# design 1

===== config.mk =====
export PLATFORM = sky130hd
export DESIGN_NAME = systolic_sched
export DESIGN_NICKNAME = d
export VERILOG_FILES = /design/src/rtl/systolic_sched.sv
export SDC_FILE = /design/constraint.sdc
export NUM_CORES = 1
export LEC_CHECK = 0
export CORE_UTILIZATION = 24
export DETAILED_ROUTE_END_ITERATION = 8
export PLACE_DENSITY_LB_ADDON = 0.2
export RECOVER_POWER = 100
export SETUP_SLACK_MARGIN = 0.1
export SYNTH_ARGS = -nofsm -noshare
export SYNTH_HDL_FRONTEND = slang
export SYNTH_SLANG_ARGS = --single-unit

===== constraint.sdc =====
create_clock -name clk -period 5.48 [get_ports clk]
set_input_delay 1.644 -clock clk [delete_from_list [all_inputs] [get_ports clk]]
set_output_delay 1.644 -clock clk [all_outputs]
set_load 0.1 [all_outputs]

===== src/rtl/systolic_sched.sv =====
// rtl/systolic_sched.sv - phase sequencer for a ROW x COL systolic array
//
// Walks the array through weight preload, skewed input streaming and
// skewed output capture after each accepted start request.
//
// Ports:
//   clk, rst         clock and asynchronous active-high reset
//   start            request one pass (accepted only in IDLE, N != 0)
//   num_vectors[5:0] input vectors per pass, latched with start
//   busy             high during LOAD_W and STREAM
//   done             one-cycle pulse when the pass completes
//   w_ps             1 = weight load, 0 = partial-sum accumulate
//   w_row            weight row being loaded during LOAD_W
//   input_en[ROW]    per-row input enable
//   out_en[COL]      per-column output capture enable
//   busy_cycles[16]  saturating busy-cycle counter
//
// Build option: SCHED_PERF_CNT_EN enables the busy_cycles counter;
// when undefined the port is tied to zero.

module systolic_sched #(
   parameter int ROW = 32,
   parameter int COL = 32
) (
   input  logic                    clk,
   input  logic                    rst,
   input  logic                    start,
   input  logic [5:0]              num_vectors,
   output logic                    busy,
   output logic                    done,
   output logic                    w_ps,
   output logic [$clog2(ROW)-1:0]  w_row,
   output logic [ROW-1:0]          input_en,
   output logic [COL-1:0]          out_en,
   output logic [15:0]             busy_cycles
);

   localparam int RW = $clog2(ROW);
   // Wide enough for the largest stream index (63+ROW+COL-2) plus the
   // window upper bounds, so no comparison ever wraps.
   localparam int TW = $clog2(63 + ROW + COL);

   localparam logic [TW-1:0] LOAD_LAST = TW'(ROW - 1);
   localparam logic [TW-1:0] SKEW_SPAN = TW'(ROW + COL - 2);

   typedef enum logic [1:0] {
      IDLE   = 2'd0,
      LOAD_W = 2'd1,
      STREAM = 2'd2,
      DONE   = 2'd3
   } state_t;

   state_t          state_q, state_d;
   logic [TW-1:0]   t_q, t_d;
   logic [5:0]      n_q, n_d;
   logic [TW-1:0]   n_ext;

   assign n_ext = TW'(n_q);

   always_ff @(posedge clk or posedge rst) begin
      if (rst) begin
         state_q <= IDLE;
         t_q     <= '0;
         n_q     <= '0;
      end else begin
         state_q <= state_d;
         t_q     <= t_d;
         n_q     <= n_d;
      end
   end

   // Next-state logic
   always_comb begin
      state_d = state_q;
      t_d     = t_q;
      n_d     = n_q;
      case (state_q)
         IDLE: begin
            if (start && (num_vectors != 6'd0)) begin
               n_d     = num_vectors;
               t_d     = '0;
               state_d = LOAD_W;
            end
         end
         LOAD_W: begin
            if (t_q == LOAD_LAST) begin
               t_d     = '0;
               state_d = STREAM;
            end else begin
               t_d = t_q + 1'b1;
            end
         end
         STREAM: begin
            // Last stream cycle is t = N+ROW+COL-2: the final column
            // finishes capturing its N-th result there.
            if (t_q == (n_ext + SKEW_SPAN)) begin
               t_d     = '0;
               state_d = DONE;
            end else begin
               t_d = t_q + 1'b1;
            end
         end
         DONE: begin
            state_d = IDLE;
         end
         default: begin
            state_d = IDLE;
            t_d     = '0;
         end
      endcase
   end

   // Moore outputs, decoded from registered state, t and latched N
   always_comb begin
      busy     = 1'b0;
      done     = 1'b0;
      w_ps     = 1'b1;
      w_row    = '0;
      input_en = '0;
      out_en   = '0;
      case (state_q)
         LOAD_W: begin
            busy  = 1'b1;
            w_row = t_q[RW-1:0];
         end
         STREAM: begin
            busy = 1'b1;
            w_ps = 1'b0;
            for (int r = 0; r < ROW; r++) begin
               input_en[r] = (t_q >= TW'(r)) && (t_q < (TW'(r) + n_ext));
            end
            for (int c = 0; c < COL; c++) begin
               out_en[c] = (t_q >= TW'(ROW + c)) &&
                           (t_q < (TW'(ROW + c) + n_ext));
            end
         end
         DONE: begin
            done = 1'b1;
         end
         default: begin
         end
      endcase
   end

`ifdef SCHED_PERF_CNT_EN
   logic [15:0] busy_cycles_q, busy_cycles_d;

   always_comb begin
      busy_cycles_d = busy_cycles_q;
      if (busy && (busy_cycles_q != 16'hFFFF)) begin
         busy_cycles_d = busy_cycles_q + 16'd1;
      end
   end

   always_ff @(posedge clk or posedge rst) begin
      if (rst) begin
         busy_cycles_q <= '0;
      end else begin
         busy_cycles_q <= busy_cycles_d;
      end
   end

   assign busy_cycles = busy_cycles_q;
`else
   assign busy_cycles = 16'd0;
`endif

endmodule


==> results.json <==
{
  "die_h_um": 183,
  "cts_max_path_buffers": 2,
  "failed_checks": "max-capacitance violations, max-slew violations",
  "critPathBufInv": 4,
  "wl_met1_um": 15100,
  "cp-start-kind": "register",
  "critical_path_class": "reg2out",
  "finalMaxSlewViolations": 9,
  "drv_cap": 1,
  "synth-simple-area-share_pct": 14.3,
  "regMostFlops": "t_q",
  "clockRootBuffer": "clkbuf_16",
  "powerComb_w": 0.0000581,
  "outcome": "finished with violations",
  "worstPathArrival_ns": 3.63,
  "cts_made_buffers": 3,
  "met2_length_um": 14600,
  "max_freq_ghz": 0.189,
  "rrSetupSlack_ns": 1.97
}
timing repair:
item	in CTS	in global routing
hold buffers	0	0
hold endpoints to repair	0	0
setup buffers	0	0
gates resized	0	1
endpoints found under the setup margin	0	1
tightest hold or removal path: cells and delay by family, from the launching register on:
family | cells | cell delay [ns]
DFF | 1 | 0.42
and+or+nand+nor | 1 | 0.06
AOI/OAI and AO/OA | 1 | 0.06
metrics by stage:
step / setup WS [ns] / hold slack (ns)
floorplan: -1.47 / 0.521
global placement: 0.660 / 0.561
detailed placement: 0.622 / 0.575
CTS: 0.337 / 0.585
global route: 0.0606 / 0.637
finish: 0.202 / 0.575
Design 1, signal wires on met2:
Scale: 2 px per um. Cells faint in the background.
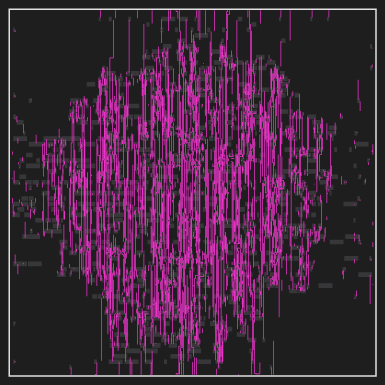
longest straight run	83.3 um
nets with wire on the layer	1057
grt met2 use: 31.0%
vias: 7913
Post-Route WL: 32000 um

Design 1, routing congestion map:
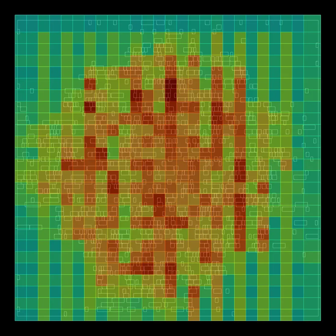
final core utilization: 29.4%
Total GRT Usage: 19.0%
GRT busiest layer: met2
routed len/inst: 20.8 um
GRT met3 Usage: 2.10%


# design 2

<file path="config.mk">
export PLATFORM = sky130hd
export DESIGN_NAME = checksum_engine
export DESIGN_NICKNAME = d
export VERILOG_FILES = /design/src/rtl/checksum_engine.sv
export SDC_FILE = /design/constraint.sdc
export NUM_CORES = 1
export LEC_CHECK = 0
export CORE_MARGIN = 1
export CORE_UTILIZATION = 30
export DETAILED_ROUTE_END_ITERATION = 7
export DONT_BUFFER_PORTS = 1
export MAX_ROUTING_LAYER = met4
export PLACE_DENSITY = 0.51
export SLEW_MARGIN = 10
export SYNTH_ARGS = -nofsm -noshare
export SYNTH_HDL_FRONTEND = slang
export SYNTH_SLANG_ARGS = --single-unit
</file>
<file path="constraint.sdc">
create_clock -name clock -period 4.7 [get_ports clock]
set_input_delay 0.94 -clock clock [delete_from_list [all_inputs] [get_ports clock]]
set_output_delay 0.94 -clock clock [all_outputs]
set_load 0.01 [all_outputs]
</file>
<file path="src/rtl/checksum_engine.sv">
// Reduction engine: loads words into a local memory, then sums, XORs or ones-complement-sums
// a prefix of them and compares the result against a reference value.
module checksum_engine #(
  parameter int DATA_WIDTH = 32,
  parameter int ADDR_WIDTH = 4,
  parameter int ACC_WIDTH  = 32
) (
  input  logic                  clock,
  input  logic                  reset_n,
  input  logic                  wr_en,
  input  logic [ADDR_WIDTH-1:0] wr_addr,
  input  logic [DATA_WIDTH-1:0] wr_data,
  input  logic                  start,
  input  logic [1:0]            mode,
  input  logic [ADDR_WIDTH:0]   len,
  input  logic [ACC_WIDTH-1:0]  expected,
  output logic                  busy,
  output logic                  done,
  output logic                  pass,
  output logic                  overflow,
  output logic [ACC_WIDTH-1:0]  result
);

  localparam int DEPTH = 2 ** ADDR_WIDTH;
  localparam logic [ADDR_WIDTH:0] DEPTH_L = (ADDR_WIDTH + 1)'(DEPTH);
  localparam logic [ADDR_WIDTH:0] ONE_L   = (ADDR_WIDTH + 1)'(1);

  typedef enum logic [1:0] {IDLE, RUN, DRAIN, CHECK} state_t;

  state_t                state_q, state_d;
  logic [ADDR_WIDTH:0]   cnt_q, cnt_d;
  logic [ADDR_WIDTH:0]   len_q, len_d;
  logic [1:0]            mode_q, mode_d;
  logic [ACC_WIDTH-1:0]  exp_q, exp_d;
  logic [ACC_WIDTH-1:0]  acc_q, acc_d;
  logic                  rd_valid_q, rd_valid_d;
  logic                  busy_q, busy_d;
  logic                  done_q, done_d;
  logic                  pass_q, pass_d;
  logic                  ovf_q, ovf_d;
  logic [ACC_WIDTH-1:0]  result_q, result_d;

  logic [DATA_WIDTH-1:0] mem [DEPTH];
  logic [DATA_WIDTH-1:0] rd_data_q;
  logic                  rd_en;
  logic [ADDR_WIDTH-1:0] rd_addr;

  logic [ADDR_WIDTH:0]   len_clamped;
  logic [ACC_WIDTH-1:0]  d_ext;
  logic [ACC_WIDTH:0]    sum_ext;
  logic [ACC_WIDTH-1:0]  acc_next;
  logic                  carry;

  // Memory is deliberately not reset; writes are only honoured while idle.
  always_ff @(posedge clock) begin
    if (wr_en && (state_q == IDLE)) mem[wr_addr] <= wr_data;
    if (rd_en) rd_data_q <= mem[rd_addr];
  end

  always_comb begin
    len_clamped = ((len == '0) || (len > DEPTH_L)) ? DEPTH_L : len;
    d_ext       = ACC_WIDTH'(rd_data_q);
    sum_ext     = {1'b0, acc_q} + {1'b0, d_ext};
    carry       = 1'b0;
    case (mode_q)
      2'b01:   acc_next = acc_q ^ d_ext;
      2'b10:   acc_next = sum_ext[ACC_WIDTH-1:0] + ACC_WIDTH'(sum_ext[ACC_WIDTH]);
      default: begin
        acc_next = sum_ext[ACC_WIDTH-1:0];
        carry    = sum_ext[ACC_WIDTH];
      end
    endcase
  end

  always_comb begin
    state_d    = state_q;
    cnt_d      = cnt_q;
    len_d      = len_q;
    mode_d     = mode_q;
    exp_d      = exp_q;
    acc_d      = acc_q;
    rd_valid_d = 1'b0;
    busy_d     = busy_q;
    done_d     = 1'b0;
    pass_d     = pass_q;
    ovf_d      = ovf_q;
    result_d   = result_q;
    rd_en      = 1'b0;
    rd_addr    = cnt_q[ADDR_WIDTH-1:0];

    // A read issued last cycle has its word on rd_data_q now.
    if (rd_valid_q) begin
      acc_d = acc_next;
      ovf_d = ovf_q | carry;
    end

    case (state_q)
      IDLE: begin
        if (start) begin
          state_d = RUN;
          cnt_d   = '0;
          len_d   = len_clamped;
          mode_d  = mode;
          exp_d   = expected;
          acc_d   = '0;
          ovf_d   = 1'b0;
          pass_d  = 1'b0;
          busy_d  = 1'b1;
        end
      end
      RUN: begin
        rd_en      = 1'b1;
        rd_valid_d = 1'b1;
        cnt_d      = cnt_q + ONE_L;
        if ((cnt_q + ONE_L) == len_q) state_d = DRAIN;
      end
      DRAIN: begin
        state_d = CHECK;
      end
      CHECK: begin
        result_d = acc_q;
        pass_d   = (acc_q == exp_q);
        done_d   = 1'b1;
        busy_d   = 1'b0;
        state_d  = IDLE;
      end
      default: state_d = IDLE;
    endcase
  end

  always_ff @(posedge clock or negedge reset_n) begin
    if (!reset_n) begin
      state_q    <= IDLE;
      cnt_q      <= '0;
      len_q      <= '0;
      mode_q     <= '0;
      exp_q      <= '0;
      acc_q      <= '0;
      rd_valid_q <= 1'b0;
      busy_q     <= 1'b0;
      done_q     <= 1'b0;
      pass_q     <= 1'b0;
      ovf_q      <= 1'b0;
      result_q   <= '0;
    end else begin
      state_q    <= state_d;
      cnt_q      <= cnt_d;
      len_q      <= len_d;
      mode_q     <= mode_d;
      exp_q      <= exp_d;
      acc_q      <= acc_d;
      rd_valid_q <= rd_valid_d;
      busy_q     <= busy_d;
      done_q     <= done_d;
      pass_q     <= pass_d;
      ovf_q      <= ovf_d;
      result_q   <= result_d;
    end
  end

  assign busy     = busy_q;
  assign done     = done_q;
  assign pass     = pass_q;
  assign overflow = ovf_q;
  assign result   = result_q;

endmodule

</file>
Design 2, routed metal per tile:
Scale: 1 px per um. 31 x 31 tiles, from dark blue (low) to red (high), scaled to the fullest tile. Values are wire area over tile area, all layers added.
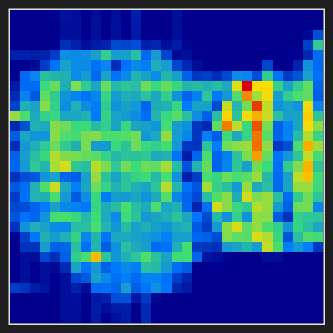
nearly empty tiles	25%
densest ninth of the die	east
mean over tiles	0.13
fullest tile	0.49
tiles over half the peak	16%
Post-Route WL: 79100 um
routed len/inst: 23.6 um
Total GRT Usage: 16.5%
vias: 17600

Design 2, M3 wires:
Scale: 1.5 px per um. Cells faint in the background.
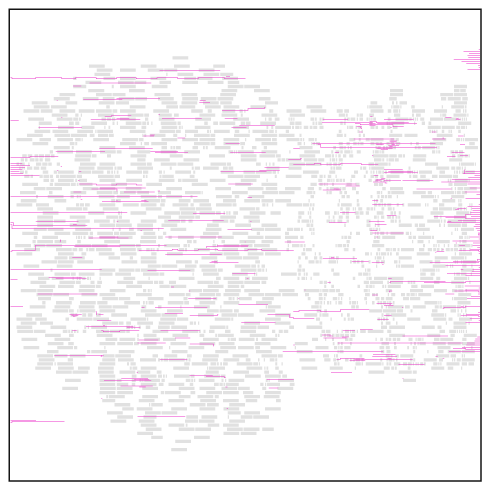
main direction	horizontal
nets with wire on the layer	215
share of all routed wire	6.1%
wire length on this layer	4830 um
longest straight run	124 um

==> results.json <==
{
  "outcome": "finished clean",
  "flop_cell": "edfxtp_1",
  "use_met3_pct": 3.34,
  "worstPathArrival_ns": 4.95,
  "diodes": 1,
  "cts.reportedPaths.clkPinSlew_ns": 0.06,
  "critPathMaxFanout": 6,
  "die_area_sq_um": 98300,
  "critical_path.endpoint": "acc_q[26]$_DFF_PN0_",
  "critical_path.max_stage_delay_ns": 0.66,
  "cts_tree": "built",
  "logic_family": "multiplexers",
  "ant_nets": 0,
  "logic_gates": 1227,
  "ys_sh_mux_pct": 11.3,
  "place_hpwl_um": 49800,
  "nClkBuffers": 96,
  "grt_max_degree": 116,
  "setup_viol_count_final": 0,
  "aoi_share_pct": 9.71,
  "viasPerCell": 5.23,
  "dr_wl_met3_um": 4830,
  "critPathBufInv": 0,
  "bufAreaShareNonClock_pct": 1.52,
  "grt_pass1_vias": 17600,
  "wl_met1_um": 36600,
  "async_flop_share_pct": 17.5,
  "num-nets-final": 2160,
  "cp_top_family": "AND-OR/OR-AND gates",
  "rows": 113,
  "yosysMostFrequentCell": "edfxtp_1",
  "seq_share_pct": 57.9,
  "met2_length_um": 35800,
  "ys_seq_share_pct": 66.0,
  "area.combinational_sq_um": 9480,
  "drt_pass1_iterations": 7,
  "fin_util_pct": 34.7,
  "post-route-period-util_pct": 94.8,
  "portBuffers": 0
}
## cells by family after synthesis
logic type      count (synthesis)
flops                         659
simple gates                  463
compound gates                422
mux                           241
buf+inv                       138
xor+xnor                       59
fa+ha+maj                      42
## power by group
group	internal [W]	switching [W]
Sequential	0.00712	0.000883
Combinational	0.00348	0.00533
Clock	0.00313	0.00239
Total	0.0137	0.00861
## state kept, by name (all words and copies together) (netlist names), 2 cells and up
signal,cells
exp_q,32
result,32
d_ext,32
cnt_q,5
state_q,2
mem,512
acc_q,32
mode_q,2
len_q,5

# design 3

===== src/rtl/stl_uart_host.sv =====
// STL UART host: serializes a 128-bit command into 16 UART bytes, then collects a 16-byte response.
// Optional STL_UART_HOST_TIMEOUT_CNT_EN adds a saturating timeout_count output.
module stl_uart_host #(
  parameter int PACKET_SIZE    = 16,
  parameter int TIMEOUT_CYCLES = 1_000_000
) (
  input  logic         clk,
  input  logic         reset_n,
  input  logic         cmd_valid,
  output logic         cmd_ready,
  input  logic [127:0] cmd_data,
  output logic         tx_valid,
  input  logic         tx_ready,
  output logic [7:0]   tx_data,
  input  logic         rx_valid,
  output logic         rx_ready,
  input  logic [7:0]   rx_data,
  output logic         rsp_valid,
  input  logic         rsp_ready,
  output logic [127:0] rsp_data,
  output logic         rsp_timeout,
  output logic         busy,
`ifdef STL_UART_HOST_TIMEOUT_CNT_EN
  output logic [7:0]   timeout_count,
`endif
  output logic [1:0]   debug_state
);

  // state | meaning
  // IDLE  | waiting for a command packet
  // SEND  | shifting command bytes out to the transmitter
  // RECV  | collecting response bytes, watching for silence
  // RSP   | holding the assembled response for the consumer

  localparam int TW = $clog2(TIMEOUT_CYCLES);
  localparam logic [4:0]    LAST_BYTE = 5'(PACKET_SIZE - 1);
  localparam logic [TW-1:0] TO_LAST   = TW'(TIMEOUT_CYCLES - 1);

  typedef enum logic [1:0] {
    IDLE = 2'd0,
    SEND = 2'd1,
    RECV = 2'd2,
    RSP  = 2'd3
  } state_t;

  state_t         state, state_nxt;
  logic [4:0]     byte_cnt, byte_cnt_nxt;
  logic [TW-1:0]  to_cnt, to_cnt_nxt;
  logic [127:0]   shift_buf, shift_buf_nxt;
  logic           timeout_nxt, rsp_timeout_q;

  always_ff @(posedge clk or negedge reset_n) begin
    if (!reset_n) begin
      state         <= IDLE;
      byte_cnt      <= '0;
      to_cnt        <= '0;
      shift_buf     <= '0;
      rsp_timeout_q <= 1'b0;
    end else begin
      state         <= state_nxt;
      byte_cnt      <= byte_cnt_nxt;
      to_cnt        <= to_cnt_nxt;
      shift_buf     <= shift_buf_nxt;
      rsp_timeout_q <= timeout_nxt;
    end
  end

  always_comb begin
    state_nxt     = state;
    byte_cnt_nxt  = byte_cnt;
    to_cnt_nxt    = to_cnt;
    shift_buf_nxt = shift_buf;
    timeout_nxt   = 1'b0;
    cmd_ready     = 1'b0;
    tx_valid      = 1'b0;
    rx_ready      = 1'b0;
    rsp_valid     = 1'b0;
    case (state)
      IDLE: begin
        cmd_ready = 1'b1;
        if (cmd_valid) begin
          shift_buf_nxt = cmd_data;
          byte_cnt_nxt  = '0;
          state_nxt     = SEND;
        end
      end
      SEND: begin
        tx_valid = 1'b1;
        if (tx_ready) begin
          shift_buf_nxt = {8'h00, shift_buf[127:8]};
          if (byte_cnt == LAST_BYTE) begin
            byte_cnt_nxt = '0;
            to_cnt_nxt   = '0;
            state_nxt    = RECV;
          end else begin
            byte_cnt_nxt = byte_cnt + 5'd1;
          end
        end
      end
      RECV: begin
        rx_ready = 1'b1;
        // a byte on the threshold cycle takes priority over the timeout
        if (rx_valid) begin
          shift_buf_nxt = {rx_data, shift_buf[127:8]};
          to_cnt_nxt    = '0;
          if (byte_cnt == LAST_BYTE) begin
            byte_cnt_nxt = '0;
            state_nxt    = RSP;
          end else begin
            byte_cnt_nxt = byte_cnt + 5'd1;
          end
        end else if (to_cnt == TO_LAST) begin
          timeout_nxt   = 1'b1;
          shift_buf_nxt = '0;
          byte_cnt_nxt  = '0;
          to_cnt_nxt    = '0;
          state_nxt     = IDLE;
        end else begin
          to_cnt_nxt = to_cnt + 1'b1;
        end
      end
      RSP: begin
        rsp_valid = 1'b1;
        if (rsp_ready) state_nxt = IDLE;
      end
      default: state_nxt = IDLE;
    endcase
  end

  assign tx_data     = (state == SEND) ? shift_buf[7:0] : 8'h00;
  assign rsp_data    = (state == RSP) ? shift_buf : '0;
  assign rsp_timeout = rsp_timeout_q;
  assign busy        = (state != IDLE);
  assign debug_state = state;

`ifdef STL_UART_HOST_TIMEOUT_CNT_EN
  always_ff @(posedge clk or negedge reset_n) begin
    if (!reset_n) begin
      timeout_count <= 8'd0;
    end else if (timeout_nxt && (timeout_count != 8'hFF)) begin
      timeout_count <= timeout_count + 8'd1;
    end
  end
`endif

endmodule


===== config.mk =====
export PLATFORM = sky130hd
export DESIGN_NAME = stl_uart_host
export DESIGN_NICKNAME = d
export VERILOG_FILES = /design/src/rtl/stl_uart_host.sv
export SDC_FILE = /design/constraint.sdc
export NUM_CORES = 1
export LEC_CHECK = 0
export CORE_MARGIN = 3
export CORE_UTILIZATION = 30
export CTS_CLUSTER_DIAMETER = 80
export DETAILED_ROUTE_END_ITERATION = 16
export GPL_TIMING_DRIVEN = 0
export HOLD_SLACK_MARGIN = 0.06
export PLACE_DENSITY = 0.53
export SYNTH_ARGS = -nofsm -noshare
export SYNTH_HDL_FRONTEND = slang
export SYNTH_SLANG_ARGS = --single-unit

===== constraint.sdc =====
create_clock -name clk -period 2.6 [get_ports clk]
set_input_delay 0.39 -clock clk [delete_from_list [all_inputs] [get_ports clk]]
set_output_delay 0.39 -clock clk [all_outputs]
set_load 0.05 [all_outputs]

Design 3, I/O pins on the die edge:
Scale: 3 px per um. Pins as bars across the die edge, other pins in grey.
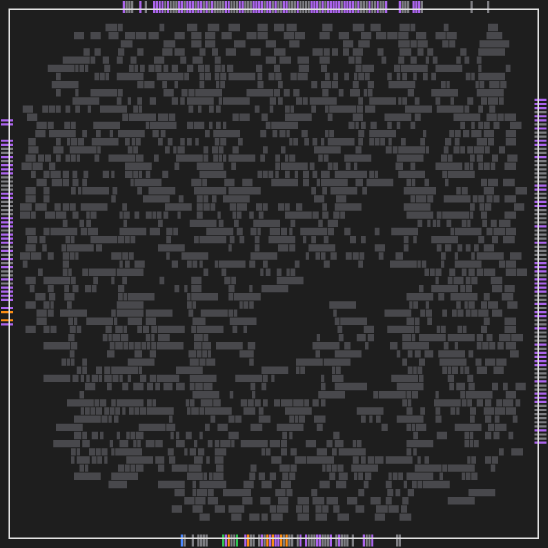
port	colour	pins	direction	edge
rx_ready	blue	1	output	south
rx_data	orange	8	input	6 south, 2 west
debug_state	green	2	output	south
cmd_data	purple	128	input	51 north, 37 east, 26 west, 14 south
all pins by edge	101 north, 85 east, 54 south, 46 west
Die X-Extent: 176 um
# port buffers: 285

Design 3, signal wires on met2:
Scale: 3 px per um. Cells faint in the background.
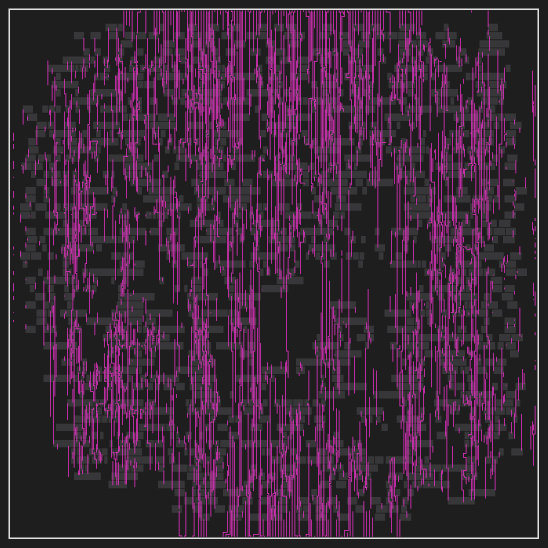
share of all routed wire	48%
longest straight run	68.3 um

==> results.json <==
{
  "nFlopsAndLatches": 156,
  "p_clk_w": 0.00283,
  "cp-startpoint": "debug_state[1]$_DFFE_PN0P_",
  "logic_family": "simple AND/OR/NAND/NOR gates",
  "peakVddDrop_v": 0.000445,
  "ys_seq_share_pct": 45.1,
  "powerComb_w": 0.0107,
  "yosysCellCount": 1044,
  "cts_max_path_buffers": 2,
  "max_freq_ghz": 0.399,
  "antenna_found_initial": 4,
  "worstMarginPinSlew_ns": 0.618,
  "clockRootBuffer": "clkbuf_16",
  "grt.total_usage_pct": 20.9,
  "post-route-period-util_pct": 96.3,
  "place_hpwl_um": 24400,
  "finalCriticalPeriod_ns": 2.51,
  "crit_required_ns": 2.21,
  "finalHoldViolCount": 0,
  "fp_util_pct": 30.8,
  "relSlewSlack_pct": 58.8,
  "power_w": 0.0182,
  "wl_um": 32800,
  "yosysMostFrequentCell": "a21oi_1",
  "ys_sh_xor_pct": 0,
  "sh_comb_area_pct": 34.8,
  "drive_gt1_share_pct": 16.9,
  "layout_top_cell": "a21oi_1",
  "nClkBuffers": 20,
  "cts_made_buffers": 17,
  "r2r_start": "to_cnt[12]$_DFFE_PN0P_",
  "worst_slack_ns": 0.0950,
  "core_sq_um": 28100,
  "lay_top_cells": "a21oi_1 (258), dfrtp_1 (155), clkdlybuf4s50_1 (148), and2_1 (137), nor2_1 (134)",
  "outcome": "finished clean",
  "placed_area_sq_um": 12000,
  "grt_max_degree": 99,
  "vias": 8489
}
Design 3, routing congestion map:
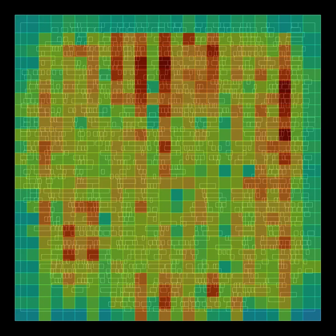
routed len/inst: 18.8 um
grt met2 use: 34.9%
met1 Use GR: 27.8%
GRT met3 Usage: 4.06%
final core utilization: 44.8%

per-layer routing:
layer / vias to the layer above / part of all wire (%) / global-route usage (%)
met5: - / 0.12 / 0
met4: 6 / 1.8 / 5.58
met3: 33 / 5.4 / 4.06
met2: 252 / 48 / 34.9
met1: 4074 / 44 / 27.8
li1: 4124 / - / -
sequential cells by signal (all words and copies together) (netlist names):
name         flops
byte_cnt         5
debug_state      2
rsp_timeout      1
shift_buf      128
to_cnt          20
critical path: stages (launching register included):
cell	delay, ns
dfrtp_2	0.42
ha_2	0.25
clkbuf_8	0.23
clkbuf_2	0.22
and2_1	0.18
clkdlybuf4s18_2	0.37

# design 4

Design 4, signal wires on met2:
Scale: 3 px per um. Cells faint in the background.
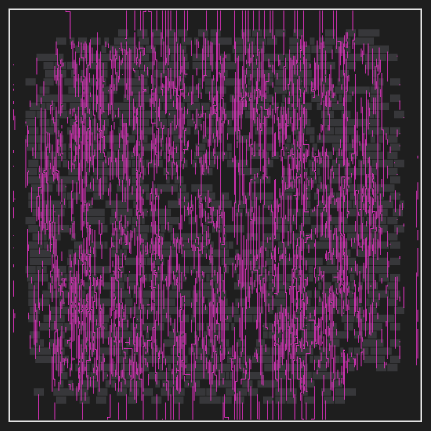
===== src/rtl/thd_ram_reader_if.sv =====
// Bus between the THD read-side controller and its environment:
// spectrum RAM read port plus the start/busy/done control and result fields.
`timescale 1ns/1ps
interface thd_ram_reader_if #(
   parameter int ADDR_W = 11,
   parameter int DATA_W = 32,
   parameter int SUM_W  = DATA_W + 4
);
   // Protocol: start is a one-cycle pulse honoured only while busy=0; busy rises
   // the cycle after acceptance and falls with the single-cycle done pulse, from
   // which fund_*/harm_* are valid and held until the next accepted start.
   // rd_data must carry the word at rd_addr in the cycle after rd_addr changes.
   logic              start;
   logic [ADDR_W-1:0] rd_addr;
   logic [DATA_W-1:0] rd_data;
   logic              busy;
   logic              done;
   logic [ADDR_W-1:0] fund_idx;
   logic [DATA_W-1:0] fund_power;
   logic [SUM_W-1:0]  harm_sum;
   logic [3:0]        harm_cnt;

   modport master (
      input  start, rd_data,
      output rd_addr, busy, done, fund_idx, fund_power, harm_sum, harm_cnt
   );

   modport slave (
      output start, rd_data,
      input  rd_addr, busy, done, fund_idx, fund_power, harm_sum, harm_cnt
   );
endinterface


===== src/rtl/thd_ram_reader.sv =====
// Drains the THD spectrum RAM: finds the fundamental in the lower half-spectrum
// (DC excluded) and accumulates the power of its harmonics 2..NUM_HARM.
`timescale 1ns/1ps
module thd_ram_reader #(
   parameter int ADDR_W   = 11,
   parameter int DATA_W   = 32,
   parameter int NUM_HARM = 5,
   parameter int SUM_W    = DATA_W + 4
) (
   input  logic             rd_clk,
   input  logic             rd_rst,
   thd_ram_reader_if.master bus,
   output logic [2:0]       dbg_state
);
   localparam int HALF  = 2 ** (ADDR_W - 1);
   localparam int TGT_W = ADDR_W + 4;

   typedef enum logic [2:0] {
      S_IDLE, S_SCAN, S_SCAN_FLUSH, S_HMUL, S_HARM, S_HARM_FLUSH, S_DONE
   } state_t;

   state_t            state, state_next;
   logic [ADDR_W-1:0] max_idx;
   logic [DATA_W-1:0] max_val;
   logic [3:0]        h;
   logic [TGT_W-1:0]  target;

   logic              last_scan;
   logic              take;
   logic [ADDR_W-1:0] cand_idx;
   logic [DATA_W-1:0] cand_val;
   logic              harm_stop;

   assign dbg_state = state;

   // During SCAN the word on rd_data belongs to the address still held in rd_addr.
   assign last_scan = (bus.rd_addr == ADDR_W'(HALF - 1));
   assign take      = (bus.rd_data > max_val);
   assign cand_idx  = take ? bus.rd_addr : max_idx;
   assign cand_val  = take ? bus.rd_data : max_val;
   assign harm_stop = (target >= TGT_W'(HALF)) || (h > 4'(NUM_HARM));

   always_ff @(posedge rd_clk) begin
      if (rd_rst) state <= S_IDLE;
      else        state <= state_next;
   end

   always_comb begin
      state_next = state;
      case (state)
         S_IDLE:       if (bus.start) state_next = S_SCAN;
         S_SCAN:       if (last_scan) state_next = S_SCAN_FLUSH;
         S_SCAN_FLUSH: state_next = S_HMUL;
         S_HMUL: begin
            if (harm_stop)                 state_next = S_DONE;
            else if (h == 4'(NUM_HARM))    state_next = S_HARM_FLUSH;
            else                           state_next = S_HARM;
         end
         S_HARM:       state_next = S_HMUL;
         S_HARM_FLUSH: state_next = S_DONE;
         S_DONE:       state_next = S_IDLE;
         default:      state_next = S_IDLE;
      endcase
   end

   always_ff @(posedge rd_clk) begin
      if (rd_rst) begin
         bus.rd_addr    <= '0;
         bus.busy       <= 1'b0;
         bus.done       <= 1'b0;
         bus.fund_idx   <= '0;
         bus.fund_power <= '0;
         bus.harm_sum   <= '0;
         bus.harm_cnt   <= '0;
         max_idx        <= '0;
         max_val        <= '0;
         h              <= '0;
         target         <= '0;
      end else begin
         bus.done <= (state_next == S_DONE);
         if (state_next == S_DONE) bus.busy <= 1'b0;

         case (state)
            S_IDLE: begin
               if (bus.start) begin
                  bus.rd_addr <= ADDR_W'(1);
                  bus.busy    <= 1'b1;
                  max_val     <= '0;
                  max_idx     <= ADDR_W'(1);
               end
            end
            S_SCAN: begin
               max_idx <= cand_idx;
               max_val <= cand_val;
               if (!last_scan) bus.rd_addr <= bus.rd_addr + ADDR_W'(1);
            end
            S_SCAN_FLUSH: begin
               bus.fund_idx   <= cand_idx;
               bus.fund_power <= cand_val;
               bus.harm_sum   <= '0;
               bus.harm_cnt   <= '0;
               h              <= 4'd2;
               target         <= TGT_W'(cand_idx) + TGT_W'(cand_idx);
            end
            S_HMUL: begin
               if (!harm_stop) bus.rd_addr <= target[ADDR_W-1:0];
            end
            // Both states consume the word read in the preceding HMUL cycle.
            S_HARM, S_HARM_FLUSH: begin
               bus.harm_sum <= bus.harm_sum + SUM_W'(bus.rd_data);
               bus.harm_cnt <= bus.harm_cnt + 4'd1;
               h            <= h + 4'd1;
               target       <= target + TGT_W'(bus.fund_idx);
            end
            default: ;
         endcase
      end
   end
endmodule


===== src/flat_wrapper.sv =====
// flat-port wrapper written by rule: the top's interface ports become plain ports
module thd_ram_reader_flat 
#(
   parameter int ADDR_W   = 11,
   parameter int DATA_W   = 32,
   parameter int NUM_HARM = 5,
   parameter int SUM_W    = DATA_W + 4
)
  (rd_clk, rd_rst, dbg_state, bus_start, bus_rd_data, bus_rd_addr, bus_busy, bus_done, bus_fund_idx, bus_fund_power, bus_harm_sum, bus_harm_cnt);
  thd_ram_reader_if #(.ADDR_W(ADDR_W), .DATA_W(DATA_W), .SUM_W(SUM_W)) bus_i ();
  input  logic rd_clk;
  input  logic rd_rst;
  output logic [2:0] dbg_state;
  input wire logic [$bits(bus_i.start)-1:0] bus_start;
  input wire logic [$bits(bus_i.rd_data)-1:0] bus_rd_data;
  output wire logic [$bits(bus_i.rd_addr)-1:0] bus_rd_addr;
  output wire logic [$bits(bus_i.busy)-1:0] bus_busy;
  output wire logic [$bits(bus_i.done)-1:0] bus_done;
  output wire logic [$bits(bus_i.fund_idx)-1:0] bus_fund_idx;
  output wire logic [$bits(bus_i.fund_power)-1:0] bus_fund_power;
  output wire logic [$bits(bus_i.harm_sum)-1:0] bus_harm_sum;
  output wire logic [$bits(bus_i.harm_cnt)-1:0] bus_harm_cnt;
  assign bus_i.start = bus_start;
  assign bus_i.rd_data = bus_rd_data;
  assign bus_rd_addr = bus_i.rd_addr;
  assign bus_busy = bus_i.busy;
  assign bus_done = bus_i.done;
  assign bus_fund_idx = bus_i.fund_idx;
  assign bus_fund_power = bus_i.fund_power;
  assign bus_harm_sum = bus_i.harm_sum;
  assign bus_harm_cnt = bus_i.harm_cnt;
  thd_ram_reader #(.ADDR_W(ADDR_W), .DATA_W(DATA_W), .NUM_HARM(NUM_HARM), .SUM_W(SUM_W)) u_core (.rd_clk(rd_clk), .rd_rst(rd_rst), .bus(bus_i), .dbg_state(dbg_state));
endmodule

===== config.mk =====
export PLATFORM = sky130hd
export DESIGN_NAME = thd_ram_reader_flat
export DESIGN_NICKNAME = d
export VERILOG_FILES = /design/src/rtl/thd_ram_reader_if.sv /design/src/rtl/thd_ram_reader.sv /design/src/flat_wrapper.sv
export SDC_FILE = /design/constraint.sdc
export NUM_CORES = 1
export LEC_CHECK = 0
export CORE_MARGIN = 5
export CORE_UTILIZATION = 57
export CTS_BUF_LIST = sky130_fd_sc_hd__clkbuf_2
export DETAILED_ROUTE_END_ITERATION = 8
export PLACE_DENSITY_LB_ADDON = 0.12
export SLEW_MARGIN = 20
export SYNTH_ARGS = -nofsm -noshare
export SYNTH_HDL_FRONTEND = slang
export SYNTH_SLANG_ARGS = --single-unit

===== constraint.sdc =====
create_clock -name rd_clk -period 6.9 [get_ports rd_clk]
set_input_delay 0.69 -clock rd_clk [delete_from_list [all_inputs] [get_ports rd_clk]]
set_output_delay 0.69 -clock rd_clk [all_outputs]
set_load 0.02 [all_outputs]

==> results.json <==
{
  "overflow": 0,
  "drive_gt1_share_pct": 6.02,
  "placed_area_sq_um": 10600,
  "ios": 134,
  "final_area_sq_um": 10800,
  "grt_pass1_vias": 7870,
  "netlist_top_cells_count": "dfxtp_1 (161), a21oi_1 (120), ha_1 (80)",
  "critical_path.endpoint": "u_core.bus.fund_power[12]$_SDFFE_PP0P_",
  "cp_top_family": "AND-OR/OR-AND gates",
  "power_w": 0.00173,
  "cts_max_path_buffers": 2,
  "r2r_start": "u_core.max_val[5]$_SDFFE_PP0P_",
  "outcome": "finished clean",
  "flop_cell": "dfxtp_1",
  "critical_path.max_stage_delay_ns": 0.71,
  "clock_skew_ns": 0.0369,
  "portBuffers": 133,
  "grt_max_degree": 74,
  "layout_top_cell": "dfxtp_1",
  "rsz0062_at_grt": "false",
  "yosys_area_sq_um": 9170,
  "cts_post_setup_buffers_inserted": 0,
  "finalCriticalPeriod_ns": 3.70,
  "setup_tns_ns": 0,
  "top_area_cell": "dfxtp_1",
  "die_area_sq_um": 18700,
  "use_met3_pct": 4.49,
  "yosysMostFrequentCell": "dfxtp_1",
  "avgRoutedWirePerCell_um": 17.7,
  "synth_cell_types": 66,
  "leakagePower_nw": 4.27,
  "cts.reportedPaths.clkPinSlew_ns": 0.23,
  "top_regs": "u_core.bus.harm_sum x36, u_core.bus.fund_power x32, u_core.max_val x32",
  "ys_sh_mux_pct": 5.20,
  "rows": 46,
  "worstPathArrival_ns": 4.33,
  "drt_pass1_iterations": 5
}
Notes on 'signal wires on met2' of design 4 above:
share of all routed wire	47%
main direction	vertical
nets with wire on the layer	1065
grt met2 use: 44.3%
Post-Route WL: 24800 um
vias: 8378

==> cell type report <==
| type | instances | area (sq um) |
|---|---|---|
| Antenna cell | 1 | 2.50 |
| Tap cell | 216 | 270 |
| Inverter | 58 | 218 |
| Clock inverter | 12 | 143 |
| Timing Repair Buffer | 144 | 1410 |
| Clock buffer | 19 | 95.1 |
| Sequential cell | 161 | 3220 |
| Multi-Input combinational cell | 785 | 5480 |
| Fill cell | 1372 | 4990 |
==> where the power goes <==
group          internal, W  switching (W)  total, W
clock             0.000199       0.000339  0.000538
sequential        0.000945      0.0000139  0.000959
combinational    0.0000973       0.000133  0.000231

# design 5

Design 5, routed metal per tile:
Scale: 4 px per um. 17 x 18 tiles, from dark blue (low) to red (high), scaled to the fullest tile. Values are wire area over tile area, all layers added.
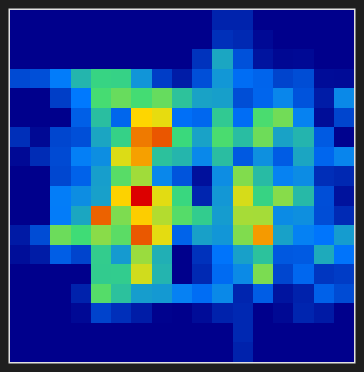
Design 5, I/O pins on the die edge:
Scale: 6 px per um. Pins as bars across the die edge, other pins in grey.
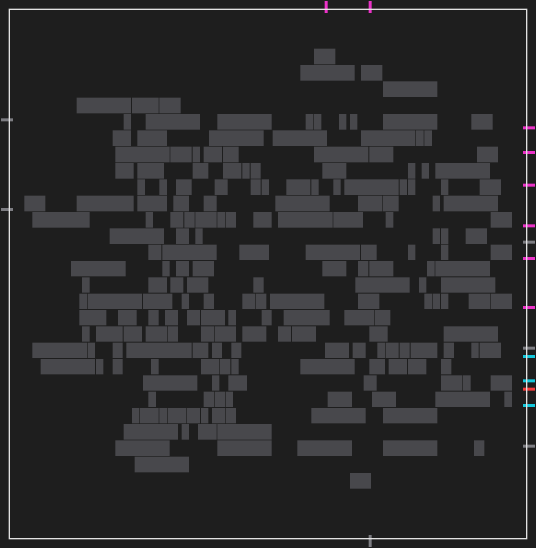
Design 5, signal wires on met2:
Scale: 6 px per um. Cells faint in the background.
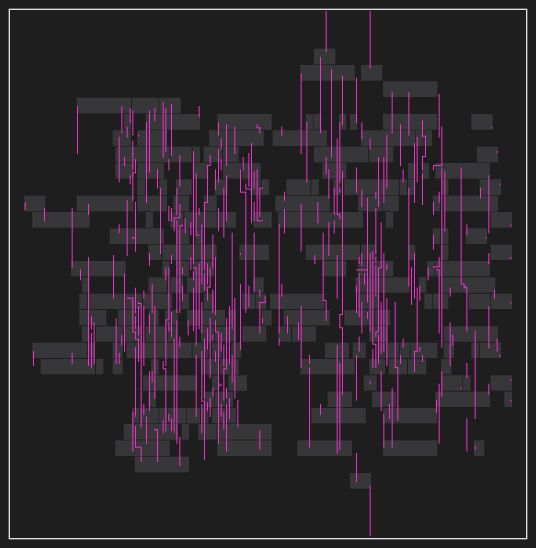
`src/rtl/waves_pkg.sv`:
```
// waves_pkg: shared waveform enum, ASCII command codes and UART receiver states.
package waves_pkg;
   typedef enum logic [2:0] {SQUARE = 3'd0, TRIANGLE = 3'd1, SAW = 3'd2, SINE = 3'd3} wave_t;
   typedef enum logic [2:0] {IDLE, START, DATA, STOP, BREAK} state_t;
   localparam logic [7:0] CMD_SQUARE    = 8'h51;
   localparam logic [7:0] CMD_TRI       = 8'h54;
   localparam logic [7:0] CMD_SAW       = 8'h53;
   localparam logic [7:0] CMD_SINE      = 8'h49;
   localparam logic [7:0] CMD_NOISE_ON  = 8'h4E;
   localparam logic [7:0] CMD_NOISE_OFF = 8'h46;
endpackage

```
`src/rtl/uart_cmd_decoder_if.sv`:
```
// uart_cmd_decoder_if: UART line in, decoded wave controls and status pulses out.
interface uart_cmd_decoder_if;
   logic       rx;
   logic [2:0] wave_select;
   logic       white_noise_en;
   logic [7:0] rx_data;
   logic       rx_valid;
   logic       cmd_unknown;
   logic       frame_err;
   modport master(output rx, input wave_select, white_noise_en, rx_data, rx_valid, cmd_unknown, frame_err);
   modport slave(input rx, output wave_select, white_noise_en, rx_data, rx_valid, cmd_unknown, frame_err);
endinterface

```
`src/rtl/uart_cmd_decoder_rx_core.sv`:
```
// uart_rx_core: 8N1 receiver with 2-FF synchronizer; valid_o/ferr_o strobe during the stop-bit sample.
module uart_rx_core
   import waves_pkg::*;
#(
   parameter int CLK_FREQ = 25_000_000,
   parameter int BAUD     = 9600
) (
   input  logic       clk,
   input  logic       rst_n,
   input  logic       rx_i,
   output logic [7:0] byte_o,
   output logic       valid_o,
   output logic       ferr_o
);
   localparam int DIV  = CLK_FREQ / BAUD;
   localparam int HALF = DIV / 2;
   localparam int CW   = $clog2(DIV);
   localparam logic [CW-1:0] DIV_M1  = CW'(DIV - 1);
   localparam logic [CW-1:0] HALF_M1 = CW'(HALF - 1);
   logic          s1_q, s2_q;
   state_t        state_q, state_d;
   logic [CW-1:0] cnt_q, cnt_d;
   logic [2:0]    idx_q, idx_d;
   logic [7:0]    sh_q, sh_d;
   always_ff @(posedge clk or negedge rst_n) begin
      if (!rst_n) begin
         s1_q    <= 1'b1;
         s2_q    <= 1'b1;
         state_q <= IDLE;
         cnt_q   <= '0;
         idx_q   <= '0;
         sh_q    <= '0;
      end else begin
         s1_q    <= rx_i;
         s2_q    <= s1_q;
         state_q <= state_d;
         cnt_q   <= cnt_d;
         idx_q   <= idx_d;
         sh_q    <= sh_d;
      end
   end
   // Counter is cleared on every transition so it never wraps mid-bit.
   always_comb begin
      state_d = state_q;
      cnt_d   = cnt_q + 1'b1;
      idx_d   = idx_q;
      sh_d    = sh_q;
      valid_o = 1'b0;
      ferr_o  = 1'b0;
      case (state_q)
         IDLE: begin
            cnt_d = '0;
            if (!s2_q) state_d = START;
         end
         START: if (cnt_q == HALF_M1) begin
            cnt_d   = '0;
            idx_d   = '0;
            state_d = s2_q ? IDLE : DATA;
         end
         DATA: if (cnt_q == DIV_M1) begin
            cnt_d = '0;
            sh_d  = {s2_q, sh_q[7:1]};
            idx_d = idx_q + 1'b1;
            if (idx_q == 3'd7) state_d = STOP;
         end
         STOP: if (cnt_q == DIV_M1) begin
            cnt_d   = '0;
            valid_o = s2_q;
            ferr_o  = !s2_q;
            state_d = s2_q ? IDLE : BREAK;
         end
         BREAK: begin
            cnt_d = '0;
            if (s2_q) state_d = IDLE;
         end
         default: state_d = IDLE;
      endcase
   end
   assign byte_o = sh_q;
endmodule

```
`src/rtl/uart_cmd_decoder.sv`:
```
// uart_cmd_decoder: UART command receiver driving registered wave/noise controls.
// Define UART_CASE_FOLD_EN to accept lowercase command letters.
module uart_cmd_decoder
   import waves_pkg::*;
#(
   parameter int CLK_FREQ = 25_000_000,
   parameter int BAUD     = 9600
) (
   input logic                clk,
   input logic                rst_n,
   uart_cmd_decoder_if.slave  bus
);
   logic [7:0] rx_byte, b;
   logic       valid, ferr, known;
   wave_t      wave_q, wave_d;
   logic       noise_q, noise_d;
   logic [7:0] data_q;
   logic       valid_q, unk_q, ferr_q;
   uart_rx_core #(.CLK_FREQ(CLK_FREQ), .BAUD(BAUD)) u_core (
      .clk(clk), .rst_n(rst_n), .rx_i(bus.rx),
      .byte_o(rx_byte), .valid_o(valid), .ferr_o(ferr)
   );
   always_comb begin
`ifdef UART_CASE_FOLD_EN
      b = (rx_byte inside {[8'h61:8'h7A]}) ? (rx_byte & 8'hDF) : rx_byte;
`else
      b = rx_byte;
`endif
      known   = b inside {CMD_SQUARE, CMD_TRI, CMD_SAW, CMD_SINE, CMD_NOISE_ON, CMD_NOISE_OFF};
      wave_d  = !valid ? wave_q : b == CMD_SQUARE ? SQUARE : b == CMD_TRI ? TRIANGLE :
                b == CMD_SAW ? SAW : b == CMD_SINE ? SINE : wave_q;
      noise_d = !valid ? noise_q : b == CMD_NOISE_ON ? 1'b1 : b == CMD_NOISE_OFF ? 1'b0 : noise_q;
   end
   always_ff @(posedge clk or negedge rst_n) begin
      if (!rst_n) begin
         wave_q  <= SQUARE;
         noise_q <= 1'b0;
         data_q  <= '0;
         valid_q <= 1'b0;
         unk_q   <= 1'b0;
         ferr_q  <= 1'b0;
      end else begin
         wave_q  <= wave_d;
         noise_q <= noise_d;
         data_q  <= valid ? rx_byte : data_q;
         valid_q <= valid;
         unk_q   <= valid && !known;
         ferr_q  <= ferr;
      end
   end
   assign bus.wave_select    = wave_q;
   assign bus.white_noise_en = noise_q;
   assign bus.rx_data        = data_q;
   assign bus.rx_valid       = valid_q;
   assign bus.cmd_unknown    = unk_q;
   assign bus.frame_err      = ferr_q;
endmodule

```
`src/flat_wrapper.sv`:
```
// flat-port wrapper written by rule: the top's interface ports become plain ports
module uart_cmd_decoder_flat import waves_pkg::*;
#(
   parameter int CLK_FREQ = 25_000_000,
   parameter int BAUD     = 9600
)
  (clk, rst_n, bus_rx, bus_wave_select, bus_white_noise_en, bus_rx_data, bus_rx_valid, bus_cmd_unknown, bus_frame_err);
  uart_cmd_decoder_if bus_i ();
  input logic clk;
  input logic rst_n;
  input wire logic [$bits(bus_i.rx)-1:0] bus_rx;
  output wire logic [$bits(bus_i.wave_select)-1:0] bus_wave_select;
  output wire logic [$bits(bus_i.white_noise_en)-1:0] bus_white_noise_en;
  output wire logic [$bits(bus_i.rx_data)-1:0] bus_rx_data;
  output wire logic [$bits(bus_i.rx_valid)-1:0] bus_rx_valid;
  output wire logic [$bits(bus_i.cmd_unknown)-1:0] bus_cmd_unknown;
  output wire logic [$bits(bus_i.frame_err)-1:0] bus_frame_err;
  assign bus_i.rx = bus_rx;
  assign bus_wave_select = bus_i.wave_select;
  assign bus_white_noise_en = bus_i.white_noise_en;
  assign bus_rx_data = bus_i.rx_data;
  assign bus_rx_valid = bus_i.rx_valid;
  assign bus_cmd_unknown = bus_i.cmd_unknown;
  assign bus_frame_err = bus_i.frame_err;
  uart_cmd_decoder #(.CLK_FREQ(CLK_FREQ), .BAUD(BAUD)) u_core (.clk(clk), .rst_n(rst_n), .bus(bus_i));
endmodule
```
`config.mk`:
```
export PLATFORM = sky130hd
export DESIGN_NAME = uart_cmd_decoder_flat
export DESIGN_NICKNAME = d
export VERILOG_FILES = /design/src/rtl/waves_pkg.sv /design/src/rtl/uart_cmd_decoder_if.sv /design/src/rtl/uart_cmd_decoder_rx_core.sv /design/src/rtl/uart_cmd_decoder.sv /design/src/flat_wrapper.sv
export SDC_FILE = /design/constraint.sdc
export NUM_CORES = 1
export LEC_CHECK = 0
export CAP_MARGIN = 20
export CORE_AREA = 2 2 84 86
export CTS_CLUSTER_SIZE = 20
export DETAILED_ROUTE_END_ITERATION = 8
export DIE_AREA = 0 0 86 88
export PLACE_DENSITY = 0.52
export SLEW_MARGIN = 10
export SYNTH_ARGS = -nofsm -noshare
export SYNTH_HDL_FRONTEND = slang
export SYNTH_SLANG_ARGS = --single-unit
```
`constraint.sdc`:
```
create_clock -name clk -period 2.87 [get_ports clk]
set_input_delay 0.574 -clock clk [delete_from_list [all_inputs] [get_ports clk]]
set_output_delay 0.574 -clock clk [all_outputs]
set_load 0.05 [all_outputs]
```
==> results.json <==
{
  "outcome": "finished clean",
  "setup_viol_count_final": 0,
  "diodes": 0,
  "place_hpwl_um": 2710,
  "ys_warn_count": 0,
  "num-nets-final": 216,
  "syn2layout_area_growth_pct": 16.4,
  "drt_iter0_drc": 40,
  "dr_wl_met3_um": 149,
  "max_freq_ghz": 0.455,
  "placed_area_sq_um": 2230,
  "fp_nets": 198,
  "warning_count": 27,
  "routed.top_layer": "met4",
  "crit_chain": "or4bb_1 > nor4_4 > nand3_1 > mux2_1",
  "reg2reg_depth": 4,
  "critical_path.max_stage_delay_ns": 0.63,
  "cp_top_family": "simple AND/OR/NAND/NOR gates",
  "lay_top_cells": "dfrtp_1 (40), nand2_1 (29), nor2_1 (16), clkdlybuf4s50_1 (15)",
  "netlist_top_cells_count": "dfrtp_1 (40), nand2_1 (29), nor2_1 (16)",
  "clock_skew_ns": 0.00643,
  "die_area_sq_um": 7570,
  "cts.reportedPaths.clkPinSlew_ns": 0.08,
  "fin_util_pct": 35.3,
  "ctsHtreeMaxLevel": 2,
  "flop_cell": "dfrtp_1",
  "finalHoldViolCount": 0,
  "avgSynthCellArea_sq_um": 10.6,
  "powerSeq_w": 0.000595,
  "netSwitchingFraction_pct": 19.7,
  "dp.cells": 282,
  "cts_made_buffers": 5,
  "post-route-period-util_pct": 76.5
}
About 'routed metal per tile' of design 5:
nearly empty tiles	35%
tiles over half the peak	13%
mean over tiles	0.078
Total GRT Usage: 11.4%
vias: 1413
routed len/inst: 13.1 um
Post-Route WL: 3770 um

About 'I/O pins on the die edge' of design 5:
port	colour	pins	direction	edge
bus_wave_select	cyan	3	output	east
bus_rx_data	magenta	8	output	6 east, 2 north
bus_cmd_unknown	red	1	output	east
Die X-Extent: 86 um
# port buffers: 16
Die Span Y: 88 um

About 'signal wires on met2' of design 5:
share of all routed wire	47%
wire length on this layer	1780 um
nets with wire on the layer	177
grt met2 use: 17.8%

-- state kept, by name, indices dropped and copies added (netlist names), 2 cells and up --
signal	flops
u_core.bus.wave_select	2
u_core.bus.rx_data	8
u_core.u_core.idx_q	3
u_core.u_core.cnt_q	12
u_core.u_core.byte_o	8
u_core.u_core.state_q	3
-- cell type report --
cell class | count | area, sq um
Clock buffer | 6 | 82.6
Clock inverter | 1 | 30.0
Tap cell | 80 | 100
Fill cell | 665 | 4300
Inverter | 8 | 30.0
Sequential cell | 42 | 1050
Multi-Input combinational cell | 135 | 888
Timing Repair Buffer | 17 | 163

# design 6

<file path="src/rtl/stream_demux_1xn_if.sv">
// Handshake bundle for stream_demux_1xn: one upstream stream in, NUM_CH
// downstream streams out, all using valid/ready flow control.
interface stream_demux_1xn_if #(
  parameter int DATA_W = 8,
  parameter int NUM_CH = 8,
  parameter int SEL_W  = $clog2(NUM_CH)
);
  // Handshake: a beat moves when valid && ready on the same rising edge;
  // valid never waits on ready, and a raised valid holds its payload stable
  // until that transfer happens.
  logic [DATA_W-1:0]        s_data;
  logic                     s_valid;
  logic                     s_last;
  logic [SEL_W-1:0]         s_sel;
  logic                     s_ready;
  logic [NUM_CH*DATA_W-1:0] m_data;
  logic [NUM_CH-1:0]        m_valid;
  logic [NUM_CH-1:0]        m_last;
  logic [NUM_CH-1:0]        m_ready;

  modport slave (
    input  s_data, s_valid, s_last, s_sel, m_ready,
    output s_ready, m_data, m_valid, m_last
  );

  modport master (
    output s_data, s_valid, s_last, s_sel, m_ready,
    input  s_ready, m_data, m_valid, m_last
  );
endinterface

</file>
<file path="src/rtl/stream_demux_1xn.sv">
// Registered 1-to-N packet demultiplexer: the select on a packet's first beat
// picks the channel for the whole packet; out-of-range selects drop the packet.
module stream_demux_1xn #(
  parameter int DATA_W = 8,
  parameter int NUM_CH = 8,
  parameter int SEL_W  = $clog2(NUM_CH)
) (
  input  logic                clk,
  input  logic                rst_n,
  stream_demux_1xn_if.slave   bus,
  output logic                busy,
  output logic                drop_pulse,
  output logic [7:0]          drop_cnt,
  output logic [1:0]          dbg_state
);
  localparam logic [1:0] IDLE  = 2'd0;
  localparam logic [1:0] ROUTE = 2'd1;
  localparam logic [1:0] DROP  = 2'd2;
  // One extra bit so NUM_CH itself is representable (e.g. 256 with SEL_W 8).
  localparam logic [SEL_W:0] NUM_CH_V = (SEL_W+1)'(NUM_CH);

  logic [1:0]        state;
  logic [SEL_W-1:0]  cur_sel;
  logic [NUM_CH-1:0] full;
  logic [NUM_CH-1:0] lst;
  logic [DATA_W-1:0] dat [NUM_CH];

  logic              sel_ok;
  logic              drop_now;
  logic              tgt_free;
  logic              acc;
  logic [SEL_W-1:0]  tgt;
  logic [NUM_CH-1:0] push;
  logic [NUM_CH-1:0] pop;

  always_comb begin
    sel_ok   = ({1'b0, bus.s_sel} < NUM_CH_V);
    tgt      = (state == ROUTE) ? cur_sel : bus.s_sel;
    drop_now = (state == DROP) || ((state == IDLE) && !sel_ok);
    tgt_free = 1'b0;
    for (int k = 0; k < NUM_CH; k++) begin
      if (tgt == SEL_W'(k)) tgt_free = !full[k] || bus.m_ready[k];
    end
    bus.s_ready = rst_n && (drop_now || tgt_free);
    acc         = bus.s_valid && bus.s_ready;
    for (int k = 0; k < NUM_CH; k++) begin
      push[k] = acc && !drop_now && (tgt == SEL_W'(k));
      pop[k]  = full[k] && bus.m_ready[k];
    end
  end

  // Empty channels present zeros so stale payloads never leak out.
  always_comb begin
    bus.m_data  = '0;
    bus.m_valid = full;
    bus.m_last  = full & lst;
    for (int k = 0; k < NUM_CH; k++) begin
      if (full[k]) bus.m_data[k*DATA_W +: DATA_W] = dat[k];
    end
  end

  always_ff @(posedge clk or negedge rst_n) begin
    if (!rst_n) begin
      state      <= IDLE;
      cur_sel    <= '0;
      full       <= '0;
      lst        <= '0;
      drop_pulse <= 1'b0;
      drop_cnt   <= 8'd0;
      for (int k = 0; k < NUM_CH; k++) dat[k] <= '0;
    end else begin
      for (int k = 0; k < NUM_CH; k++) begin
        if (push[k]) begin
          full[k] <= 1'b1;
          dat[k]  <= bus.s_data;
          lst[k]  <= bus.s_last;
        end else if (pop[k]) begin
          full[k] <= 1'b0;
        end
      end
      drop_pulse <= acc && drop_now;
      if (acc && drop_now && (drop_cnt != 8'hFF)) drop_cnt <= drop_cnt + 8'd1;
      case (state)
        IDLE: begin
          if (acc) begin
            if (sel_ok) begin
              cur_sel <= bus.s_sel;
              if (!bus.s_last) state <= ROUTE;
            end else if (!bus.s_last) begin
              state <= DROP;
            end
          end
        end
        ROUTE, DROP: if (acc && bus.s_last) state <= IDLE;
        default: state <= IDLE;
      endcase
    end
  end

  assign busy      = (state != IDLE);
  assign dbg_state = state;
endmodule

</file>
<file path="src/flat_wrapper.sv">
// flat-port wrapper written by rule: the top's interface ports become plain ports
module stream_demux_1xn_flat 
#(
  parameter int DATA_W = 8,
  parameter int NUM_CH = 8,
  parameter int SEL_W  = $clog2(NUM_CH)
)
  (clk, rst_n, busy, drop_pulse, drop_cnt, dbg_state, bus_s_data, bus_s_valid, bus_s_last, bus_s_sel, bus_m_ready, bus_s_ready, bus_m_data, bus_m_valid, bus_m_last);
  stream_demux_1xn_if #(.DATA_W(DATA_W), .NUM_CH(NUM_CH), .SEL_W(SEL_W)) bus_i ();
  input  logic clk;
  input  logic rst_n;
  output logic busy;
  output logic drop_pulse;
  output logic [7:0] drop_cnt;
  output logic [1:0] dbg_state;
  input wire logic [$bits(bus_i.s_data)-1:0] bus_s_data;
  input wire logic [$bits(bus_i.s_valid)-1:0] bus_s_valid;
  input wire logic [$bits(bus_i.s_last)-1:0] bus_s_last;
  input wire logic [$bits(bus_i.s_sel)-1:0] bus_s_sel;
  input wire logic [$bits(bus_i.m_ready)-1:0] bus_m_ready;
  output wire logic [$bits(bus_i.s_ready)-1:0] bus_s_ready;
  output wire logic [$bits(bus_i.m_data)-1:0] bus_m_data;
  output wire logic [$bits(bus_i.m_valid)-1:0] bus_m_valid;
  output wire logic [$bits(bus_i.m_last)-1:0] bus_m_last;
  assign bus_i.s_data = bus_s_data;
  assign bus_i.s_valid = bus_s_valid;
  assign bus_i.s_last = bus_s_last;
  assign bus_i.s_sel = bus_s_sel;
  assign bus_i.m_ready = bus_m_ready;
  assign bus_s_ready = bus_i.s_ready;
  assign bus_m_data = bus_i.m_data;
  assign bus_m_valid = bus_i.m_valid;
  assign bus_m_last = bus_i.m_last;
  stream_demux_1xn #(.DATA_W(DATA_W), .NUM_CH(NUM_CH), .SEL_W(SEL_W)) u_core (.clk(clk), .rst_n(rst_n), .bus(bus_i), .busy(busy), .drop_pulse(drop_pulse), .drop_cnt(drop_cnt), .dbg_state(dbg_state));
endmodule
</file>
<file path="config.mk">
export PLATFORM = sky130hd
export DESIGN_NAME = stream_demux_1xn_flat
export DESIGN_NICKNAME = d
export VERILOG_FILES = /design/src/rtl/stream_demux_1xn_if.sv /design/src/rtl/stream_demux_1xn.sv /design/src/flat_wrapper.sv
export SDC_FILE = /design/constraint.sdc
export NUM_CORES = 1
export LEC_CHECK = 0
export CAP_MARGIN = 20
export CORE_MARGIN = 5
export CORE_UTILIZATION = 30
export CTS_BUF_LIST = sky130_fd_sc_hd__clkbuf_8
export DETAILED_ROUTE_END_ITERATION = 10
export GPL_TIMING_DRIVEN = 0
export HOLD_SLACK_MARGIN = 0.15
export PLACE_DENSITY_LB_ADDON = 0.2
export SYNTH_ARGS = -nofsm -noshare
export SYNTH_HDL_FRONTEND = slang
export SYNTH_SLANG_ARGS = --single-unit
</file>
<file path="constraint.sdc">
create_clock -name clk -period 2.8 [get_ports clk]
set_input_delay 0.42 -clock clk [delete_from_list [all_inputs] [get_ports clk]]
set_output_delay 0.42 -clock clk [all_outputs]
set_load 0.01 [all_outputs]
</file>
Design 6, I/O pins on the die edge:
Scale: 4 px per um. Pins as bars across the die edge, other pins in grey.
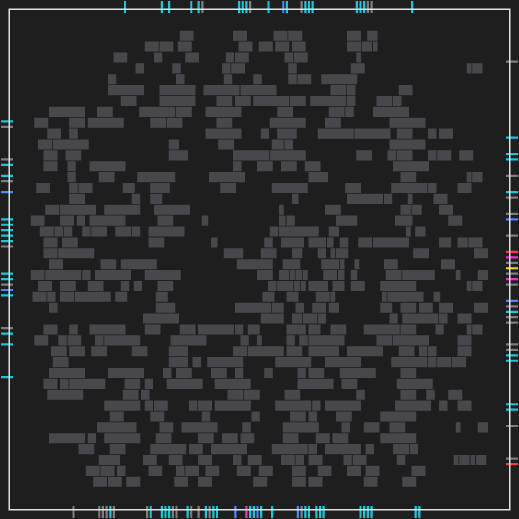
port	colour	pins	direction	edge
bus_s_valid	yellow	1	input	east
bus_m_ready	blue	8	input	3 south, 2 west, 2 east, 1 north
dbg_state	red	2	output	east
bus_m_data	cyan	64	output	24 south, 17 north, 14 west, 9 east
bus_s_sel	magenta	3	input	2 east, 1 south
all pins by edge	40 south, 31 east, 23 north, 22 west

Design 6, M3 wires:
Scale: 4 px per um. Cells faint in the background.
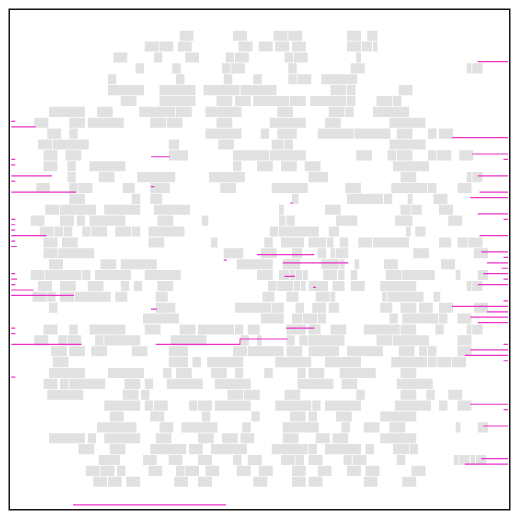
wire length on this layer	393 um
longest straight run	38.0 um
vias: 2801
GRT met3 Usage: 2.36%
Post-Route WL: 10600 um

==> results.json <==
{
  "outcome": "finished clean",
  "seqPwrFrac_pct": 45.3,
  "syn2layout_area_growth_pct": 41.9,
  "routed.top_layer": "met4",
  "overflow": 0,
  "cp_top_family": "buffers and inverters",
  "cts.reportedPaths.clkPinSlew_ns": 0.10,
  "regMostFlops": "u_core.dat",
  "ys_ff": 84,
  "insertion_delay_ns": 0.37,
  "core_sq_um": 13100,
  "viasPerCell": 4.49,
  "dp_slack_ns": -0.257,
  "cp-start-kind": "input port",
  "critPathBufInv": 2,
  "die_area_sq_um": 15600,
  "async_flop_share_pct": 100,
  "finalHoldViolCount": 0,
  "p_sw_w": 0.00143,
  "peakVddDrop_v": 0.000274,
  "clock_skew_ns": 0.0119,
  "ys_sh_xor_pct": 0,
  "critical_path.max_stage_delay_ns": 0.51,
  "combPwrFrac_pct": 35.8,
  "place_hpwl_um": 7370,
  "num-nets-final": 466,
  "finalMaxSlewViolations": 0,
  "post-route-period-util_pct": 97.7,
  "fp_util_pct": 30.2,
  "rows": 42,
  "dr_wl_met3_um": 392,
  "ys_sh_adder_pct": 0,
  "grt_pass1_wl_um": 16900
}
## cell type report
class	count	area, sq um	area share, %
clock buffer	10	138	2.46
tap	176	220	3.93
buffer	19	136	2.43
multi-input combinational	216	1830	32.6
timing repair buffer	111	1120	20.0
sequential	84	2100	37.5
inverter	2	7.51	0.134
clock inverter	6	53.8	0.960
## what timing repair did
item                                    in CTS  in global routing
endpoints found under the hold margin       38                  0
pin swaps                                    1                  1
gates resized                               14                 10
hold buffers                                 1                  0
endpoints found under the setup margin       1                 67
buffers inserted                             1                  3

# design 7

**src/rtl/skyking_typewriter_seq.sv**
```systemverilog
// Typewriter caption sequencer for the SkyKing overlay: reveals one letter
// per FRAMES_PER_CHAR frames, holds the full line, erases, optionally loops.
module skyking_typewriter_seq #(
    parameter int N_LETTERS       = 17,
    parameter int FRAMES_PER_CHAR = 8,
    parameter int HOLD_FRAMES     = 180,
    parameter int BLINK_FRAMES    = 16,
    parameter int IDX_W           = 5
) (
    input  logic                 clk,
    input  logic                 rst_n,
    input  logic                 vsync,
    input  logic                 start,
    input  logic                 loop_en,
    input  logic                 pause,
    output logic [N_LETTERS-1:0] letter_mask,
    output logic [IDX_W-1:0]     cursor_idx,
    output logic                 cursor_on,
    output logic                 busy,
    output logic                 done
);

    localparam int FC_MAX = (FRAMES_PER_CHAR > HOLD_FRAMES) ?
                            FRAMES_PER_CHAR : HOLD_FRAMES;
    localparam int FC_W   = $clog2(FC_MAX + 1);
    localparam int BL_W   = $clog2(BLINK_FRAMES + 1);

    localparam logic [FC_W-1:0]  CHAR_LAST  = FC_W'(FRAMES_PER_CHAR - 1);
    localparam logic [FC_W-1:0]  HOLD_LAST  = FC_W'(HOLD_FRAMES - 1);
    localparam logic [BL_W-1:0]  BLINK_LAST = BL_W'(BLINK_FRAMES - 1);
    localparam logic [IDX_W-1:0] IDX_LAST   = IDX_W'(N_LETTERS - 1);

    typedef enum logic [1:0] {
        IDLE,
        TYPE,
        HOLD,
        ERASE
    } state_t;

    state_t               state, state_n;
    logic                 vsync_r, vsync_h;
    logic                 tick;
    logic [FC_W-1:0]      frame_cnt, frame_n;
    logic [BL_W-1:0]      blink_cnt, blink_n;
    logic [N_LETTERS-1:0] mask_n;
    logic [IDX_W-1:0]     idx_n;
    logic                 cursor_n;
    logic                 done_n;

    // Edges arriving while paused are dropped, never queued.
    assign tick = vsync_r & ~vsync_h & ~pause;

    always_ff @(posedge clk) begin
        if (!rst_n) begin
            state <= IDLE;
        end else begin
            state <= state_n;
        end
    end

    always_comb begin
        state_n  = state;
        frame_n  = frame_cnt;
        blink_n  = blink_cnt;
        mask_n   = letter_mask;
        idx_n    = cursor_idx;
        cursor_n = cursor_on;
        done_n   = 1'b0;

        if (tick && state != TYPE) begin
            if (blink_cnt == BLINK_LAST) begin
                blink_n  = '0;
                cursor_n = ~cursor_on;
            end else begin
                blink_n = blink_cnt + BL_W'(1);
            end
        end

        case (state)
            IDLE: begin
                mask_n = '0;
                idx_n  = '0;
                if (start) begin
                    state_n  = TYPE;
                    frame_n  = '0;
                    blink_n  = '0;
                    cursor_n = 1'b1;
                end
            end
            TYPE: begin
                cursor_n = 1'b1;
                if (tick) begin
                    if (frame_cnt == CHAR_LAST) begin
                        frame_n = '0;
                        for (int k = 0; k < N_LETTERS; k++) begin
                            if (cursor_idx == IDX_W'(k)) begin
                                mask_n[k] = 1'b1;
                            end
                        end
                        idx_n = cursor_idx + IDX_W'(1);
                        if (cursor_idx == IDX_LAST) begin
                            state_n = HOLD;
                            done_n  = 1'b1;
                        end
                    end else begin
                        frame_n = frame_cnt + FC_W'(1);
                    end
                end
            end
            HOLD: begin
                if (tick) begin
                    if (frame_cnt == HOLD_LAST) begin
                        state_n = ERASE;
                        frame_n = '0;
                    end else begin
                        frame_n = frame_cnt + FC_W'(1);
                    end
                end
            end
            ERASE: begin
                mask_n  = '0;
                idx_n   = '0;
                frame_n = '0;
                if (loop_en) begin
                    state_n  = TYPE;
                    blink_n  = '0;
                    cursor_n = 1'b1;
                end else begin
                    state_n = IDLE;
                end
            end
            default: begin
                state_n = IDLE;
            end
        endcase
    end

    always_ff @(posedge clk) begin
        if (!rst_n) begin
            vsync_r     <= 1'b0;
            vsync_h     <= 1'b0;
            frame_cnt   <= '0;
            blink_cnt   <= '0;
            letter_mask <= '0;
            cursor_idx  <= '0;
            cursor_on   <= 1'b0;
            busy        <= 1'b0;
            done        <= 1'b0;
        end else begin
            vsync_r     <= vsync;
            vsync_h     <= vsync_r;
            frame_cnt   <= frame_n;
            blink_cnt   <= blink_n;
            letter_mask <= mask_n;
            cursor_idx  <= idx_n;
            cursor_on   <= cursor_n;
            busy        <= (state_n != IDLE);
            done        <= done_n;
        end
    end

endmodule

```
**config.mk**
```make
export PLATFORM = sky130hd
export DESIGN_NAME = skyking_typewriter_seq
export DESIGN_NICKNAME = d
export VERILOG_FILES = /design/src/rtl/skyking_typewriter_seq.sv
export SDC_FILE = /design/constraint.sdc
export NUM_CORES = 1
export LEC_CHECK = 0
export ABC_AREA = 1
export CAP_MARGIN = 20
export CORE_ASPECT_RATIO = 0.8
export CORE_MARGIN = 3
export CORE_UTILIZATION = 32
export CTS_CLUSTER_SIZE = 24
export DETAILED_ROUTE_END_ITERATION = 10
export MAX_ROUTING_LAYER = met4
export SKIP_LAST_GASP = 1
export SYNTH_ARGS = -nofsm -noshare
export SYNTH_HDL_FRONTEND = slang
export SYNTH_SLANG_ARGS = --single-unit
```
**constraint.sdc**
```tcl
create_clock -name clk -period 2.45 [get_ports clk]
set_input_delay 0.49 -clock clk [delete_from_list [all_inputs] [get_ports clk]]
set_output_delay 0.49 -clock clk [all_outputs]
set_load 0.03 [all_outputs]
```
==> results.json <==
{
  "outcome": "finished clean",
  "warning_count": 33,
  "powerSeq_w": 0.000778,
  "top_regs": "letter_mask x17, frame_cnt x8",
  "ys_warn_count": 0,
  "fp_nets": 347,
  "cts_max_path_buffers": 2,
  "drv_cap": 0,
  "async_flop_share_pct": 0,
  "routed.top_layer": "met4",
  "instances_no_fill": 445,
  "largest_reg_flops": 17,
  "slowest_stage": "clkdlybuf4s50_1",
  "setup_tns_ns": 0,
  "placed_area_sq_um": 2680,
  "critical_path_class": "reg2out",
  "cts_hold_buf": 0,
  "die_area_sq_um": 8200,
  "whs_ns": 0.446,
  "clk_share_pct": 2.86,
  "syn2layout_area_growth_pct": 20.6,
  "core_sq_um": 6640,
  "clockRootBuffer": "clkbuf_8",
  "dp.cells": 438,
  "seq_area_sq_um": 841,
  "overflow": 0,
  "area.combinational_sq_um": 1230,
  "buffers": 34,
  "diodes": 0,
  "ant_nets": 0,
  "grt.busiest_layer": "met1",
  "yosys_area_sq_um": 2290,
  "ios": 31
}
[layout by cell type, fill, tap and decap left out, types with 2 or more instances in the layout]
| cell type | count |
|---|---|
| nor3_1 | 17 |
| ha_1 | 12 |
| buf_4 | 3 |
| o21ai_0 | 15 |
| nand3_1 | 18 |
| nor2_1 | 57 |
| clkdlybuf4s50_1 | 30 |
| o21bai_1 | 5 |
| dfxtp_1 | 42 |
| clkbuf_8 | 5 |
| o21bai_2 | 10 |
| clkinv_2 | 2 |
| o21ai_2 | 3 |
| or2_2 | 2 |
| a21oi_1 | 22 |
| inv_1 | 42 |
| nand2_1 | 66 |
| xnor2_1 | 3 |
Design 7, M3 wires:
Scale: 4 px per um. Cells faint in the background.
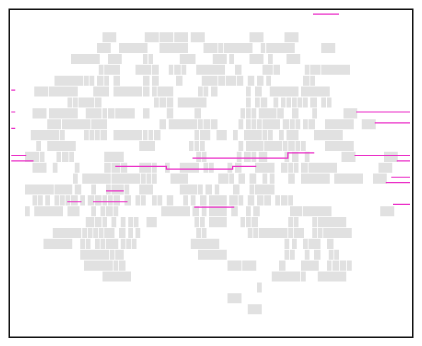
main direction	horizontal
nets with wire on the layer	18
longest straight run	23.7 um

Design 7, routed metal per tile:
Scale: 4 px per um. 20 x 16 tiles, from dark blue (low) to red (high), scaled to the fullest tile. Values are wire area over tile area, all layers added.
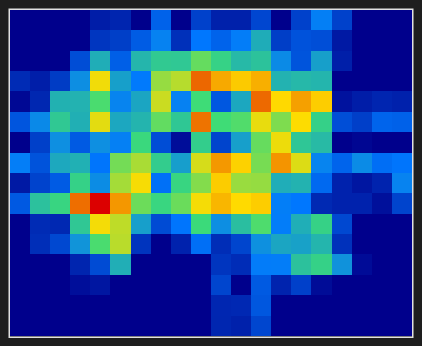
densest ninth of the die	centre
mean over tiles	0.093
fullest tile	0.39
tiles over half the peak	17%


# design 8

## src/rtl/systolic_ctrl_pkg.sv

```systemverilog
// Shared geometry, pipeline latency and FSM state encoding for the systolic
// array sequencer.
package systolic_ctrl_pkg;
  localparam int ROWS     = 4;
  localparam int COLS     = 4;
  localparam int DW       = 8;
  localparam int PW       = 24;
  localparam int PIPE_LAT = 7;

  typedef enum logic [2:0] {
    S_IDLE,
    S_LOAD_W,
    S_STREAM,
    S_DRAIN,
    S_DONE
  } state_t;
endpackage

```

## src/rtl/en_delay_line.sv

```systemverilog
// Enable-gated shift register: q is d delayed by DEPTH enabled steps.
// Used for both the input skew and the output deskew of the array.
module en_delay_line #(
  parameter int W     = 8,
  parameter int DEPTH = 1
) (
  input  logic         clk,
  input  logic         rst_n,
  input  logic         en,
  input  logic [W-1:0] d,
  output logic [W-1:0] q
);
  logic [W-1:0] r_stage [DEPTH];

  always_ff @(posedge clk or negedge rst_n) begin
    if (!rst_n) begin
      for (int i = 0; i < DEPTH; i++) r_stage[i] <= '0;
    end else if (en) begin
      r_stage[0] <= d;
      for (int i = 1; i < DEPTH; i++) r_stage[i] <= r_stage[i-1];
    end
  end

  assign q = r_stage[DEPTH-1];
endmodule

```

## src/rtl/systolic_sequencer.sv

```systemverilog
// Sequencer for an external 4x4 weight-stationary systolic array: owns the
// weight bank, input skew, output deskew, result register and job FSM.
//
// state    | meaning
// IDLE     | bank writable, waiting for start
// LOAD_W   | one cycle pushing the bank into the array
// STREAM   | accepting input vectors until vec_count are taken
// DRAIN    | zero-injecting until the last result has been handed off
// DONE     | one-cycle done pulse
module systolic_sequencer
  import systolic_ctrl_pkg::*;
#(
  parameter int VEC_W = 8
) (
  input  logic                  clk,
  input  logic                  rst_n,
  input  logic                  wr_en,
  input  logic [3:0]            wr_addr,
  input  logic [DW-1:0]         wr_data,
  input  logic                  start,
  input  logic [VEC_W-1:0]      vec_count,
  output logic                  busy,
  output logic                  done,
  input  logic                  in_valid,
  output logic                  in_ready,
  input  logic [ROWS*DW-1:0]    in_data,
  output logic                  res_valid,
  input  logic                  res_ready,
  output logic [COLS*PW-1:0]    res_data,
  output logic                  arr_en,
  output logic                  arr_load_weight,
  output logic [ROWS*DW-1:0]    arr_ifmap,
  output logic [ROWS*COLS*DW-1:0] arr_weight,
  input  logic [COLS*PW-1:0]    arr_psum
);
  state_t               r_state, w_state_nxt;
  logic [DW-1:0]        r_bank [ROWS*COLS];
  logic [VEC_W-1:0]     r_remain;
  logic [PIPE_LAT-1:0]  r_vld;
  logic                 r_res_valid;
  logic [COLS*PW-1:0]   r_res_data;

  logic                 w_stall, w_accept, w_adv;
  logic [ROWS*DW-1:0]   w_inject;
  logic [COLS*PW-1:0]   w_aligned;

  assign w_stall  = r_res_valid & ~res_ready;
  assign w_accept = (r_state == S_STREAM) & in_valid & ~w_stall;
  assign w_adv    = w_accept | ((r_state == S_DRAIN) & ~w_stall);
  // Only accepted vectors enter the array; every other advance injects zeros.
  assign w_inject = w_accept ? in_data : '0;

  always_ff @(posedge clk or negedge rst_n) begin
    if (!rst_n) begin
      for (int i = 0; i < ROWS*COLS; i++) r_bank[i] <= '0;
    end else if (r_state == S_IDLE && wr_en) begin
      r_bank[wr_addr] <= wr_data;
    end
  end

  for (genvar i = 0; i < ROWS*COLS; i++) begin : g_wbus
    assign arr_weight[i*DW +: DW] = r_bank[i];
  end

  assign arr_ifmap[DW-1:0] = w_inject[DW-1:0];
  for (genvar r = 1; r < ROWS; r++) begin : g_skew
    en_delay_line #(.W(DW), .DEPTH(r)) u_skew (
      .clk(clk), .rst_n(rst_n), .en(w_adv),
      .d(w_inject[r*DW +: DW]), .q(arr_ifmap[r*DW +: DW])
    );
  end

  // Column c leaves the array c steps after column 0; delay it the rest of the way.
  for (genvar c = 0; c < COLS-1; c++) begin : g_deskew
    en_delay_line #(.W(PW), .DEPTH(COLS-1-c)) u_deskew (
      .clk(clk), .rst_n(rst_n), .en(w_adv),
      .d(arr_psum[c*PW +: PW]), .q(w_aligned[c*PW +: PW])
    );
  end
  assign w_aligned[(COLS-1)*PW +: PW] = arr_psum[(COLS-1)*PW +: PW];

  always_ff @(posedge clk or negedge rst_n) begin
    if (!rst_n) begin
      r_state     <= S_IDLE;
      r_remain    <= '0;
      r_vld       <= '0;
      r_res_valid <= 1'b0;
      r_res_data  <= '0;
    end else begin
      r_state <= w_state_nxt;
      if (r_state == S_IDLE && start) r_remain <= vec_count;
      else if (w_accept)              r_remain <= r_remain - VEC_W'(1);
      if (w_adv) r_vld <= {r_vld[PIPE_LAT-2:0], w_accept};
      if (w_adv && r_vld[PIPE_LAT-1]) begin
        r_res_data  <= w_aligned;
        r_res_valid <= 1'b1;
      end else if (r_res_valid && res_ready) begin
        r_res_valid <= 1'b0;
      end
    end
  end

  always_comb begin
    w_state_nxt     = r_state;
    busy            = (r_state != S_IDLE);
    done            = 1'b0;
    in_ready        = 1'b0;
    arr_en          = w_adv;
    arr_load_weight = 1'b0;
    case (r_state)
      S_IDLE:   if (start) w_state_nxt = S_LOAD_W;
      S_LOAD_W: begin
        arr_en          = 1'b1;
        arr_load_weight = 1'b1;
        w_state_nxt     = (r_remain == '0) ? S_DONE : S_STREAM;
      end
      S_STREAM: begin
        in_ready = ~w_stall;
        if (w_accept && r_remain == VEC_W'(1)) w_state_nxt = S_DRAIN;
      end
      S_DRAIN:  if (r_vld == '0 && !r_res_valid) w_state_nxt = S_DONE;
      S_DONE: begin
        done        = 1'b1;
        w_state_nxt = S_IDLE;
      end
      default:  w_state_nxt = S_IDLE;
    endcase
  end

  assign res_valid = r_res_valid;
  assign res_data  = r_res_data;
endmodule

```

## config.mk

```make
export PLATFORM = sky130hd
export DESIGN_NAME = systolic_sequencer
export DESIGN_NICKNAME = d
export VERILOG_FILES = /design/src/rtl/systolic_ctrl_pkg.sv /design/src/rtl/en_delay_line.sv /design/src/rtl/systolic_sequencer.sv
export SDC_FILE = /design/constraint.sdc
export NUM_CORES = 1
export LEC_CHECK = 0
export CAP_MARGIN = 20
export CORE_UTILIZATION = 34
export DETAILED_ROUTE_END_ITERATION = 6
export GPL_TIMING_DRIVEN = 0
export SLEW_MARGIN = 20
export SYNTH_ARGS = -nofsm -noshare
export SYNTH_HDL_FRONTEND = slang
export SYNTH_SLANG_ARGS = --single-unit
export TNS_END_PERCENT = 1
```

## constraint.sdc

```tcl
create_clock -name clk -period 3.3 [get_ports clk]
set_clock_uncertainty 0.1 [all_clocks]
set_input_delay 0.495 -clock clk [delete_from_list [all_inputs] [get_ports clk]]
set_output_delay 0.495 -clock clk [all_outputs]
set_load 0.005 [all_outputs]
```

Design 8, M3 wires:
Scale: 2 px per um. Cells faint in the background.
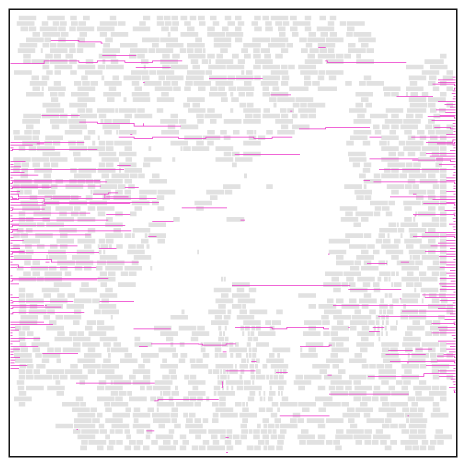
wire length on this layer	3500 um
nets with wire on the layer	211
longest straight run	60.9 um
main direction	horizontal

Design 8, I/O pins on the die edge:
Scale: 2 px per um. Pins as bars across the die edge, other pins in grey.
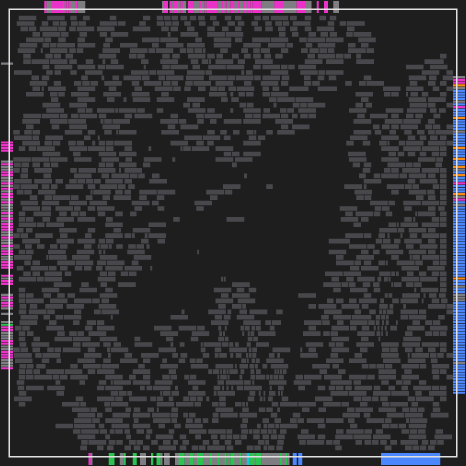
port	colour	pins	direction	edge
in_data	green	32	input	31 south, 1 west
arr_psum	magenta	96	input	52 north, 38 west, 5 east, 1 south
wr_data	orange	8	input	east
arr_weight	blue	128	output	92 east, 36 south
start	cyan	1	input	south
# port buffers: 412
Die X-Extent: 223 um
Die Span Y: 223 um

Design 8, routed metal per tile:
Scale: 1.5 px per um. 22 x 22 tiles, from dark blue (low) to red (high), scaled to the fullest tile. Values are wire area over tile area, all layers added.
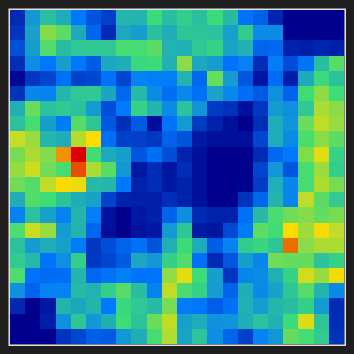
mean over tiles	0.14
fullest tile	0.43
tiles over half the peak	20%

==> results.json <==
{
  "netlist_top_cells_count": "dfrtp_1 (435), mux2_2 (398), buf_2 (27)",
  "worstMarginPinSlew_ns": 0.908,
  "whs_ns": 0.285,
  "hold_start": "in_valid",
  "worst_slack_ns": 0.123,
  "flop_cell": "dfrtp_1",
  "ys_sh_xor_pct": 0.106,
  "grt_pass1_wl_um": 65100,
  "ys_seq_share_pct": 65.6,
  "placed_area_sq_um": 21600,
  "setup_tns_ns": 0,
  "cts_tree": "built",
  "crit_required_ns": 2.70,
  "clockRootBuffer": "clkbuf_16",
  "power_leader": "sequential cells",
  "p_sw_w": 0.00659,
  "final_area_sq_um": 23300,
  "outcome": "finished clean",
  "rsz0062_at_grt": "false",
  "avgSynthCellArea_sq_um": 16.0,
  "cts_num_sinks": 435,
  "powerSeq_w": 0.00927,
  "rows": 80,
  "finalHoldViolCount": 0,
  "ios": 416,
  "vias": 10300,
  "aoi_share_pct": 2.09,
  "wl_um": 42200,
  "critical_path.endpoint": "arr_ifmap[3]",
  "edf_count": 0,
  "warning_count": 27,
  "grt_use_met1_pct": 21.3
}
==> area by class of cell <==
cell class	instances	area, sq um
Antenna cell	1	2.50
Sequential cell	435	10900
Clock buffer	72	1400
Tap cell	615	769
Inverter	6	22.5
Fill cell	4252	24700
Buffer	67	367
Multi-Input combinational cell	529	5370
Timing Repair Buffer	422	4310
Clock inverter	16	168
==> worst min-delay path, cell delays in order <==
cell      delay (ns)
clkbuf_1        0.19
a21oi_1         0.17
a21oi_1         0.05
==> routing by layer <==
metal,up-vias,part of all wire (%)
li1,4621,-
met5,-,0.13
met1,5273,42
met3,67,8.3
met2,291,48
met4,10,1.6

# design 9

===== src/rtl/bcd_to_bin_seq_if.sv =====
// Handshake bundle between the BCD entry side (master) and the BCD-to-binary converter (slave).
interface bcd_to_bin_seq_if #(
    parameter int DIGITS = 3,
    parameter int BIN_W  = 10
);
    logic                  start;
    logic [4*DIGITS-1:0]   bcd_in;
    logic [BIN_W-1:0]      bin_out;
    logic                  busy;
    logic                  done;
    logic                  err;

    modport master (
        output start, bcd_in,
        input  bin_out, busy, done, err
    );

    modport slave (
        input  start, bcd_in,
        output bin_out, busy, done, err
    );
endinterface


===== src/rtl/bcd_to_bin_seq.sv =====
// Sequential BCD-to-binary converter, reverse double-dabble, one bit per clock.
// Optional invalid-digit detection enabled by defining BCD2BIN_DIGIT_CHECK_EN.
module bcd_to_bin_seq #(
    parameter int DIGITS = 3,
    parameter int BIN_W  = 10
) (
    input  logic              clk,
    input  logic              rst_n,
    bcd_to_bin_seq_if.slave   bus
);
    localparam int BCD_W = 4 * DIGITS;
    localparam int SR_W  = BCD_W + BIN_W;
    localparam int CNT_W = $clog2(BIN_W + 1);
    localparam logic [CNT_W-1:0] CNT_LAST = CNT_W'(BIN_W - 1);

    localparam logic [1:0] S_IDLE  = 2'd0;
    localparam logic [1:0] S_SHIFT = 2'd1;
    localparam logic [1:0] S_DONE  = 2'd2;

    logic [1:0]       state_q, state_d;
    logic [CNT_W-1:0] cnt_q, cnt_d;
    logic [BCD_W-1:0] bcd_sr_q, bcd_sr_d;
    logic [BIN_W-1:0] bin_sr_q, bin_sr_d;
    logic [BIN_W-1:0] bin_out_q, bin_out_d;

    logic [SR_W-1:0]  sh;
    logic [BCD_W-1:0] bcd_adj;
    logic             accept;
    logic             bad_digit;

`ifdef BCD2BIN_DIGIT_CHECK_EN
    logic err_q, err_d;

    always_comb begin
        bad_digit = 1'b0;
        for (int i = 0; i < DIGITS; i++) begin
            if (bus.bcd_in[4*i +: 4] > 4'd9) begin
                bad_digit = 1'b1;
            end
        end
    end
`else
    assign bad_digit = 1'b0;
`endif

    assign accept = ((state_q == S_IDLE) || (state_q == S_DONE)) && bus.start;

    // One iteration: shift right, then pull each nibble that landed at >=8 back by 3.
    always_comb begin
        sh      = {bcd_sr_q, bin_sr_q} >> 1;
        bcd_adj = sh[SR_W-1:BIN_W];
        for (int i = 0; i < DIGITS; i++) begin
            if (bcd_adj[4*i +: 4] >= 4'd8) begin
                bcd_adj[4*i +: 4] = bcd_adj[4*i +: 4] - 4'd3;
            end
        end
    end

    always_comb begin
        state_d   = state_q;
        cnt_d     = cnt_q;
        bcd_sr_d  = bcd_sr_q;
        bin_sr_d  = bin_sr_q;
        bin_out_d = bin_out_q;
`ifdef BCD2BIN_DIGIT_CHECK_EN
        err_d     = err_q;
`endif
        case (state_q)
            S_IDLE, S_DONE: begin
                state_d = S_IDLE;
                if (accept) begin
                    cnt_d    = '0;
                    bcd_sr_d = bus.bcd_in;
                    bin_sr_d = '0;
`ifdef BCD2BIN_DIGIT_CHECK_EN
                    err_d    = bad_digit;
                    if (bad_digit) begin
                        state_d   = S_DONE;
                        bin_out_d = '0;
                    end else begin
                        state_d   = S_SHIFT;
                    end
`else
                    state_d  = S_SHIFT;
`endif
                end
            end
            S_SHIFT: begin
                bcd_sr_d = bcd_adj;
                bin_sr_d = sh[BIN_W-1:0];
                cnt_d    = cnt_q + 1'b1;
                if (cnt_q == CNT_LAST) begin
                    state_d   = S_DONE;
                    bin_out_d = sh[BIN_W-1:0];
                end
            end
            default: begin
                state_d = S_IDLE;
            end
        endcase
    end

    always_ff @(posedge clk or negedge rst_n) begin
        if (!rst_n) begin
            state_q   <= S_IDLE;
            cnt_q     <= '0;
            bcd_sr_q  <= '0;
            bin_sr_q  <= '0;
            bin_out_q <= '0;
        end else begin
            state_q   <= state_d;
            cnt_q     <= cnt_d;
            bcd_sr_q  <= bcd_sr_d;
            bin_sr_q  <= bin_sr_d;
            bin_out_q <= bin_out_d;
        end
    end

`ifdef BCD2BIN_DIGIT_CHECK_EN
    always_ff @(posedge clk or negedge rst_n) begin
        if (!rst_n) begin
            err_q <= 1'b0;
        end else begin
            err_q <= err_d;
        end
    end

    assign bus.err = err_q;
`else
    assign bus.err = 1'b0;
`endif

    assign bus.bin_out = bin_out_q;
    assign bus.busy    = (state_q == S_SHIFT);
    assign bus.done    = (state_q == S_DONE);

endmodule


===== src/flat_wrapper.sv =====
// flat-port wrapper written by rule: the top's interface ports become plain ports
module bcd_to_bin_seq_flat 
#(
    parameter int DIGITS = 3,
    parameter int BIN_W  = 10
)
  (clk, rst_n, bus_start, bus_bcd_in, bus_bin_out, bus_busy, bus_done, bus_err);
  bcd_to_bin_seq_if #(.DIGITS(DIGITS), .BIN_W(BIN_W)) bus_i ();
  input  logic clk;
  input  logic rst_n;
  input wire logic [$bits(bus_i.start)-1:0] bus_start;
  input wire logic [$bits(bus_i.bcd_in)-1:0] bus_bcd_in;
  output wire logic [$bits(bus_i.bin_out)-1:0] bus_bin_out;
  output wire logic [$bits(bus_i.busy)-1:0] bus_busy;
  output wire logic [$bits(bus_i.done)-1:0] bus_done;
  output wire logic [$bits(bus_i.err)-1:0] bus_err;
  assign bus_i.start = bus_start;
  assign bus_i.bcd_in = bus_bcd_in;
  assign bus_bin_out = bus_i.bin_out;
  assign bus_busy = bus_i.busy;
  assign bus_done = bus_i.done;
  assign bus_err = bus_i.err;
  bcd_to_bin_seq #(.DIGITS(DIGITS), .BIN_W(BIN_W)) u_core (.clk(clk), .rst_n(rst_n), .bus(bus_i));
endmodule

===== config.mk =====
export PLATFORM = sky130hd
export DESIGN_NAME = bcd_to_bin_seq_flat
export DESIGN_NICKNAME = d
export VERILOG_FILES = /design/src/rtl/bcd_to_bin_seq_if.sv /design/src/rtl/bcd_to_bin_seq.sv /design/src/flat_wrapper.sv
export SDC_FILE = /design/constraint.sdc
export NUM_CORES = 1
export LEC_CHECK = 0
export CAP_MARGIN = 20
export CORE_ASPECT_RATIO = 0.75
export CORE_MARGIN = 1
export CORE_UTILIZATION = 56
export CTS_BUF_LIST = sky130_fd_sc_hd__clkbuf_16
export CTS_CLUSTER_SIZE = 20
export DETAILED_ROUTE_END_ITERATION = 16
export MAX_ROUTING_LAYER = met4
export PLACE_DENSITY = 0.94
export SLEW_MARGIN = 20
export SYNTH_ARGS = -nofsm -noshare
export SYNTH_HDL_FRONTEND = slang
export SYNTH_SLANG_ARGS = --single-unit

===== constraint.sdc =====
create_clock -name clk -period 4.5 [get_ports clk]
set_clock_uncertainty 0.1 [all_clocks]
set_input_delay 0.675 -clock clk [delete_from_list [all_inputs] [get_ports clk]]
set_output_delay 0.675 -clock clk [all_outputs]
set_load 0.1 [all_outputs]

==> results.json <==
{
  "dr_wl_met3_um": 168,
  "rows": 16,
  "crit_chain": "nand2b_1 > inv_2 > clkdlybuf4s50_1",
  "ys_ff": 37,
  "ys_sh_xor_pct": 2.64,
  "slowest_stage": "clkdlybuf4s50_1",
  "n_tap_cell": 36,
  "num-nets-final": 185,
  "cp-end-kind": "primary output",
  "power_leader": "combinational logic",
  "finalHoldViolCount": 0,
  "async_flop_share_pct": 100,
  "critical_path.endpoint": "bus_busy",
  "cts_tree": "built",
  "drv_cap": 0,
  "die_x_um": 64.8,
  "critical_path.max_stage_delay_ns": 1.22,
  "top_area_cell": "dfrtp_1",
  "grt_pass1_wl_um": 5600,
  "flop_cell": "dfrtp_1",
  "outcome": "finished clean",
  "cts_num_sinks": 37,
  "grt_use_met1_pct": 32.6,
  "post-route-period-util_pct": 80.1,
  "drt_pass1_iterations": 5,
  "routed.top_layer": "met4",
  "drc": 0
}
==> through the flow <==
stage / hold WS [ns] / setup slack, ns / std cells / area, sq um / power, W
floorplan: 0.279 / 2.56 / 138 / 1660 / 0.00124
global placement: 0.366 / 1.29 / 193 / 1920 / 0.00138
detailed placement: 0.378 / 1.21 / 193 / 1920 / 0.00143
CTS: 0.385 / 0.912 / 201 / 2060 / 0.00176
global route: 0.399 / 0.822 / 201 / 2060 / 0.00186
finish: 0.387 / 0.898 / 201 / 2060 / 0.00176
Design 9, M3 wires:
Scale: 8 px per um. Cells faint in the background.
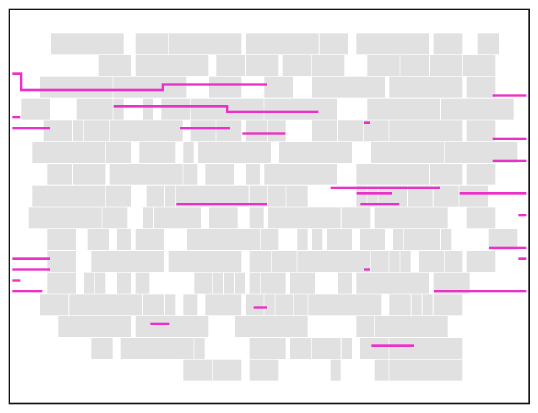
nets with wire on the layer	23
main direction	horizontal
longest straight run	17.7 um
vias: 1145
Post-Route WL: 3350 um

Design 9, routed metal per tile:
Scale: 6 px per um. 13 x 10 tiles, from dark blue (low) to red (high), scaled to the fullest tile. Values are wire area over tile area, all layers added.
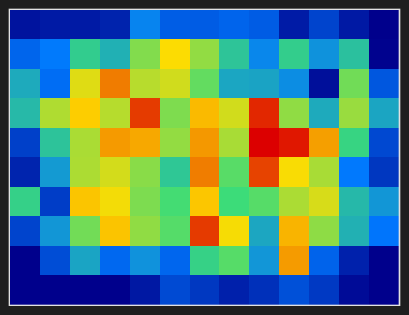
mean over tiles	0.17
fullest tile	0.39
nearly empty tiles	6.9%
tiles over half the peak	42%
densest ninth of the die	centre


# design 10

Design 10, signal wires on met2:
Scale: 4 px per um. Cells faint in the background.
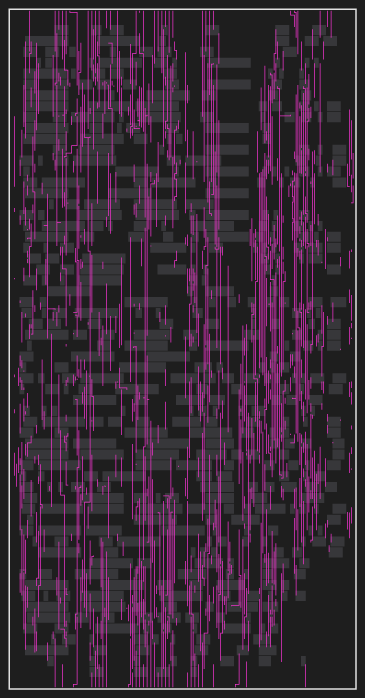
Design 10, I/O pins on the die edge:
Scale: 4 px per um. Pins as bars across the die edge, other pins in grey.
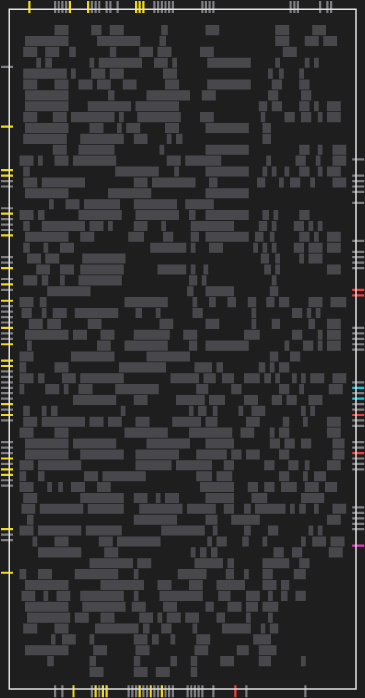
Design 10, routing congestion map:
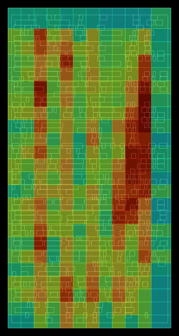
[config.mk]
export PLATFORM = sky130hd
export DESIGN_NAME = rf_write_arbiter
export DESIGN_NICKNAME = d
export VERILOG_FILES = /design/src/rtl/rf_pkg.sv /design/src/rtl/rf_wb_fifo.sv /design/src/rtl/rf_write_arbiter.sv
export SDC_FILE = /design/constraint.sdc
export NUM_CORES = 1
export LEC_CHECK = 0
export CAP_MARGIN = 25
export CELL_PAD_IN_SITES_DETAIL_PLACEMENT = 1
export CELL_PAD_IN_SITES_GLOBAL_PLACEMENT = 2
export CORE_ASPECT_RATIO = 2
export CORE_MARGIN = 1.5
export CORE_UTILIZATION = 29
export DETAILED_ROUTE_END_ITERATION = 10
export GPL_ROUTABILITY_DRIVEN = 0
export PLACE_DENSITY_LB_ADDON = 0.1
export SLEW_MARGIN = 15
export SYNTH_ARGS = -nofsm -noshare
export SYNTH_HDL_FRONTEND = slang
export SYNTH_SLANG_ARGS = --single-unit
[constraint.sdc]
create_clock -name Clk -period 5.08 [get_ports Clk]
set_clock_uncertainty 0.1 [all_clocks]
set_input_delay 1.524 -clock Clk [delete_from_list [all_inputs] [get_ports Clk]]
set_output_delay 1.524 -clock Clk [all_outputs]
set_load 0.02 [all_outputs]
[src/rtl/rf_pkg.sv]
// Register-file constants shared by the write-port arbiter and its result FIFO.
package rf_pkg;
   localparam int REG_ADDR_W = 5;
   localparam int REG_DATA_W = 32;
   localparam int NUM_REGS   = 32;
   localparam logic [REG_ADDR_W-1:0] REG_ZERO = 5'd0;
endpackage

[src/rtl/rf_wb_fifo.sv]
// Small in-order FIFO of pending mult/div register writes; every slot's
// valid bit and destination are exposed so the top can build Busy.
module rf_wb_fifo #(
   parameter int DEPTH  = 2,
   parameter int ADDR_W = 5,
   parameter int DATA_W = 32,
   localparam int PTR_W = $clog2(DEPTH)
) (
   input  logic                             clk_i,
   input  logic                             rst_i,
   input  logic                             push_i,
   input  logic [ADDR_W-1:0]                push_wn_i,
   input  logic [DATA_W-1:0]                push_wd_i,
   input  logic                             pop_i,
   output logic [ADDR_W-1:0]                head_wn_o,
   output logic [DATA_W-1:0]                head_wd_o,
   output logic                             full_o,
   output logic                             empty_o,
   output logic [PTR_W:0]                   count_o,
   output logic [DEPTH-1:0]                 ent_vld_o,
   output logic [DEPTH-1:0][ADDR_W-1:0]     ent_wn_o
);
   logic [PTR_W:0]                wr_ptr_q, wr_ptr_d, rd_ptr_q, rd_ptr_d;
   logic [DEPTH-1:0]              vld_q, vld_d;
   logic [DEPTH-1:0][ADDR_W-1:0]  wn_q;
   logic [DEPTH-1:0][DATA_W-1:0]  wd_q;

   // Extra pointer MSB separates full (MSBs differ) from empty (equal).
   assign empty_o   = (wr_ptr_q == rd_ptr_q);
   assign full_o    = (wr_ptr_q[PTR_W] != rd_ptr_q[PTR_W]) &&
                      (wr_ptr_q[PTR_W-1:0] == rd_ptr_q[PTR_W-1:0]);
   assign count_o   = wr_ptr_q - rd_ptr_q;
   assign head_wn_o = wn_q[rd_ptr_q[PTR_W-1:0]];
   assign head_wd_o = wd_q[rd_ptr_q[PTR_W-1:0]];
   assign ent_vld_o = vld_q;
   assign ent_wn_o  = wn_q;

   always_comb begin
      wr_ptr_d = wr_ptr_q;
      rd_ptr_d = rd_ptr_q;
      vld_d    = vld_q;
      if (pop_i) begin
         vld_d[rd_ptr_q[PTR_W-1:0]] = 1'b0;
         rd_ptr_d = rd_ptr_q + 1'b1;
      end
      if (push_i) begin
         vld_d[wr_ptr_q[PTR_W-1:0]] = 1'b1;
         wr_ptr_d = wr_ptr_q + 1'b1;
      end
   end

   always_ff @(posedge clk_i) begin
      if (rst_i) begin
         wr_ptr_q <= '0;
         rd_ptr_q <= '0;
         vld_q    <= '0;
      end else begin
         wr_ptr_q <= wr_ptr_d;
         rd_ptr_q <= rd_ptr_d;
         vld_q    <= vld_d;
      end
   end

   always_ff @(posedge clk_i) begin
      if (push_i) begin
         wn_q[wr_ptr_q[PTR_W-1:0]] <= push_wn_i;
         wd_q[wr_ptr_q[PTR_W-1:0]] <= push_wd_i;
      end
   end
endmodule

[src/rtl/rf_write_arbiter.sv]
// Shares the register-file write port between the WB stage (fixed priority)
// and queued mult/div results, with starvation stall and busy scoreboard.
module rf_write_arbiter
   import rf_pkg::*;
#(
   parameter int DEPTH        = 2,
   parameter int STARVE_LIMIT = 4,
   parameter int DATA_W       = REG_DATA_W,
   parameter int ADDR_W       = REG_ADDR_W
) (
   input  logic                      Clk,
   input  logic                      Reset,
   input  logic                      WB_RegWrite,
   input  logic [ADDR_W-1:0]         WB_WN,
   input  logic [DATA_W-1:0]         WB_WD,
   input  logic                      MD_Valid,
   input  logic [ADDR_W-1:0]         MD_WN,
   input  logic [DATA_W-1:0]         MD_WD,
   output logic                      MD_Ready,
   output logic                      RegWrite,
   output logic [ADDR_W-1:0]         WN,
   output logic [DATA_W-1:0]         WD,
   output logic                      Stall_Req,
   output logic [NUM_REGS-1:0]       Busy,
   output logic [$clog2(DEPTH):0]    Count,
   output logic                      Protocol_Err
);
   localparam int CNT_W = $clog2(STARVE_LIMIT + 1);
   localparam logic [CNT_W-1:0] LIMIT = CNT_W'(STARVE_LIMIT);

   logic                          wb_win, push, pop, full, empty;
   logic [ADDR_W-1:0]             head_wn;
   logic [DATA_W-1:0]             head_wd;
   logic [$clog2(DEPTH):0]        fifo_cnt;
   logic [DEPTH-1:0]              ent_vld;
   logic [DEPTH-1:0][ADDR_W-1:0]  ent_wn;
   logic [CNT_W-1:0]              starve_q, starve_d;
   logic                          stall_q, stall_d, perr_q, perr_d;

   rf_wb_fifo #(.DEPTH(DEPTH), .ADDR_W(ADDR_W), .DATA_W(DATA_W)) u_fifo (
      .clk_i     (Clk),
      .rst_i     (Reset),
      .push_i    (push),
      .push_wn_i (MD_WN),
      .push_wd_i (MD_WD),
      .pop_i     (pop),
      .head_wn_o (head_wn),
      .head_wd_o (head_wd),
      .full_o    (full),
      .empty_o   (empty),
      .count_o   (fifo_cnt),
      .ent_vld_o (ent_vld),
      .ent_wn_o  (ent_wn)
   );

   // A WB write to r0 is a non-write, so the FIFO head gets the port.
   assign wb_win   = WB_RegWrite && (WB_WN != ADDR_W'(REG_ZERO));
   assign pop      = !Reset && !wb_win && !empty;
   assign MD_Ready = !Reset && !full;
   // r0 results complete the handshake but are dropped here.
   assign push     = MD_Valid && MD_Ready && (MD_WN != ADDR_W'(REG_ZERO));
   assign Count    = Reset ? '0 : fifo_cnt;

   always_comb begin
      RegWrite = 1'b0;
      WN       = '0;
      WD       = '0;
      if (!Reset) begin
         if (wb_win) begin
            RegWrite = 1'b1;
            WN       = WB_WN;
            WD       = WB_WD;
         end else if (!empty) begin
            RegWrite = 1'b1;
            WN       = head_wn;
            WD       = head_wd;
         end
      end
   end

   always_comb begin
      Busy = '0;
      if (!Reset) begin
         for (int i = 0; i < DEPTH; i++) begin
            for (int r = 1; r < NUM_REGS; r++) begin
               if (ent_vld[i] && ent_wn[i] == ADDR_W'(r)) Busy[r] = 1'b1;
            end
         end
      end
   end

   always_comb begin
      starve_d = starve_q;
      if (empty || pop)                       starve_d = '0;
      else if (wb_win && starve_q != LIMIT)   starve_d = starve_q + 1'b1;
      stall_d = stall_q;
      if (pop)                       stall_d = 1'b0;
      else if (starve_d == LIMIT)    stall_d = 1'b1;
      perr_d = perr_q || (stall_q && wb_win);
   end

   always_ff @(posedge Clk) begin
      if (Reset) begin
         starve_q <= '0;
         stall_q  <= 1'b0;
         perr_q   <= 1'b0;
      end else begin
         starve_q <= starve_d;
         stall_q  <= stall_d;
         perr_q   <= perr_d;
      end
   end

   assign Stall_Req    = stall_q;
   assign Protocol_Err = perr_q;
endmodule

==> results.json <==
{
  "clk_share_pct": 5.79,
  "ys_sh_xor_pct": 1.31,
  "netlist_area_sq_um": 4020,
  "seq_share_pct": 40.1,
  "critPathMaxFanout": 17,
  "timing.rr.end": "u_fifo.wd_q[56]$_DFFE_PP_",
  "netlist_top_cells_count": "edfxtp_1 (74), nor2_1 (52), inv_1 (39)",
  "power.internal_w": 0.00146,
  "dominant_cells": "flip-flops and latches",
  "crit_chain": "clkdlybuf4s50_1 > a21boi_4 > nor4b_4 > buf_4 > bufbuf_16 > a222oi_1 > inv_1 > buf_4",
  "ios": 153,
  "dr_wl_met3_um": 662,
  "synth_cell_types": 36,
  "outcome": "finished clean",
  "cp_top_family": "buffers and inverters",
  "powerComb_w": 0.000314,
  "vias": 3484,
  "largest_reg_flops": 64,
  "clockRootBuffer": "clkbuf_16",
  "drive_gt1_share_pct": 16.3,
  "flop_cell": "edfxtp_1"
}
## Picture notes: 'signal wires on met2' of design 10
main direction	vertical
share of all routed wire	57%
longest straight run	66.5 um
nets with wire on the layer	529
wire length on this layer	7540 um

## Picture notes: 'I/O pins on the die edge' of design 10
port	colour	pins	direction	edge
WN	red	5	output	4 east, 1 south
WB_RegWrite	magenta	1	input	east
Count	cyan	2	output	east
MD_WD	yellow	32	input	19 west, 7 south, 6 north
all pins by edge	52 west, 39 east, 32 north, 30 south
# port buffers: 151
Die X-Extent: 86.3 um
Die Span Y: 170 um

## Picture notes: 'routing congestion map' of design 10
Total GRT Usage: 18.3%
GRT busiest layer: met2
met1 Use GR: 17.8%
grt met2 use: 35.2%
GRT met3 Usage: 3.11%

## how the worst max path moves through the flow
| stage | from | to | slack, ns | depth (start not counted) |
|---|---|---|---|---|
| 2_1_floorplan | WB_WN[4] | WD[14] | 0.49 | 6 |
| 3_3_place_gp | WB_WN[1] | WD[30] | -0.52 | 8 |
| 3_5_place_dp | WB_WN[1] | WN[1] | -0.55 | 8 |
| 4_1_cts | WB_RegWrite | WD[16] | 0.0008 | 9 |
| 5_1_grt | WB_RegWrite | WD[15] | 0.002 | 8 |
| 6_report | WB_RegWrite | WD[15] | 0.1 | 8 |

# design 11

Design 11, routed metal per tile:
Scale: 3 px per um. 23 x 23 tiles, from dark blue (low) to red (high), scaled to the fullest tile. Values are wire area over tile area, all layers added.
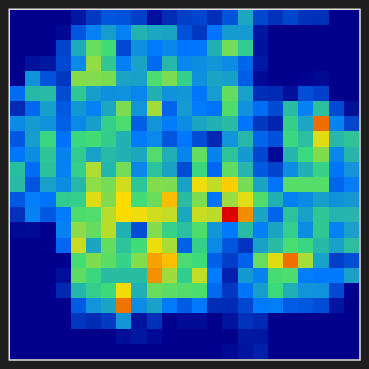
Design 11, routing congestion map:
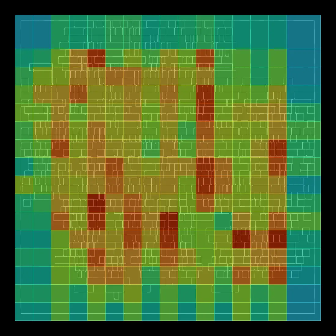
Design 11, signal wires on met2:
Scale: 4 px per um. Cells faint in the background.
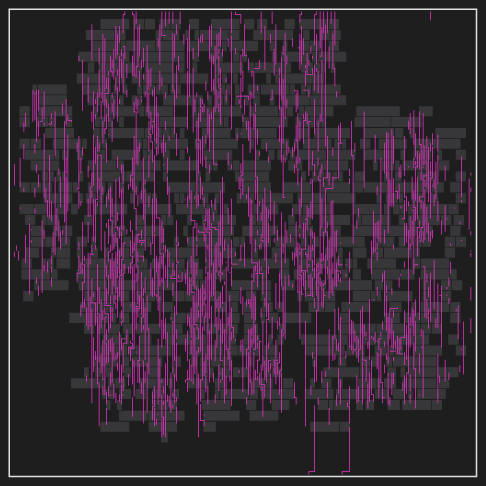
<file path="src/rtl/imem_loader_if.sv">
// Loader bus: byte stream in (valid/ready), single-port
// instruction-memory word write out.
interface imem_loader_if #(
  parameter int unsigned ADDR_WIDTH = 10
);
  logic [7:0]            in_data;
  logic                  in_valid;
  logic                  in_ready;
  logic                  imem_we;
  logic [ADDR_WIDTH-1:0] imem_addr;
  logic [31:0]           imem_wdata;

  modport master (
    input  in_data,
    input  in_valid,
    output in_ready,
    output imem_we,
    output imem_addr,
    output imem_wdata
  );

  modport slave (
    output in_data,
    output in_valid,
    input  in_ready,
    input  imem_we,
    input  imem_addr,
    input  imem_wdata
  );
endinterface

</file>
<file path="src/rtl/imem_loader.sv">
// Instruction-memory loader: 16-bit LE word count then LE words,
// written one per cycle; holds the core in reset until done.
module imem_loader #(
  parameter int unsigned ADDR_WIDTH = 10,
  parameter int unsigned BASE_ADDR  = 0
) (
  input  logic          clk,
  input  logic          rst,
  input  logic          start,
  imem_loader_if.master bus,
  output logic          core_rst,
  output logic          done,
  output logic          overflow,
  output logic [15:0]   words_loaded
);
  localparam logic [31:0] DEPTH = 32'd1 << ADDR_WIDTH;
  localparam logic [ADDR_WIDTH-1:0] BASE = ADDR_WIDTH'(BASE_ADDR);
  localparam logic [ADDR_WIDTH-1:0] LAST = '1;

  typedef enum logic [2:0] {
    IDLE,
    LEN_LO,
    LEN_HI,
    DATA,
    DONE
  } state_t;

  state_t state;
  state_t stateNxt;

  logic [15:0]           count;
  logic [15:0]           wordsSeen;
  logic [1:0]            byteIdx;
  logic [23:0]           wordBuf;
  logic                  lastPend;
  logic                  inReady;
  logic                  xfer;
  logic                  wordEnd;
  logic                  lastWord;
  logic                  room;
  logic                  startOk;
  logic                  weQ;
  logic [ADDR_WIDTH-1:0] addrQ;
  logic [31:0]           wdataQ;

  assign inReady = (state == LEN_LO)
                 | (state == LEN_HI)
                 | (state == DATA);
  assign xfer     = bus.in_valid & inReady;
  assign wordEnd  = (state == DATA) & xfer
                  & (byteIdx == 2'd3);
  assign lastWord = wordEnd
                  & ((wordsSeen + 16'd1) == count);
  assign room     = {16'd0, words_loaded} < DEPTH;
  assign startOk  = start
                  & ((state == IDLE) | (state == DONE));

  assign bus.in_ready   = inReady;
  assign bus.imem_we    = weQ;
  assign bus.imem_addr  = addrQ;
  assign bus.imem_wdata = wdataQ;

  always_ff @(posedge clk) begin
    if (rst) begin
      state <= IDLE;
    end else begin
      state <= stateNxt;
    end
  end

  always_comb begin
    stateNxt = state;
    unique case (state)
      IDLE: begin
        if (start) stateNxt = LEN_LO;
      end
      LEN_LO: begin
        if (bus.in_valid) stateNxt = LEN_HI;
      end
      LEN_HI: begin
        if (bus.in_valid) begin
          if ({bus.in_data, count[7:0]} == 16'd0)
            stateNxt = DONE;
          else
            stateNxt = DATA;
        end
      end
      DATA: begin
        if (lastPend) stateNxt = DONE;
      end
      DONE: begin
        if (start) stateNxt = LEN_LO;
      end
      default: stateNxt = IDLE;
    endcase
  end

  always_ff @(posedge clk) begin
    if (rst) begin
      weQ          <= 1'b0;
      addrQ        <= BASE;
      wdataQ       <= '0;
      core_rst     <= 1'b1;
      done         <= 1'b0;
      overflow     <= 1'b0;
      words_loaded <= '0;
      count        <= '0;
      wordsSeen    <= '0;
      byteIdx      <= '0;
      wordBuf      <= '0;
      lastPend     <= 1'b0;
    end else begin
      weQ      <= 1'b0;
      core_rst <= (stateNxt != DONE);
      done     <= (stateNxt == DONE);
      // address moves on the cycle after a write, pinned at the top word
      if (weQ && (addrQ != LAST))
        addrQ <= addrQ + ADDR_WIDTH'(1);
      if (startOk) begin
        addrQ        <= BASE;
        words_loaded <= '0;
        overflow     <= 1'b0;
        wordsSeen    <= '0;
        byteIdx      <= '0;
        lastPend     <= 1'b0;
      end
      if (xfer && (state == LEN_LO))
        count[7:0] <= bus.in_data;
      if (xfer && (state == LEN_HI))
        count[15:8] <= bus.in_data;
      if (xfer && (state == DATA)) begin
        byteIdx <= byteIdx + 2'd1;
        wordBuf <= {bus.in_data, wordBuf[23:8]};
      end
      if (wordEnd) begin
        wdataQ    <= {bus.in_data, wordBuf};
        wordsSeen <= wordsSeen + 16'd1;
        lastPend  <= lastWord;
        if (room) begin
          weQ          <= 1'b1;
          words_loaded <= words_loaded + 16'd1;
        end else begin
          overflow <= 1'b1;
        end
      end
    end
  end
endmodule

</file>
<file path="src/flat_wrapper.sv">
// flat-port wrapper written by rule: the top's interface ports become plain ports
module imem_loader_flat 
#(
  parameter int unsigned ADDR_WIDTH = 10,
  parameter int unsigned BASE_ADDR  = 0
)
  (clk, rst, start, core_rst, done, overflow, words_loaded, bus_in_data, bus_in_valid, bus_in_ready, bus_imem_we, bus_imem_addr, bus_imem_wdata);
  imem_loader_if #(.ADDR_WIDTH(ADDR_WIDTH)) bus_i ();
  input  logic clk;
  input  logic rst;
  input  logic start;
  output logic core_rst;
  output logic done;
  output logic overflow;
  output logic [15:0] words_loaded;
  input wire logic [$bits(bus_i.in_data)-1:0] bus_in_data;
  input wire logic [$bits(bus_i.in_valid)-1:0] bus_in_valid;
  output wire logic [$bits(bus_i.in_ready)-1:0] bus_in_ready;
  output wire logic [$bits(bus_i.imem_we)-1:0] bus_imem_we;
  output wire logic [$bits(bus_i.imem_addr)-1:0] bus_imem_addr;
  output wire logic [$bits(bus_i.imem_wdata)-1:0] bus_imem_wdata;
  assign bus_i.in_data = bus_in_data;
  assign bus_i.in_valid = bus_in_valid;
  assign bus_in_ready = bus_i.in_ready;
  assign bus_imem_we = bus_i.imem_we;
  assign bus_imem_addr = bus_i.imem_addr;
  assign bus_imem_wdata = bus_i.imem_wdata;
  imem_loader #(.ADDR_WIDTH(ADDR_WIDTH), .BASE_ADDR(BASE_ADDR)) u_core (.clk(clk), .rst(rst), .start(start), .bus(bus_i), .core_rst(core_rst), .done(done), .overflow(overflow), .words_loaded(words_loaded));
endmodule
</file>
<file path="config.mk">
export PLATFORM = sky130hd
export DESIGN_NAME = imem_loader_flat
export DESIGN_NICKNAME = d
export VERILOG_FILES = /design/src/rtl/imem_loader_if.sv /design/src/rtl/imem_loader.sv /design/src/flat_wrapper.sv
export SDC_FILE = /design/constraint.sdc
export NUM_CORES = 1
export LEC_CHECK = 0
export CORE_MARGIN = 2
export CORE_UTILIZATION = 42
export DETAILED_ROUTE_END_ITERATION = 8
export GPL_ROUTABILITY_DRIVEN = 0
export PLACE_DENSITY = 0.71
export SYNTH_ARGS = -nofsm -noshare
export SYNTH_HDL_FRONTEND = slang
export SYNTH_SLANG_ARGS = --single-unit
</file>
<file path="constraint.sdc">
create_clock -name clk -period 2.2 [get_ports clk]
set_input_delay 0.33 -clock clk [delete_from_list [all_inputs] [get_ports clk]]
set_output_delay 0.33 -clock clk [all_outputs]
set_load 0.1 [all_outputs]
</file>
==> results.json <==
{
  "yosys_area_sq_um": 5310,
  "crit_required_ns": 2.51,
  "grt_pass1_wl_um": 21500,
  "cts_hold_buf": 0,
  "die_h_um": 116,
  "worstPathArrival_ns": 2.28,
  "outcome": "finished clean",
  "cts_tree": "built",
  "cts_num_sinks": 124,
  "core_sq_um": 12500,
  "p_clk_w": 0.00303,
  "grt_use_met1_pct": 26.5,
  "nFlopsAndLatches": 124,
  "die_x_um": 116,
  "antenna_found_initial": 0,
  "final_area_sq_um": 6900,
  "timing.rr.end": "u_core.lastPend$_SDFFE_PP0P_",
  "ys_warn_count": 0,
  "placed_area_sq_um": 6250,
  "n_tap_cell": 172,
  "place_hpwl_um": 9320,
  "drc": 0,
  "viasPerCell": 5.24
}
## Picture notes: 'routed metal per tile' of design 11
tiles over half the peak	17%
emptiest ninth of the die	north-east
fullest tile	0.57
vias: 4922
Post-Route WL: 13400 um
Total GRT Usage: 20.2%

## Picture notes: 'routing congestion map' of design 11
routed len/inst: 14.2 um
GRT met3 Usage: 4.77%
grt met2 use: 32.2%

## Picture notes: 'signal wires on met2' of design 11
share of all routed wire	46%
nets with wire on the layer	645
main direction	vertical
longest straight run	35.7 um
wire length on this layer	6150 um

-- flip-flops by register name (all words and copies together), names as in the netlist --
name,flops
u_core.bus.imem_addr,10
u_core.bus.imem_wdata,32
u_core.bus.imem_we,1
u_core.byteIdx,2
u_core.core_rst,1
u_core.count,16
u_core.done,1
u_core.lastPend,1
u_core.overflow,1
u_core.state,3
u_core.wordBuf,24
u_core.wordsSeen,16
u_core.words_loaded,16

# design 12

===== config.mk =====
export PLATFORM = sky130hd
export DESIGN_NAME = lsu_mem_stage
export DESIGN_NICKNAME = d
export VERILOG_FILES = /design/src/rtl/lsu_mem_stage.sv
export SDC_FILE = /design/constraint.sdc
export NUM_CORES = 1
export LEC_CHECK = 0
export CORE_MARGIN = 4
export CORE_UTILIZATION = 42
export DETAILED_ROUTE_END_ITERATION = 8
export PLACE_DENSITY = 0.82
export SLEW_MARGIN = 25
export SYNTH_ARGS = -nofsm -noshare
export SYNTH_HDL_FRONTEND = slang
export SYNTH_SLANG_ARGS = --single-unit

===== constraint.sdc =====
create_clock -name clk -period 2.87 [get_ports clk]
set_clock_uncertainty 0.2 [all_clocks]
set_input_delay 0.574 -clock clk [delete_from_list [all_inputs] [get_ports clk]]
set_output_delay 0.574 -clock clk [all_outputs]
set_load 0.01 [all_outputs]

===== src/rtl/lsu_mem_stage.sv =====
// MEM-stage load/store unit: one data-memory transaction per instruction, 3+ cycles, stall_M holds the pipe until DONE.
// Define LSU_MISALIGN_TRAP_EN to trap misaligned half/word accesses; otherwise the low address bits are cleared.
module lsu_mem_stage #(
    parameter int TIMEOUT_CYC = 16
) (
    input  logic        clk,
    input  logic        rst,
    input  logic        wr_en_M,
    input  logic        rd_en_M,
    input  logic [31:0] inst_M,
    input  logic [31:0] alu_out_M,
    input  logic [31:0] rdata2_M,
    output logic        mem_req,
    output logic        mem_we,
    output logic [31:0] mem_addr,
    output logic [31:0] mem_wdata,
    output logic [3:0]  mem_wstrb,
    input  logic [31:0] mem_rdata,
    input  logic        mem_ack,
    output logic [31:0] load_data_M,
    output logic        stall_M,
    output logic        lsu_err
);
    localparam logic [1:0] IDLE = 2'd0;
    localparam logic [1:0] REQ  = 2'd1;
    localparam logic [1:0] DONE = 2'd2;
    localparam int CW = $clog2(TIMEOUT_CYC + 1);
    localparam logic [CW-1:0] TMO_LAST = CW'(TIMEOUT_CYC - 1);

    logic [1:0]    state;
    logic [CW-1:0] tmo_cnt;
    logic [2:0]    ld_f3;
    logic [1:0]    ld_lane;
    logic [2:0]    funct3;
    logic          access;
    logic          f3_ok;
    logic          misalign;
    logic          reject;
    logic [1:0]    lane;
    logic [3:0]    wstrb_nxt;
    logic [31:0]   wdata_nxt;
    logic [7:0]    ld_byte;
    logic [15:0]   ld_half;
    logic [31:0]   ld_fmt;
    logic          unused_inst;

    assign funct3      = inst_M[14:12];
    assign access      = wr_en_M | rd_en_M;
    assign unused_inst = ^{inst_M[31:15], inst_M[11:0]};

    always_comb begin
        f3_ok = 1'b0;
        if (rd_en_M)
            f3_ok = (funct3 != 3'b011) && (funct3 != 3'b110) && (funct3 != 3'b111);
        else
            f3_ok = (funct3[2] == 1'b0) && (funct3[1:0] != 2'b11);
    end

`ifdef LSU_MISALIGN_TRAP_EN
    assign misalign = ((funct3[1:0] == 2'b01) && alu_out_M[0]) ||
                      ((funct3[1:0] == 2'b10) && (alu_out_M[1:0] != 2'b00));
`else
    assign misalign = 1'b0;
`endif

    assign reject = (wr_en_M & rd_en_M) | ~f3_ok | misalign;

    // Lane already has the offending low bits cleared, so misaligned accesses land aligned.
    always_comb begin
        lane      = 2'b00;
        wstrb_nxt = 4'b1111;
        wdata_nxt = rdata2_M;
        case (funct3[1:0])
            2'b00: begin
                lane      = alu_out_M[1:0];
                wstrb_nxt = 4'b0001 << lane;
                wdata_nxt = {4{rdata2_M[7:0]}};
            end
            2'b01: begin
                lane      = {alu_out_M[1], 1'b0};
                wstrb_nxt = 4'b0011 << lane;
                wdata_nxt = {2{rdata2_M[15:0]}};
            end
            default: begin
                lane      = 2'b00;
                wstrb_nxt = 4'b1111;
                wdata_nxt = rdata2_M;
            end
        endcase
    end

    assign ld_byte = mem_rdata[{ld_lane, 3'b000} +: 8];
    assign ld_half = ld_lane[1] ? mem_rdata[31:16] : mem_rdata[15:0];

    always_comb begin
        ld_fmt = mem_rdata;
        case (ld_f3)
            3'b000:  ld_fmt = {{24{ld_byte[7]}}, ld_byte};
            3'b001:  ld_fmt = {{16{ld_half[15]}}, ld_half};
            3'b100:  ld_fmt = {24'h0, ld_byte};
            3'b101:  ld_fmt = {16'h0, ld_half};
            default: ld_fmt = mem_rdata;
        endcase
    end

    // Gated by rst so an in-flight stall drops the instant reset asserts.
    assign stall_M = rst & (((state == IDLE) & access) | (state == REQ));

    always_ff @(posedge clk or negedge rst) begin
        if (!rst) begin
            state       <= IDLE;
            tmo_cnt     <= '0;
            ld_f3       <= 3'b000;
            ld_lane     <= 2'b00;
            mem_req     <= 1'b0;
            mem_we      <= 1'b0;
            mem_addr    <= 32'h0;
            mem_wdata   <= 32'h0;
            mem_wstrb   <= 4'b0000;
            load_data_M <= 32'h0;
            lsu_err     <= 1'b0;
        end else begin
            lsu_err <= 1'b0;
            case (state)
                IDLE: begin
                    if (access) begin
                        if (reject) begin
                            state   <= DONE;
                            lsu_err <= 1'b1;
                        end else begin
                            state     <= REQ;
                            tmo_cnt   <= '0;
                            mem_req   <= 1'b1;
                            mem_we    <= wr_en_M;
                            mem_addr  <= {alu_out_M[31:2], 2'b00};
                            mem_wdata <= wr_en_M ? wdata_nxt : 32'h0;
                            mem_wstrb <= wr_en_M ? wstrb_nxt : 4'b0000;
                            ld_f3     <= funct3;
                            ld_lane   <= lane;
                        end
                    end
                end
                REQ: begin
                    if (mem_ack) begin
                        state   <= DONE;
                        mem_req <= 1'b0;
                        if (!mem_we)
                            load_data_M <= ld_fmt;
                    end else if (tmo_cnt == TMO_LAST) begin
                        state   <= DONE;
                        mem_req <= 1'b0;
                        lsu_err <= 1'b1;
                    end else begin
                        tmo_cnt <= tmo_cnt + 1'b1;
                    end
                end
                DONE:    state <= IDLE;
                default: state <= IDLE;
            endcase
        end
    end
endmodule


==> results.json <==
{
  "critical_path_class": "in2out",
  "syn2layout_area_growth_pct": 54.0,
  "r2r_start": "tmo_cnt[0]$_DFFE_PN0P_",
  "dr_wl_met3_um": 1490,
  "logic_gates": 343,
  "reg2reg_depth": 7,
  "dominant_cells": "flip-flops and latches",
  "ctsHtreeMaxLevel": 4,
  "cp-startpoint": "rd_en_M",
  "gp_congestion": 0.890,
  "seq_area_sq_um": 2830,
  "cp_top_family": "buffers and inverters",
  "critPathBufInv": 2,
  "cts_max_path_buffers": 2,
  "cp-start-kind": "input port",
  "grt_pass1_wl_um": 25400,
  "path_common_cell": "clkdlybuf4s50_1",
  "insertion_delay_ns": 0.41,
  "cts_hold_buf": 0,
  "power_w": 0.00778,
  "cts_tree": "built",
  "viasPerCell": 5.28,
  "ys_warn_count": 0,
  "worstMarginPinSlew_ns": 1.01,
  "clockRootBuffer": "clkbuf_16",
  "die_area_sq_um": 14400,
  "grt_pass1_vias": 4990,
  "fill_cells": 927,
  "outcome": "finished clean",
  "portBuffers": 205,
  "nFlopsAndLatches": 113,
  "clk_share_pct": 7.36,
  "dp.cells": 854,
  "cts_post_setup_buffers_inserted": 0,
  "diodes": 0
}
-- registers in the layout, summed over array words and instances (netlist names) --
signal,flops
ld_f3,3
mem_we,1
mem_wstrb,4
mem_addr,30
mem_wdata,32
mem_req,1
ld_lane,2
lsu_err,1
tmo_cnt,5
state,2
load_data_M,32
-- power breakdown --
group	internal, W	leakage [nW]	switching, W
clock network	0.00140	0.296	0.000716
registers	0.00226	1.41	0.000430
logic	0.00169	1.79	0.00128
total	0.00535	3.49	0.00243
Design 12, I/O pins on the die edge:
Scale: 4 px per um. Pins as bars across the die edge, other pins in grey.
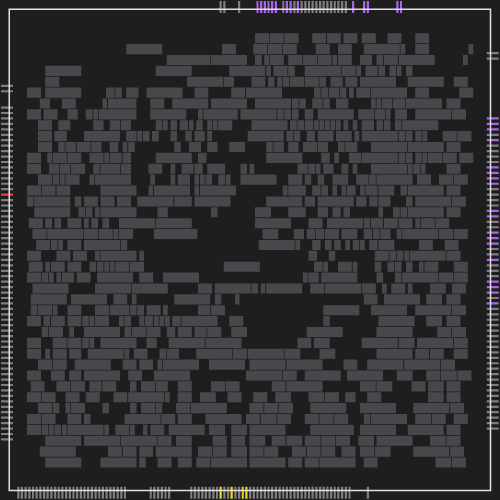
port	colour	pins	direction	edge
mem_wstrb	yellow	4	output	south
load_data_M	purple	32	output	18 east, 14 north
stall_M	red	1	output	west
all pins by edge	81 south, 64 west, 60 east, 32 north

Design 12, routing congestion map:
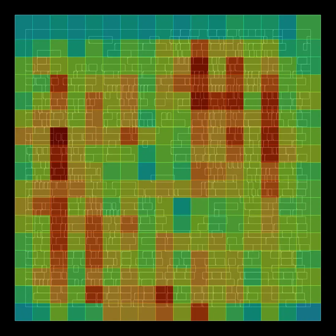
met1 Use GR: 26.5%
GRT met3 Usage: 8.62%
Total GRT Usage: 22.4%
grt met2 use: 36.3%
final core utilization: 66.7%

Design 12, routed metal per tile:
Scale: 3 px per um. 24 x 24 tiles, from dark blue (low) to red (high), scaled to the fullest tile. Values are wire area over tile area, all layers added.
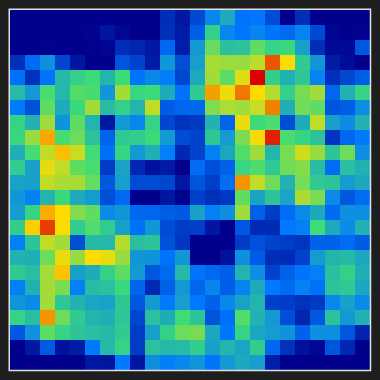
tiles over half the peak	19%
nearly empty tiles	11%
mean over tiles	0.18
densest ninth of the die	west
fullest tile	0.56



## Gallery

I/O pins on the die edge.
picture 1
Scale: 4 px per um. Pins as bars across the die edge, other pins in grey.
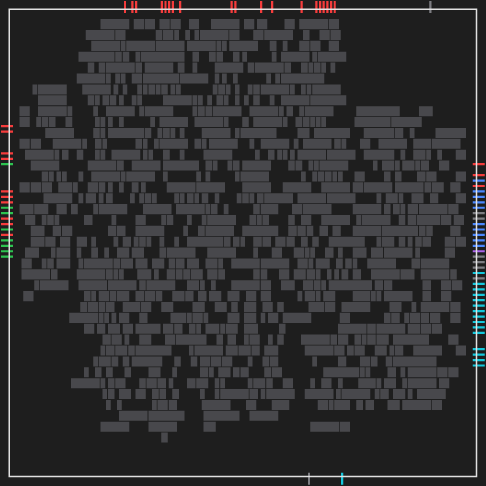
picture 2
Scale: 8 px per um. Pins as bars across the die edge, other pins in grey.
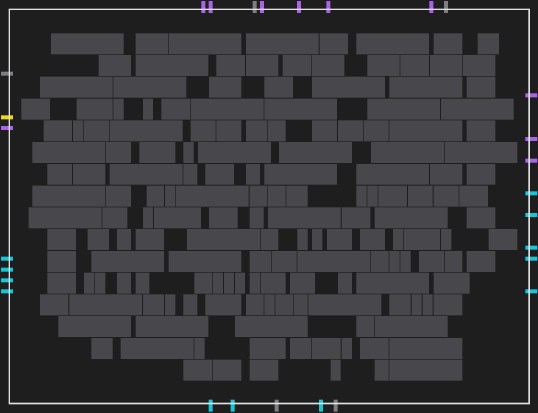
picture 3
Scale: 3 px per um. Pins as bars across the die edge, other pins in grey.
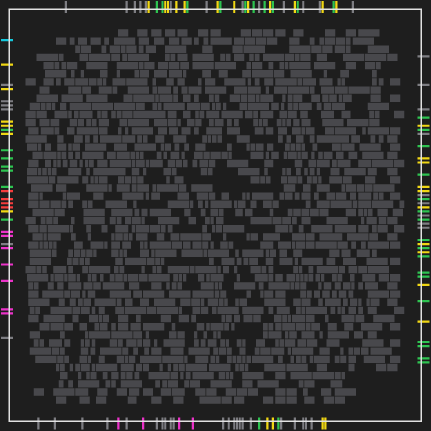
picture 4
Scale: 2 px per um. Pins as bars across the die edge, other pins in grey.
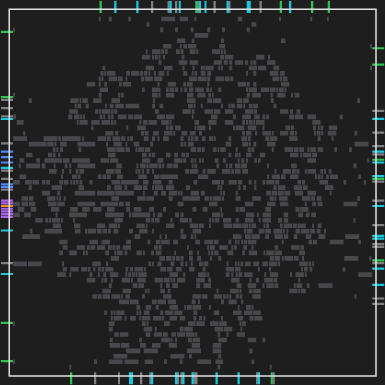
picture 5
Scale: 1.5 px per um. Pins as bars across the die edge, other pins in grey.
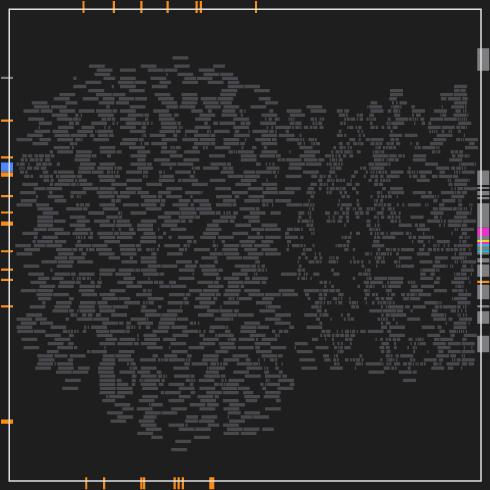
picture 6
Scale: 4 px per um. Pins as bars across the die edge, other pins in grey.
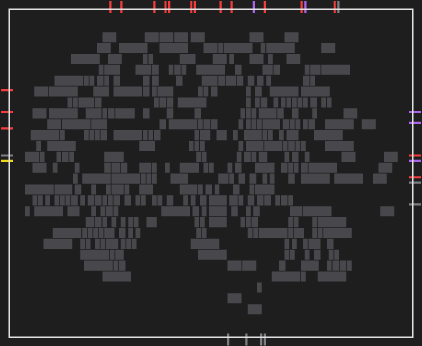
- largest die: picture 5
- smallest die: picture 2
picture 4 -> design 1
picture 3 -> design 4
picture 1 -> design 11
picture 5 -> design 2
picture 2 -> design 9
picture 6 -> design 7

Key to picture 1:
port	colour	pins	direction	edge
words_loaded	cyan	16	output	15 east, 1 south
bus_in_data	green	8	input	west
bus_in_valid	purple	1	input	east
bus_imem_wdata	red	32	output	19 north, 10 west, 3 east
bus_imem_addr	blue	10	output	east


==> notes/layouts.md <==
Pictures saved along the way, in no particular order.

Routed metal per tile.
Plate I
Scale: 2 px per um. 35 x 35 tiles, from dark blue (low) to red (high), scaled to the fullest tile. Values are wire area over tile area, all layers added.
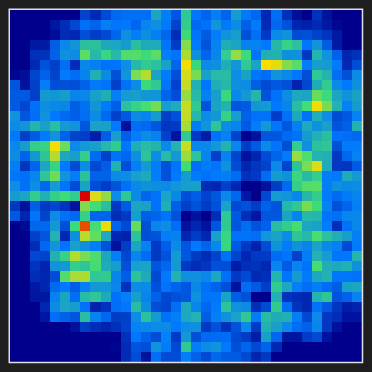
Plate II
Scale: 3 px per um. 27 x 27 tiles, from dark blue (low) to red (high), scaled to the fullest tile. Values are wire area over tile area, all layers added.
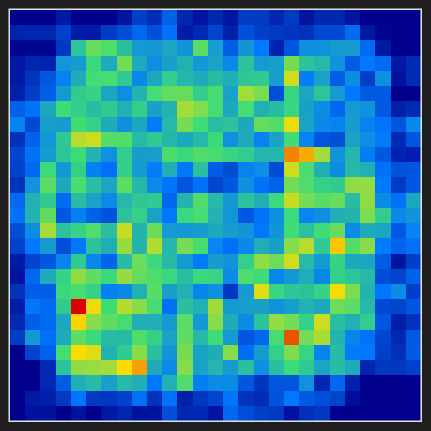
Plate III
Scale: 3 px per um. 17 x 34 tiles, from dark blue (low) to red (high), scaled to the fullest tile. Values are wire area over tile area, all layers added.
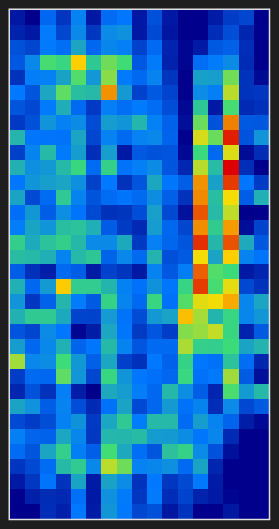
Plate IV
Scale: 3 px per um. 25 x 25 tiles, from dark blue (low) to red (high), scaled to the fullest tile. Values are wire area over tile area, all layers added.
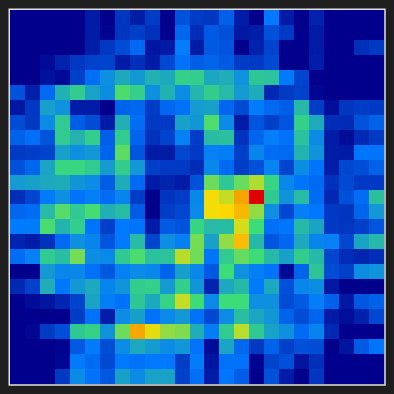
Plate V
Scale: 2 px per um. 37 x 37 tiles, from dark blue (low) to red (high), scaled to the fullest tile. Values are wire area over tile area, all layers added.
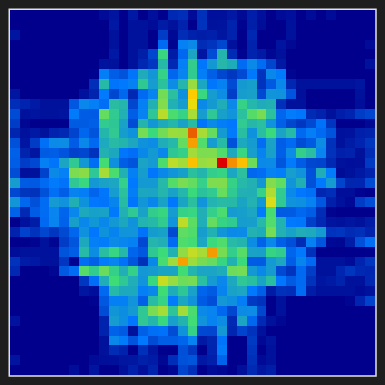
Plate I is design 3.
Plate IV is design 6.
Plate V is design 1.
Plate III is design 10.
Plate II is design 4.

Power and IR drop assume default switching activity.
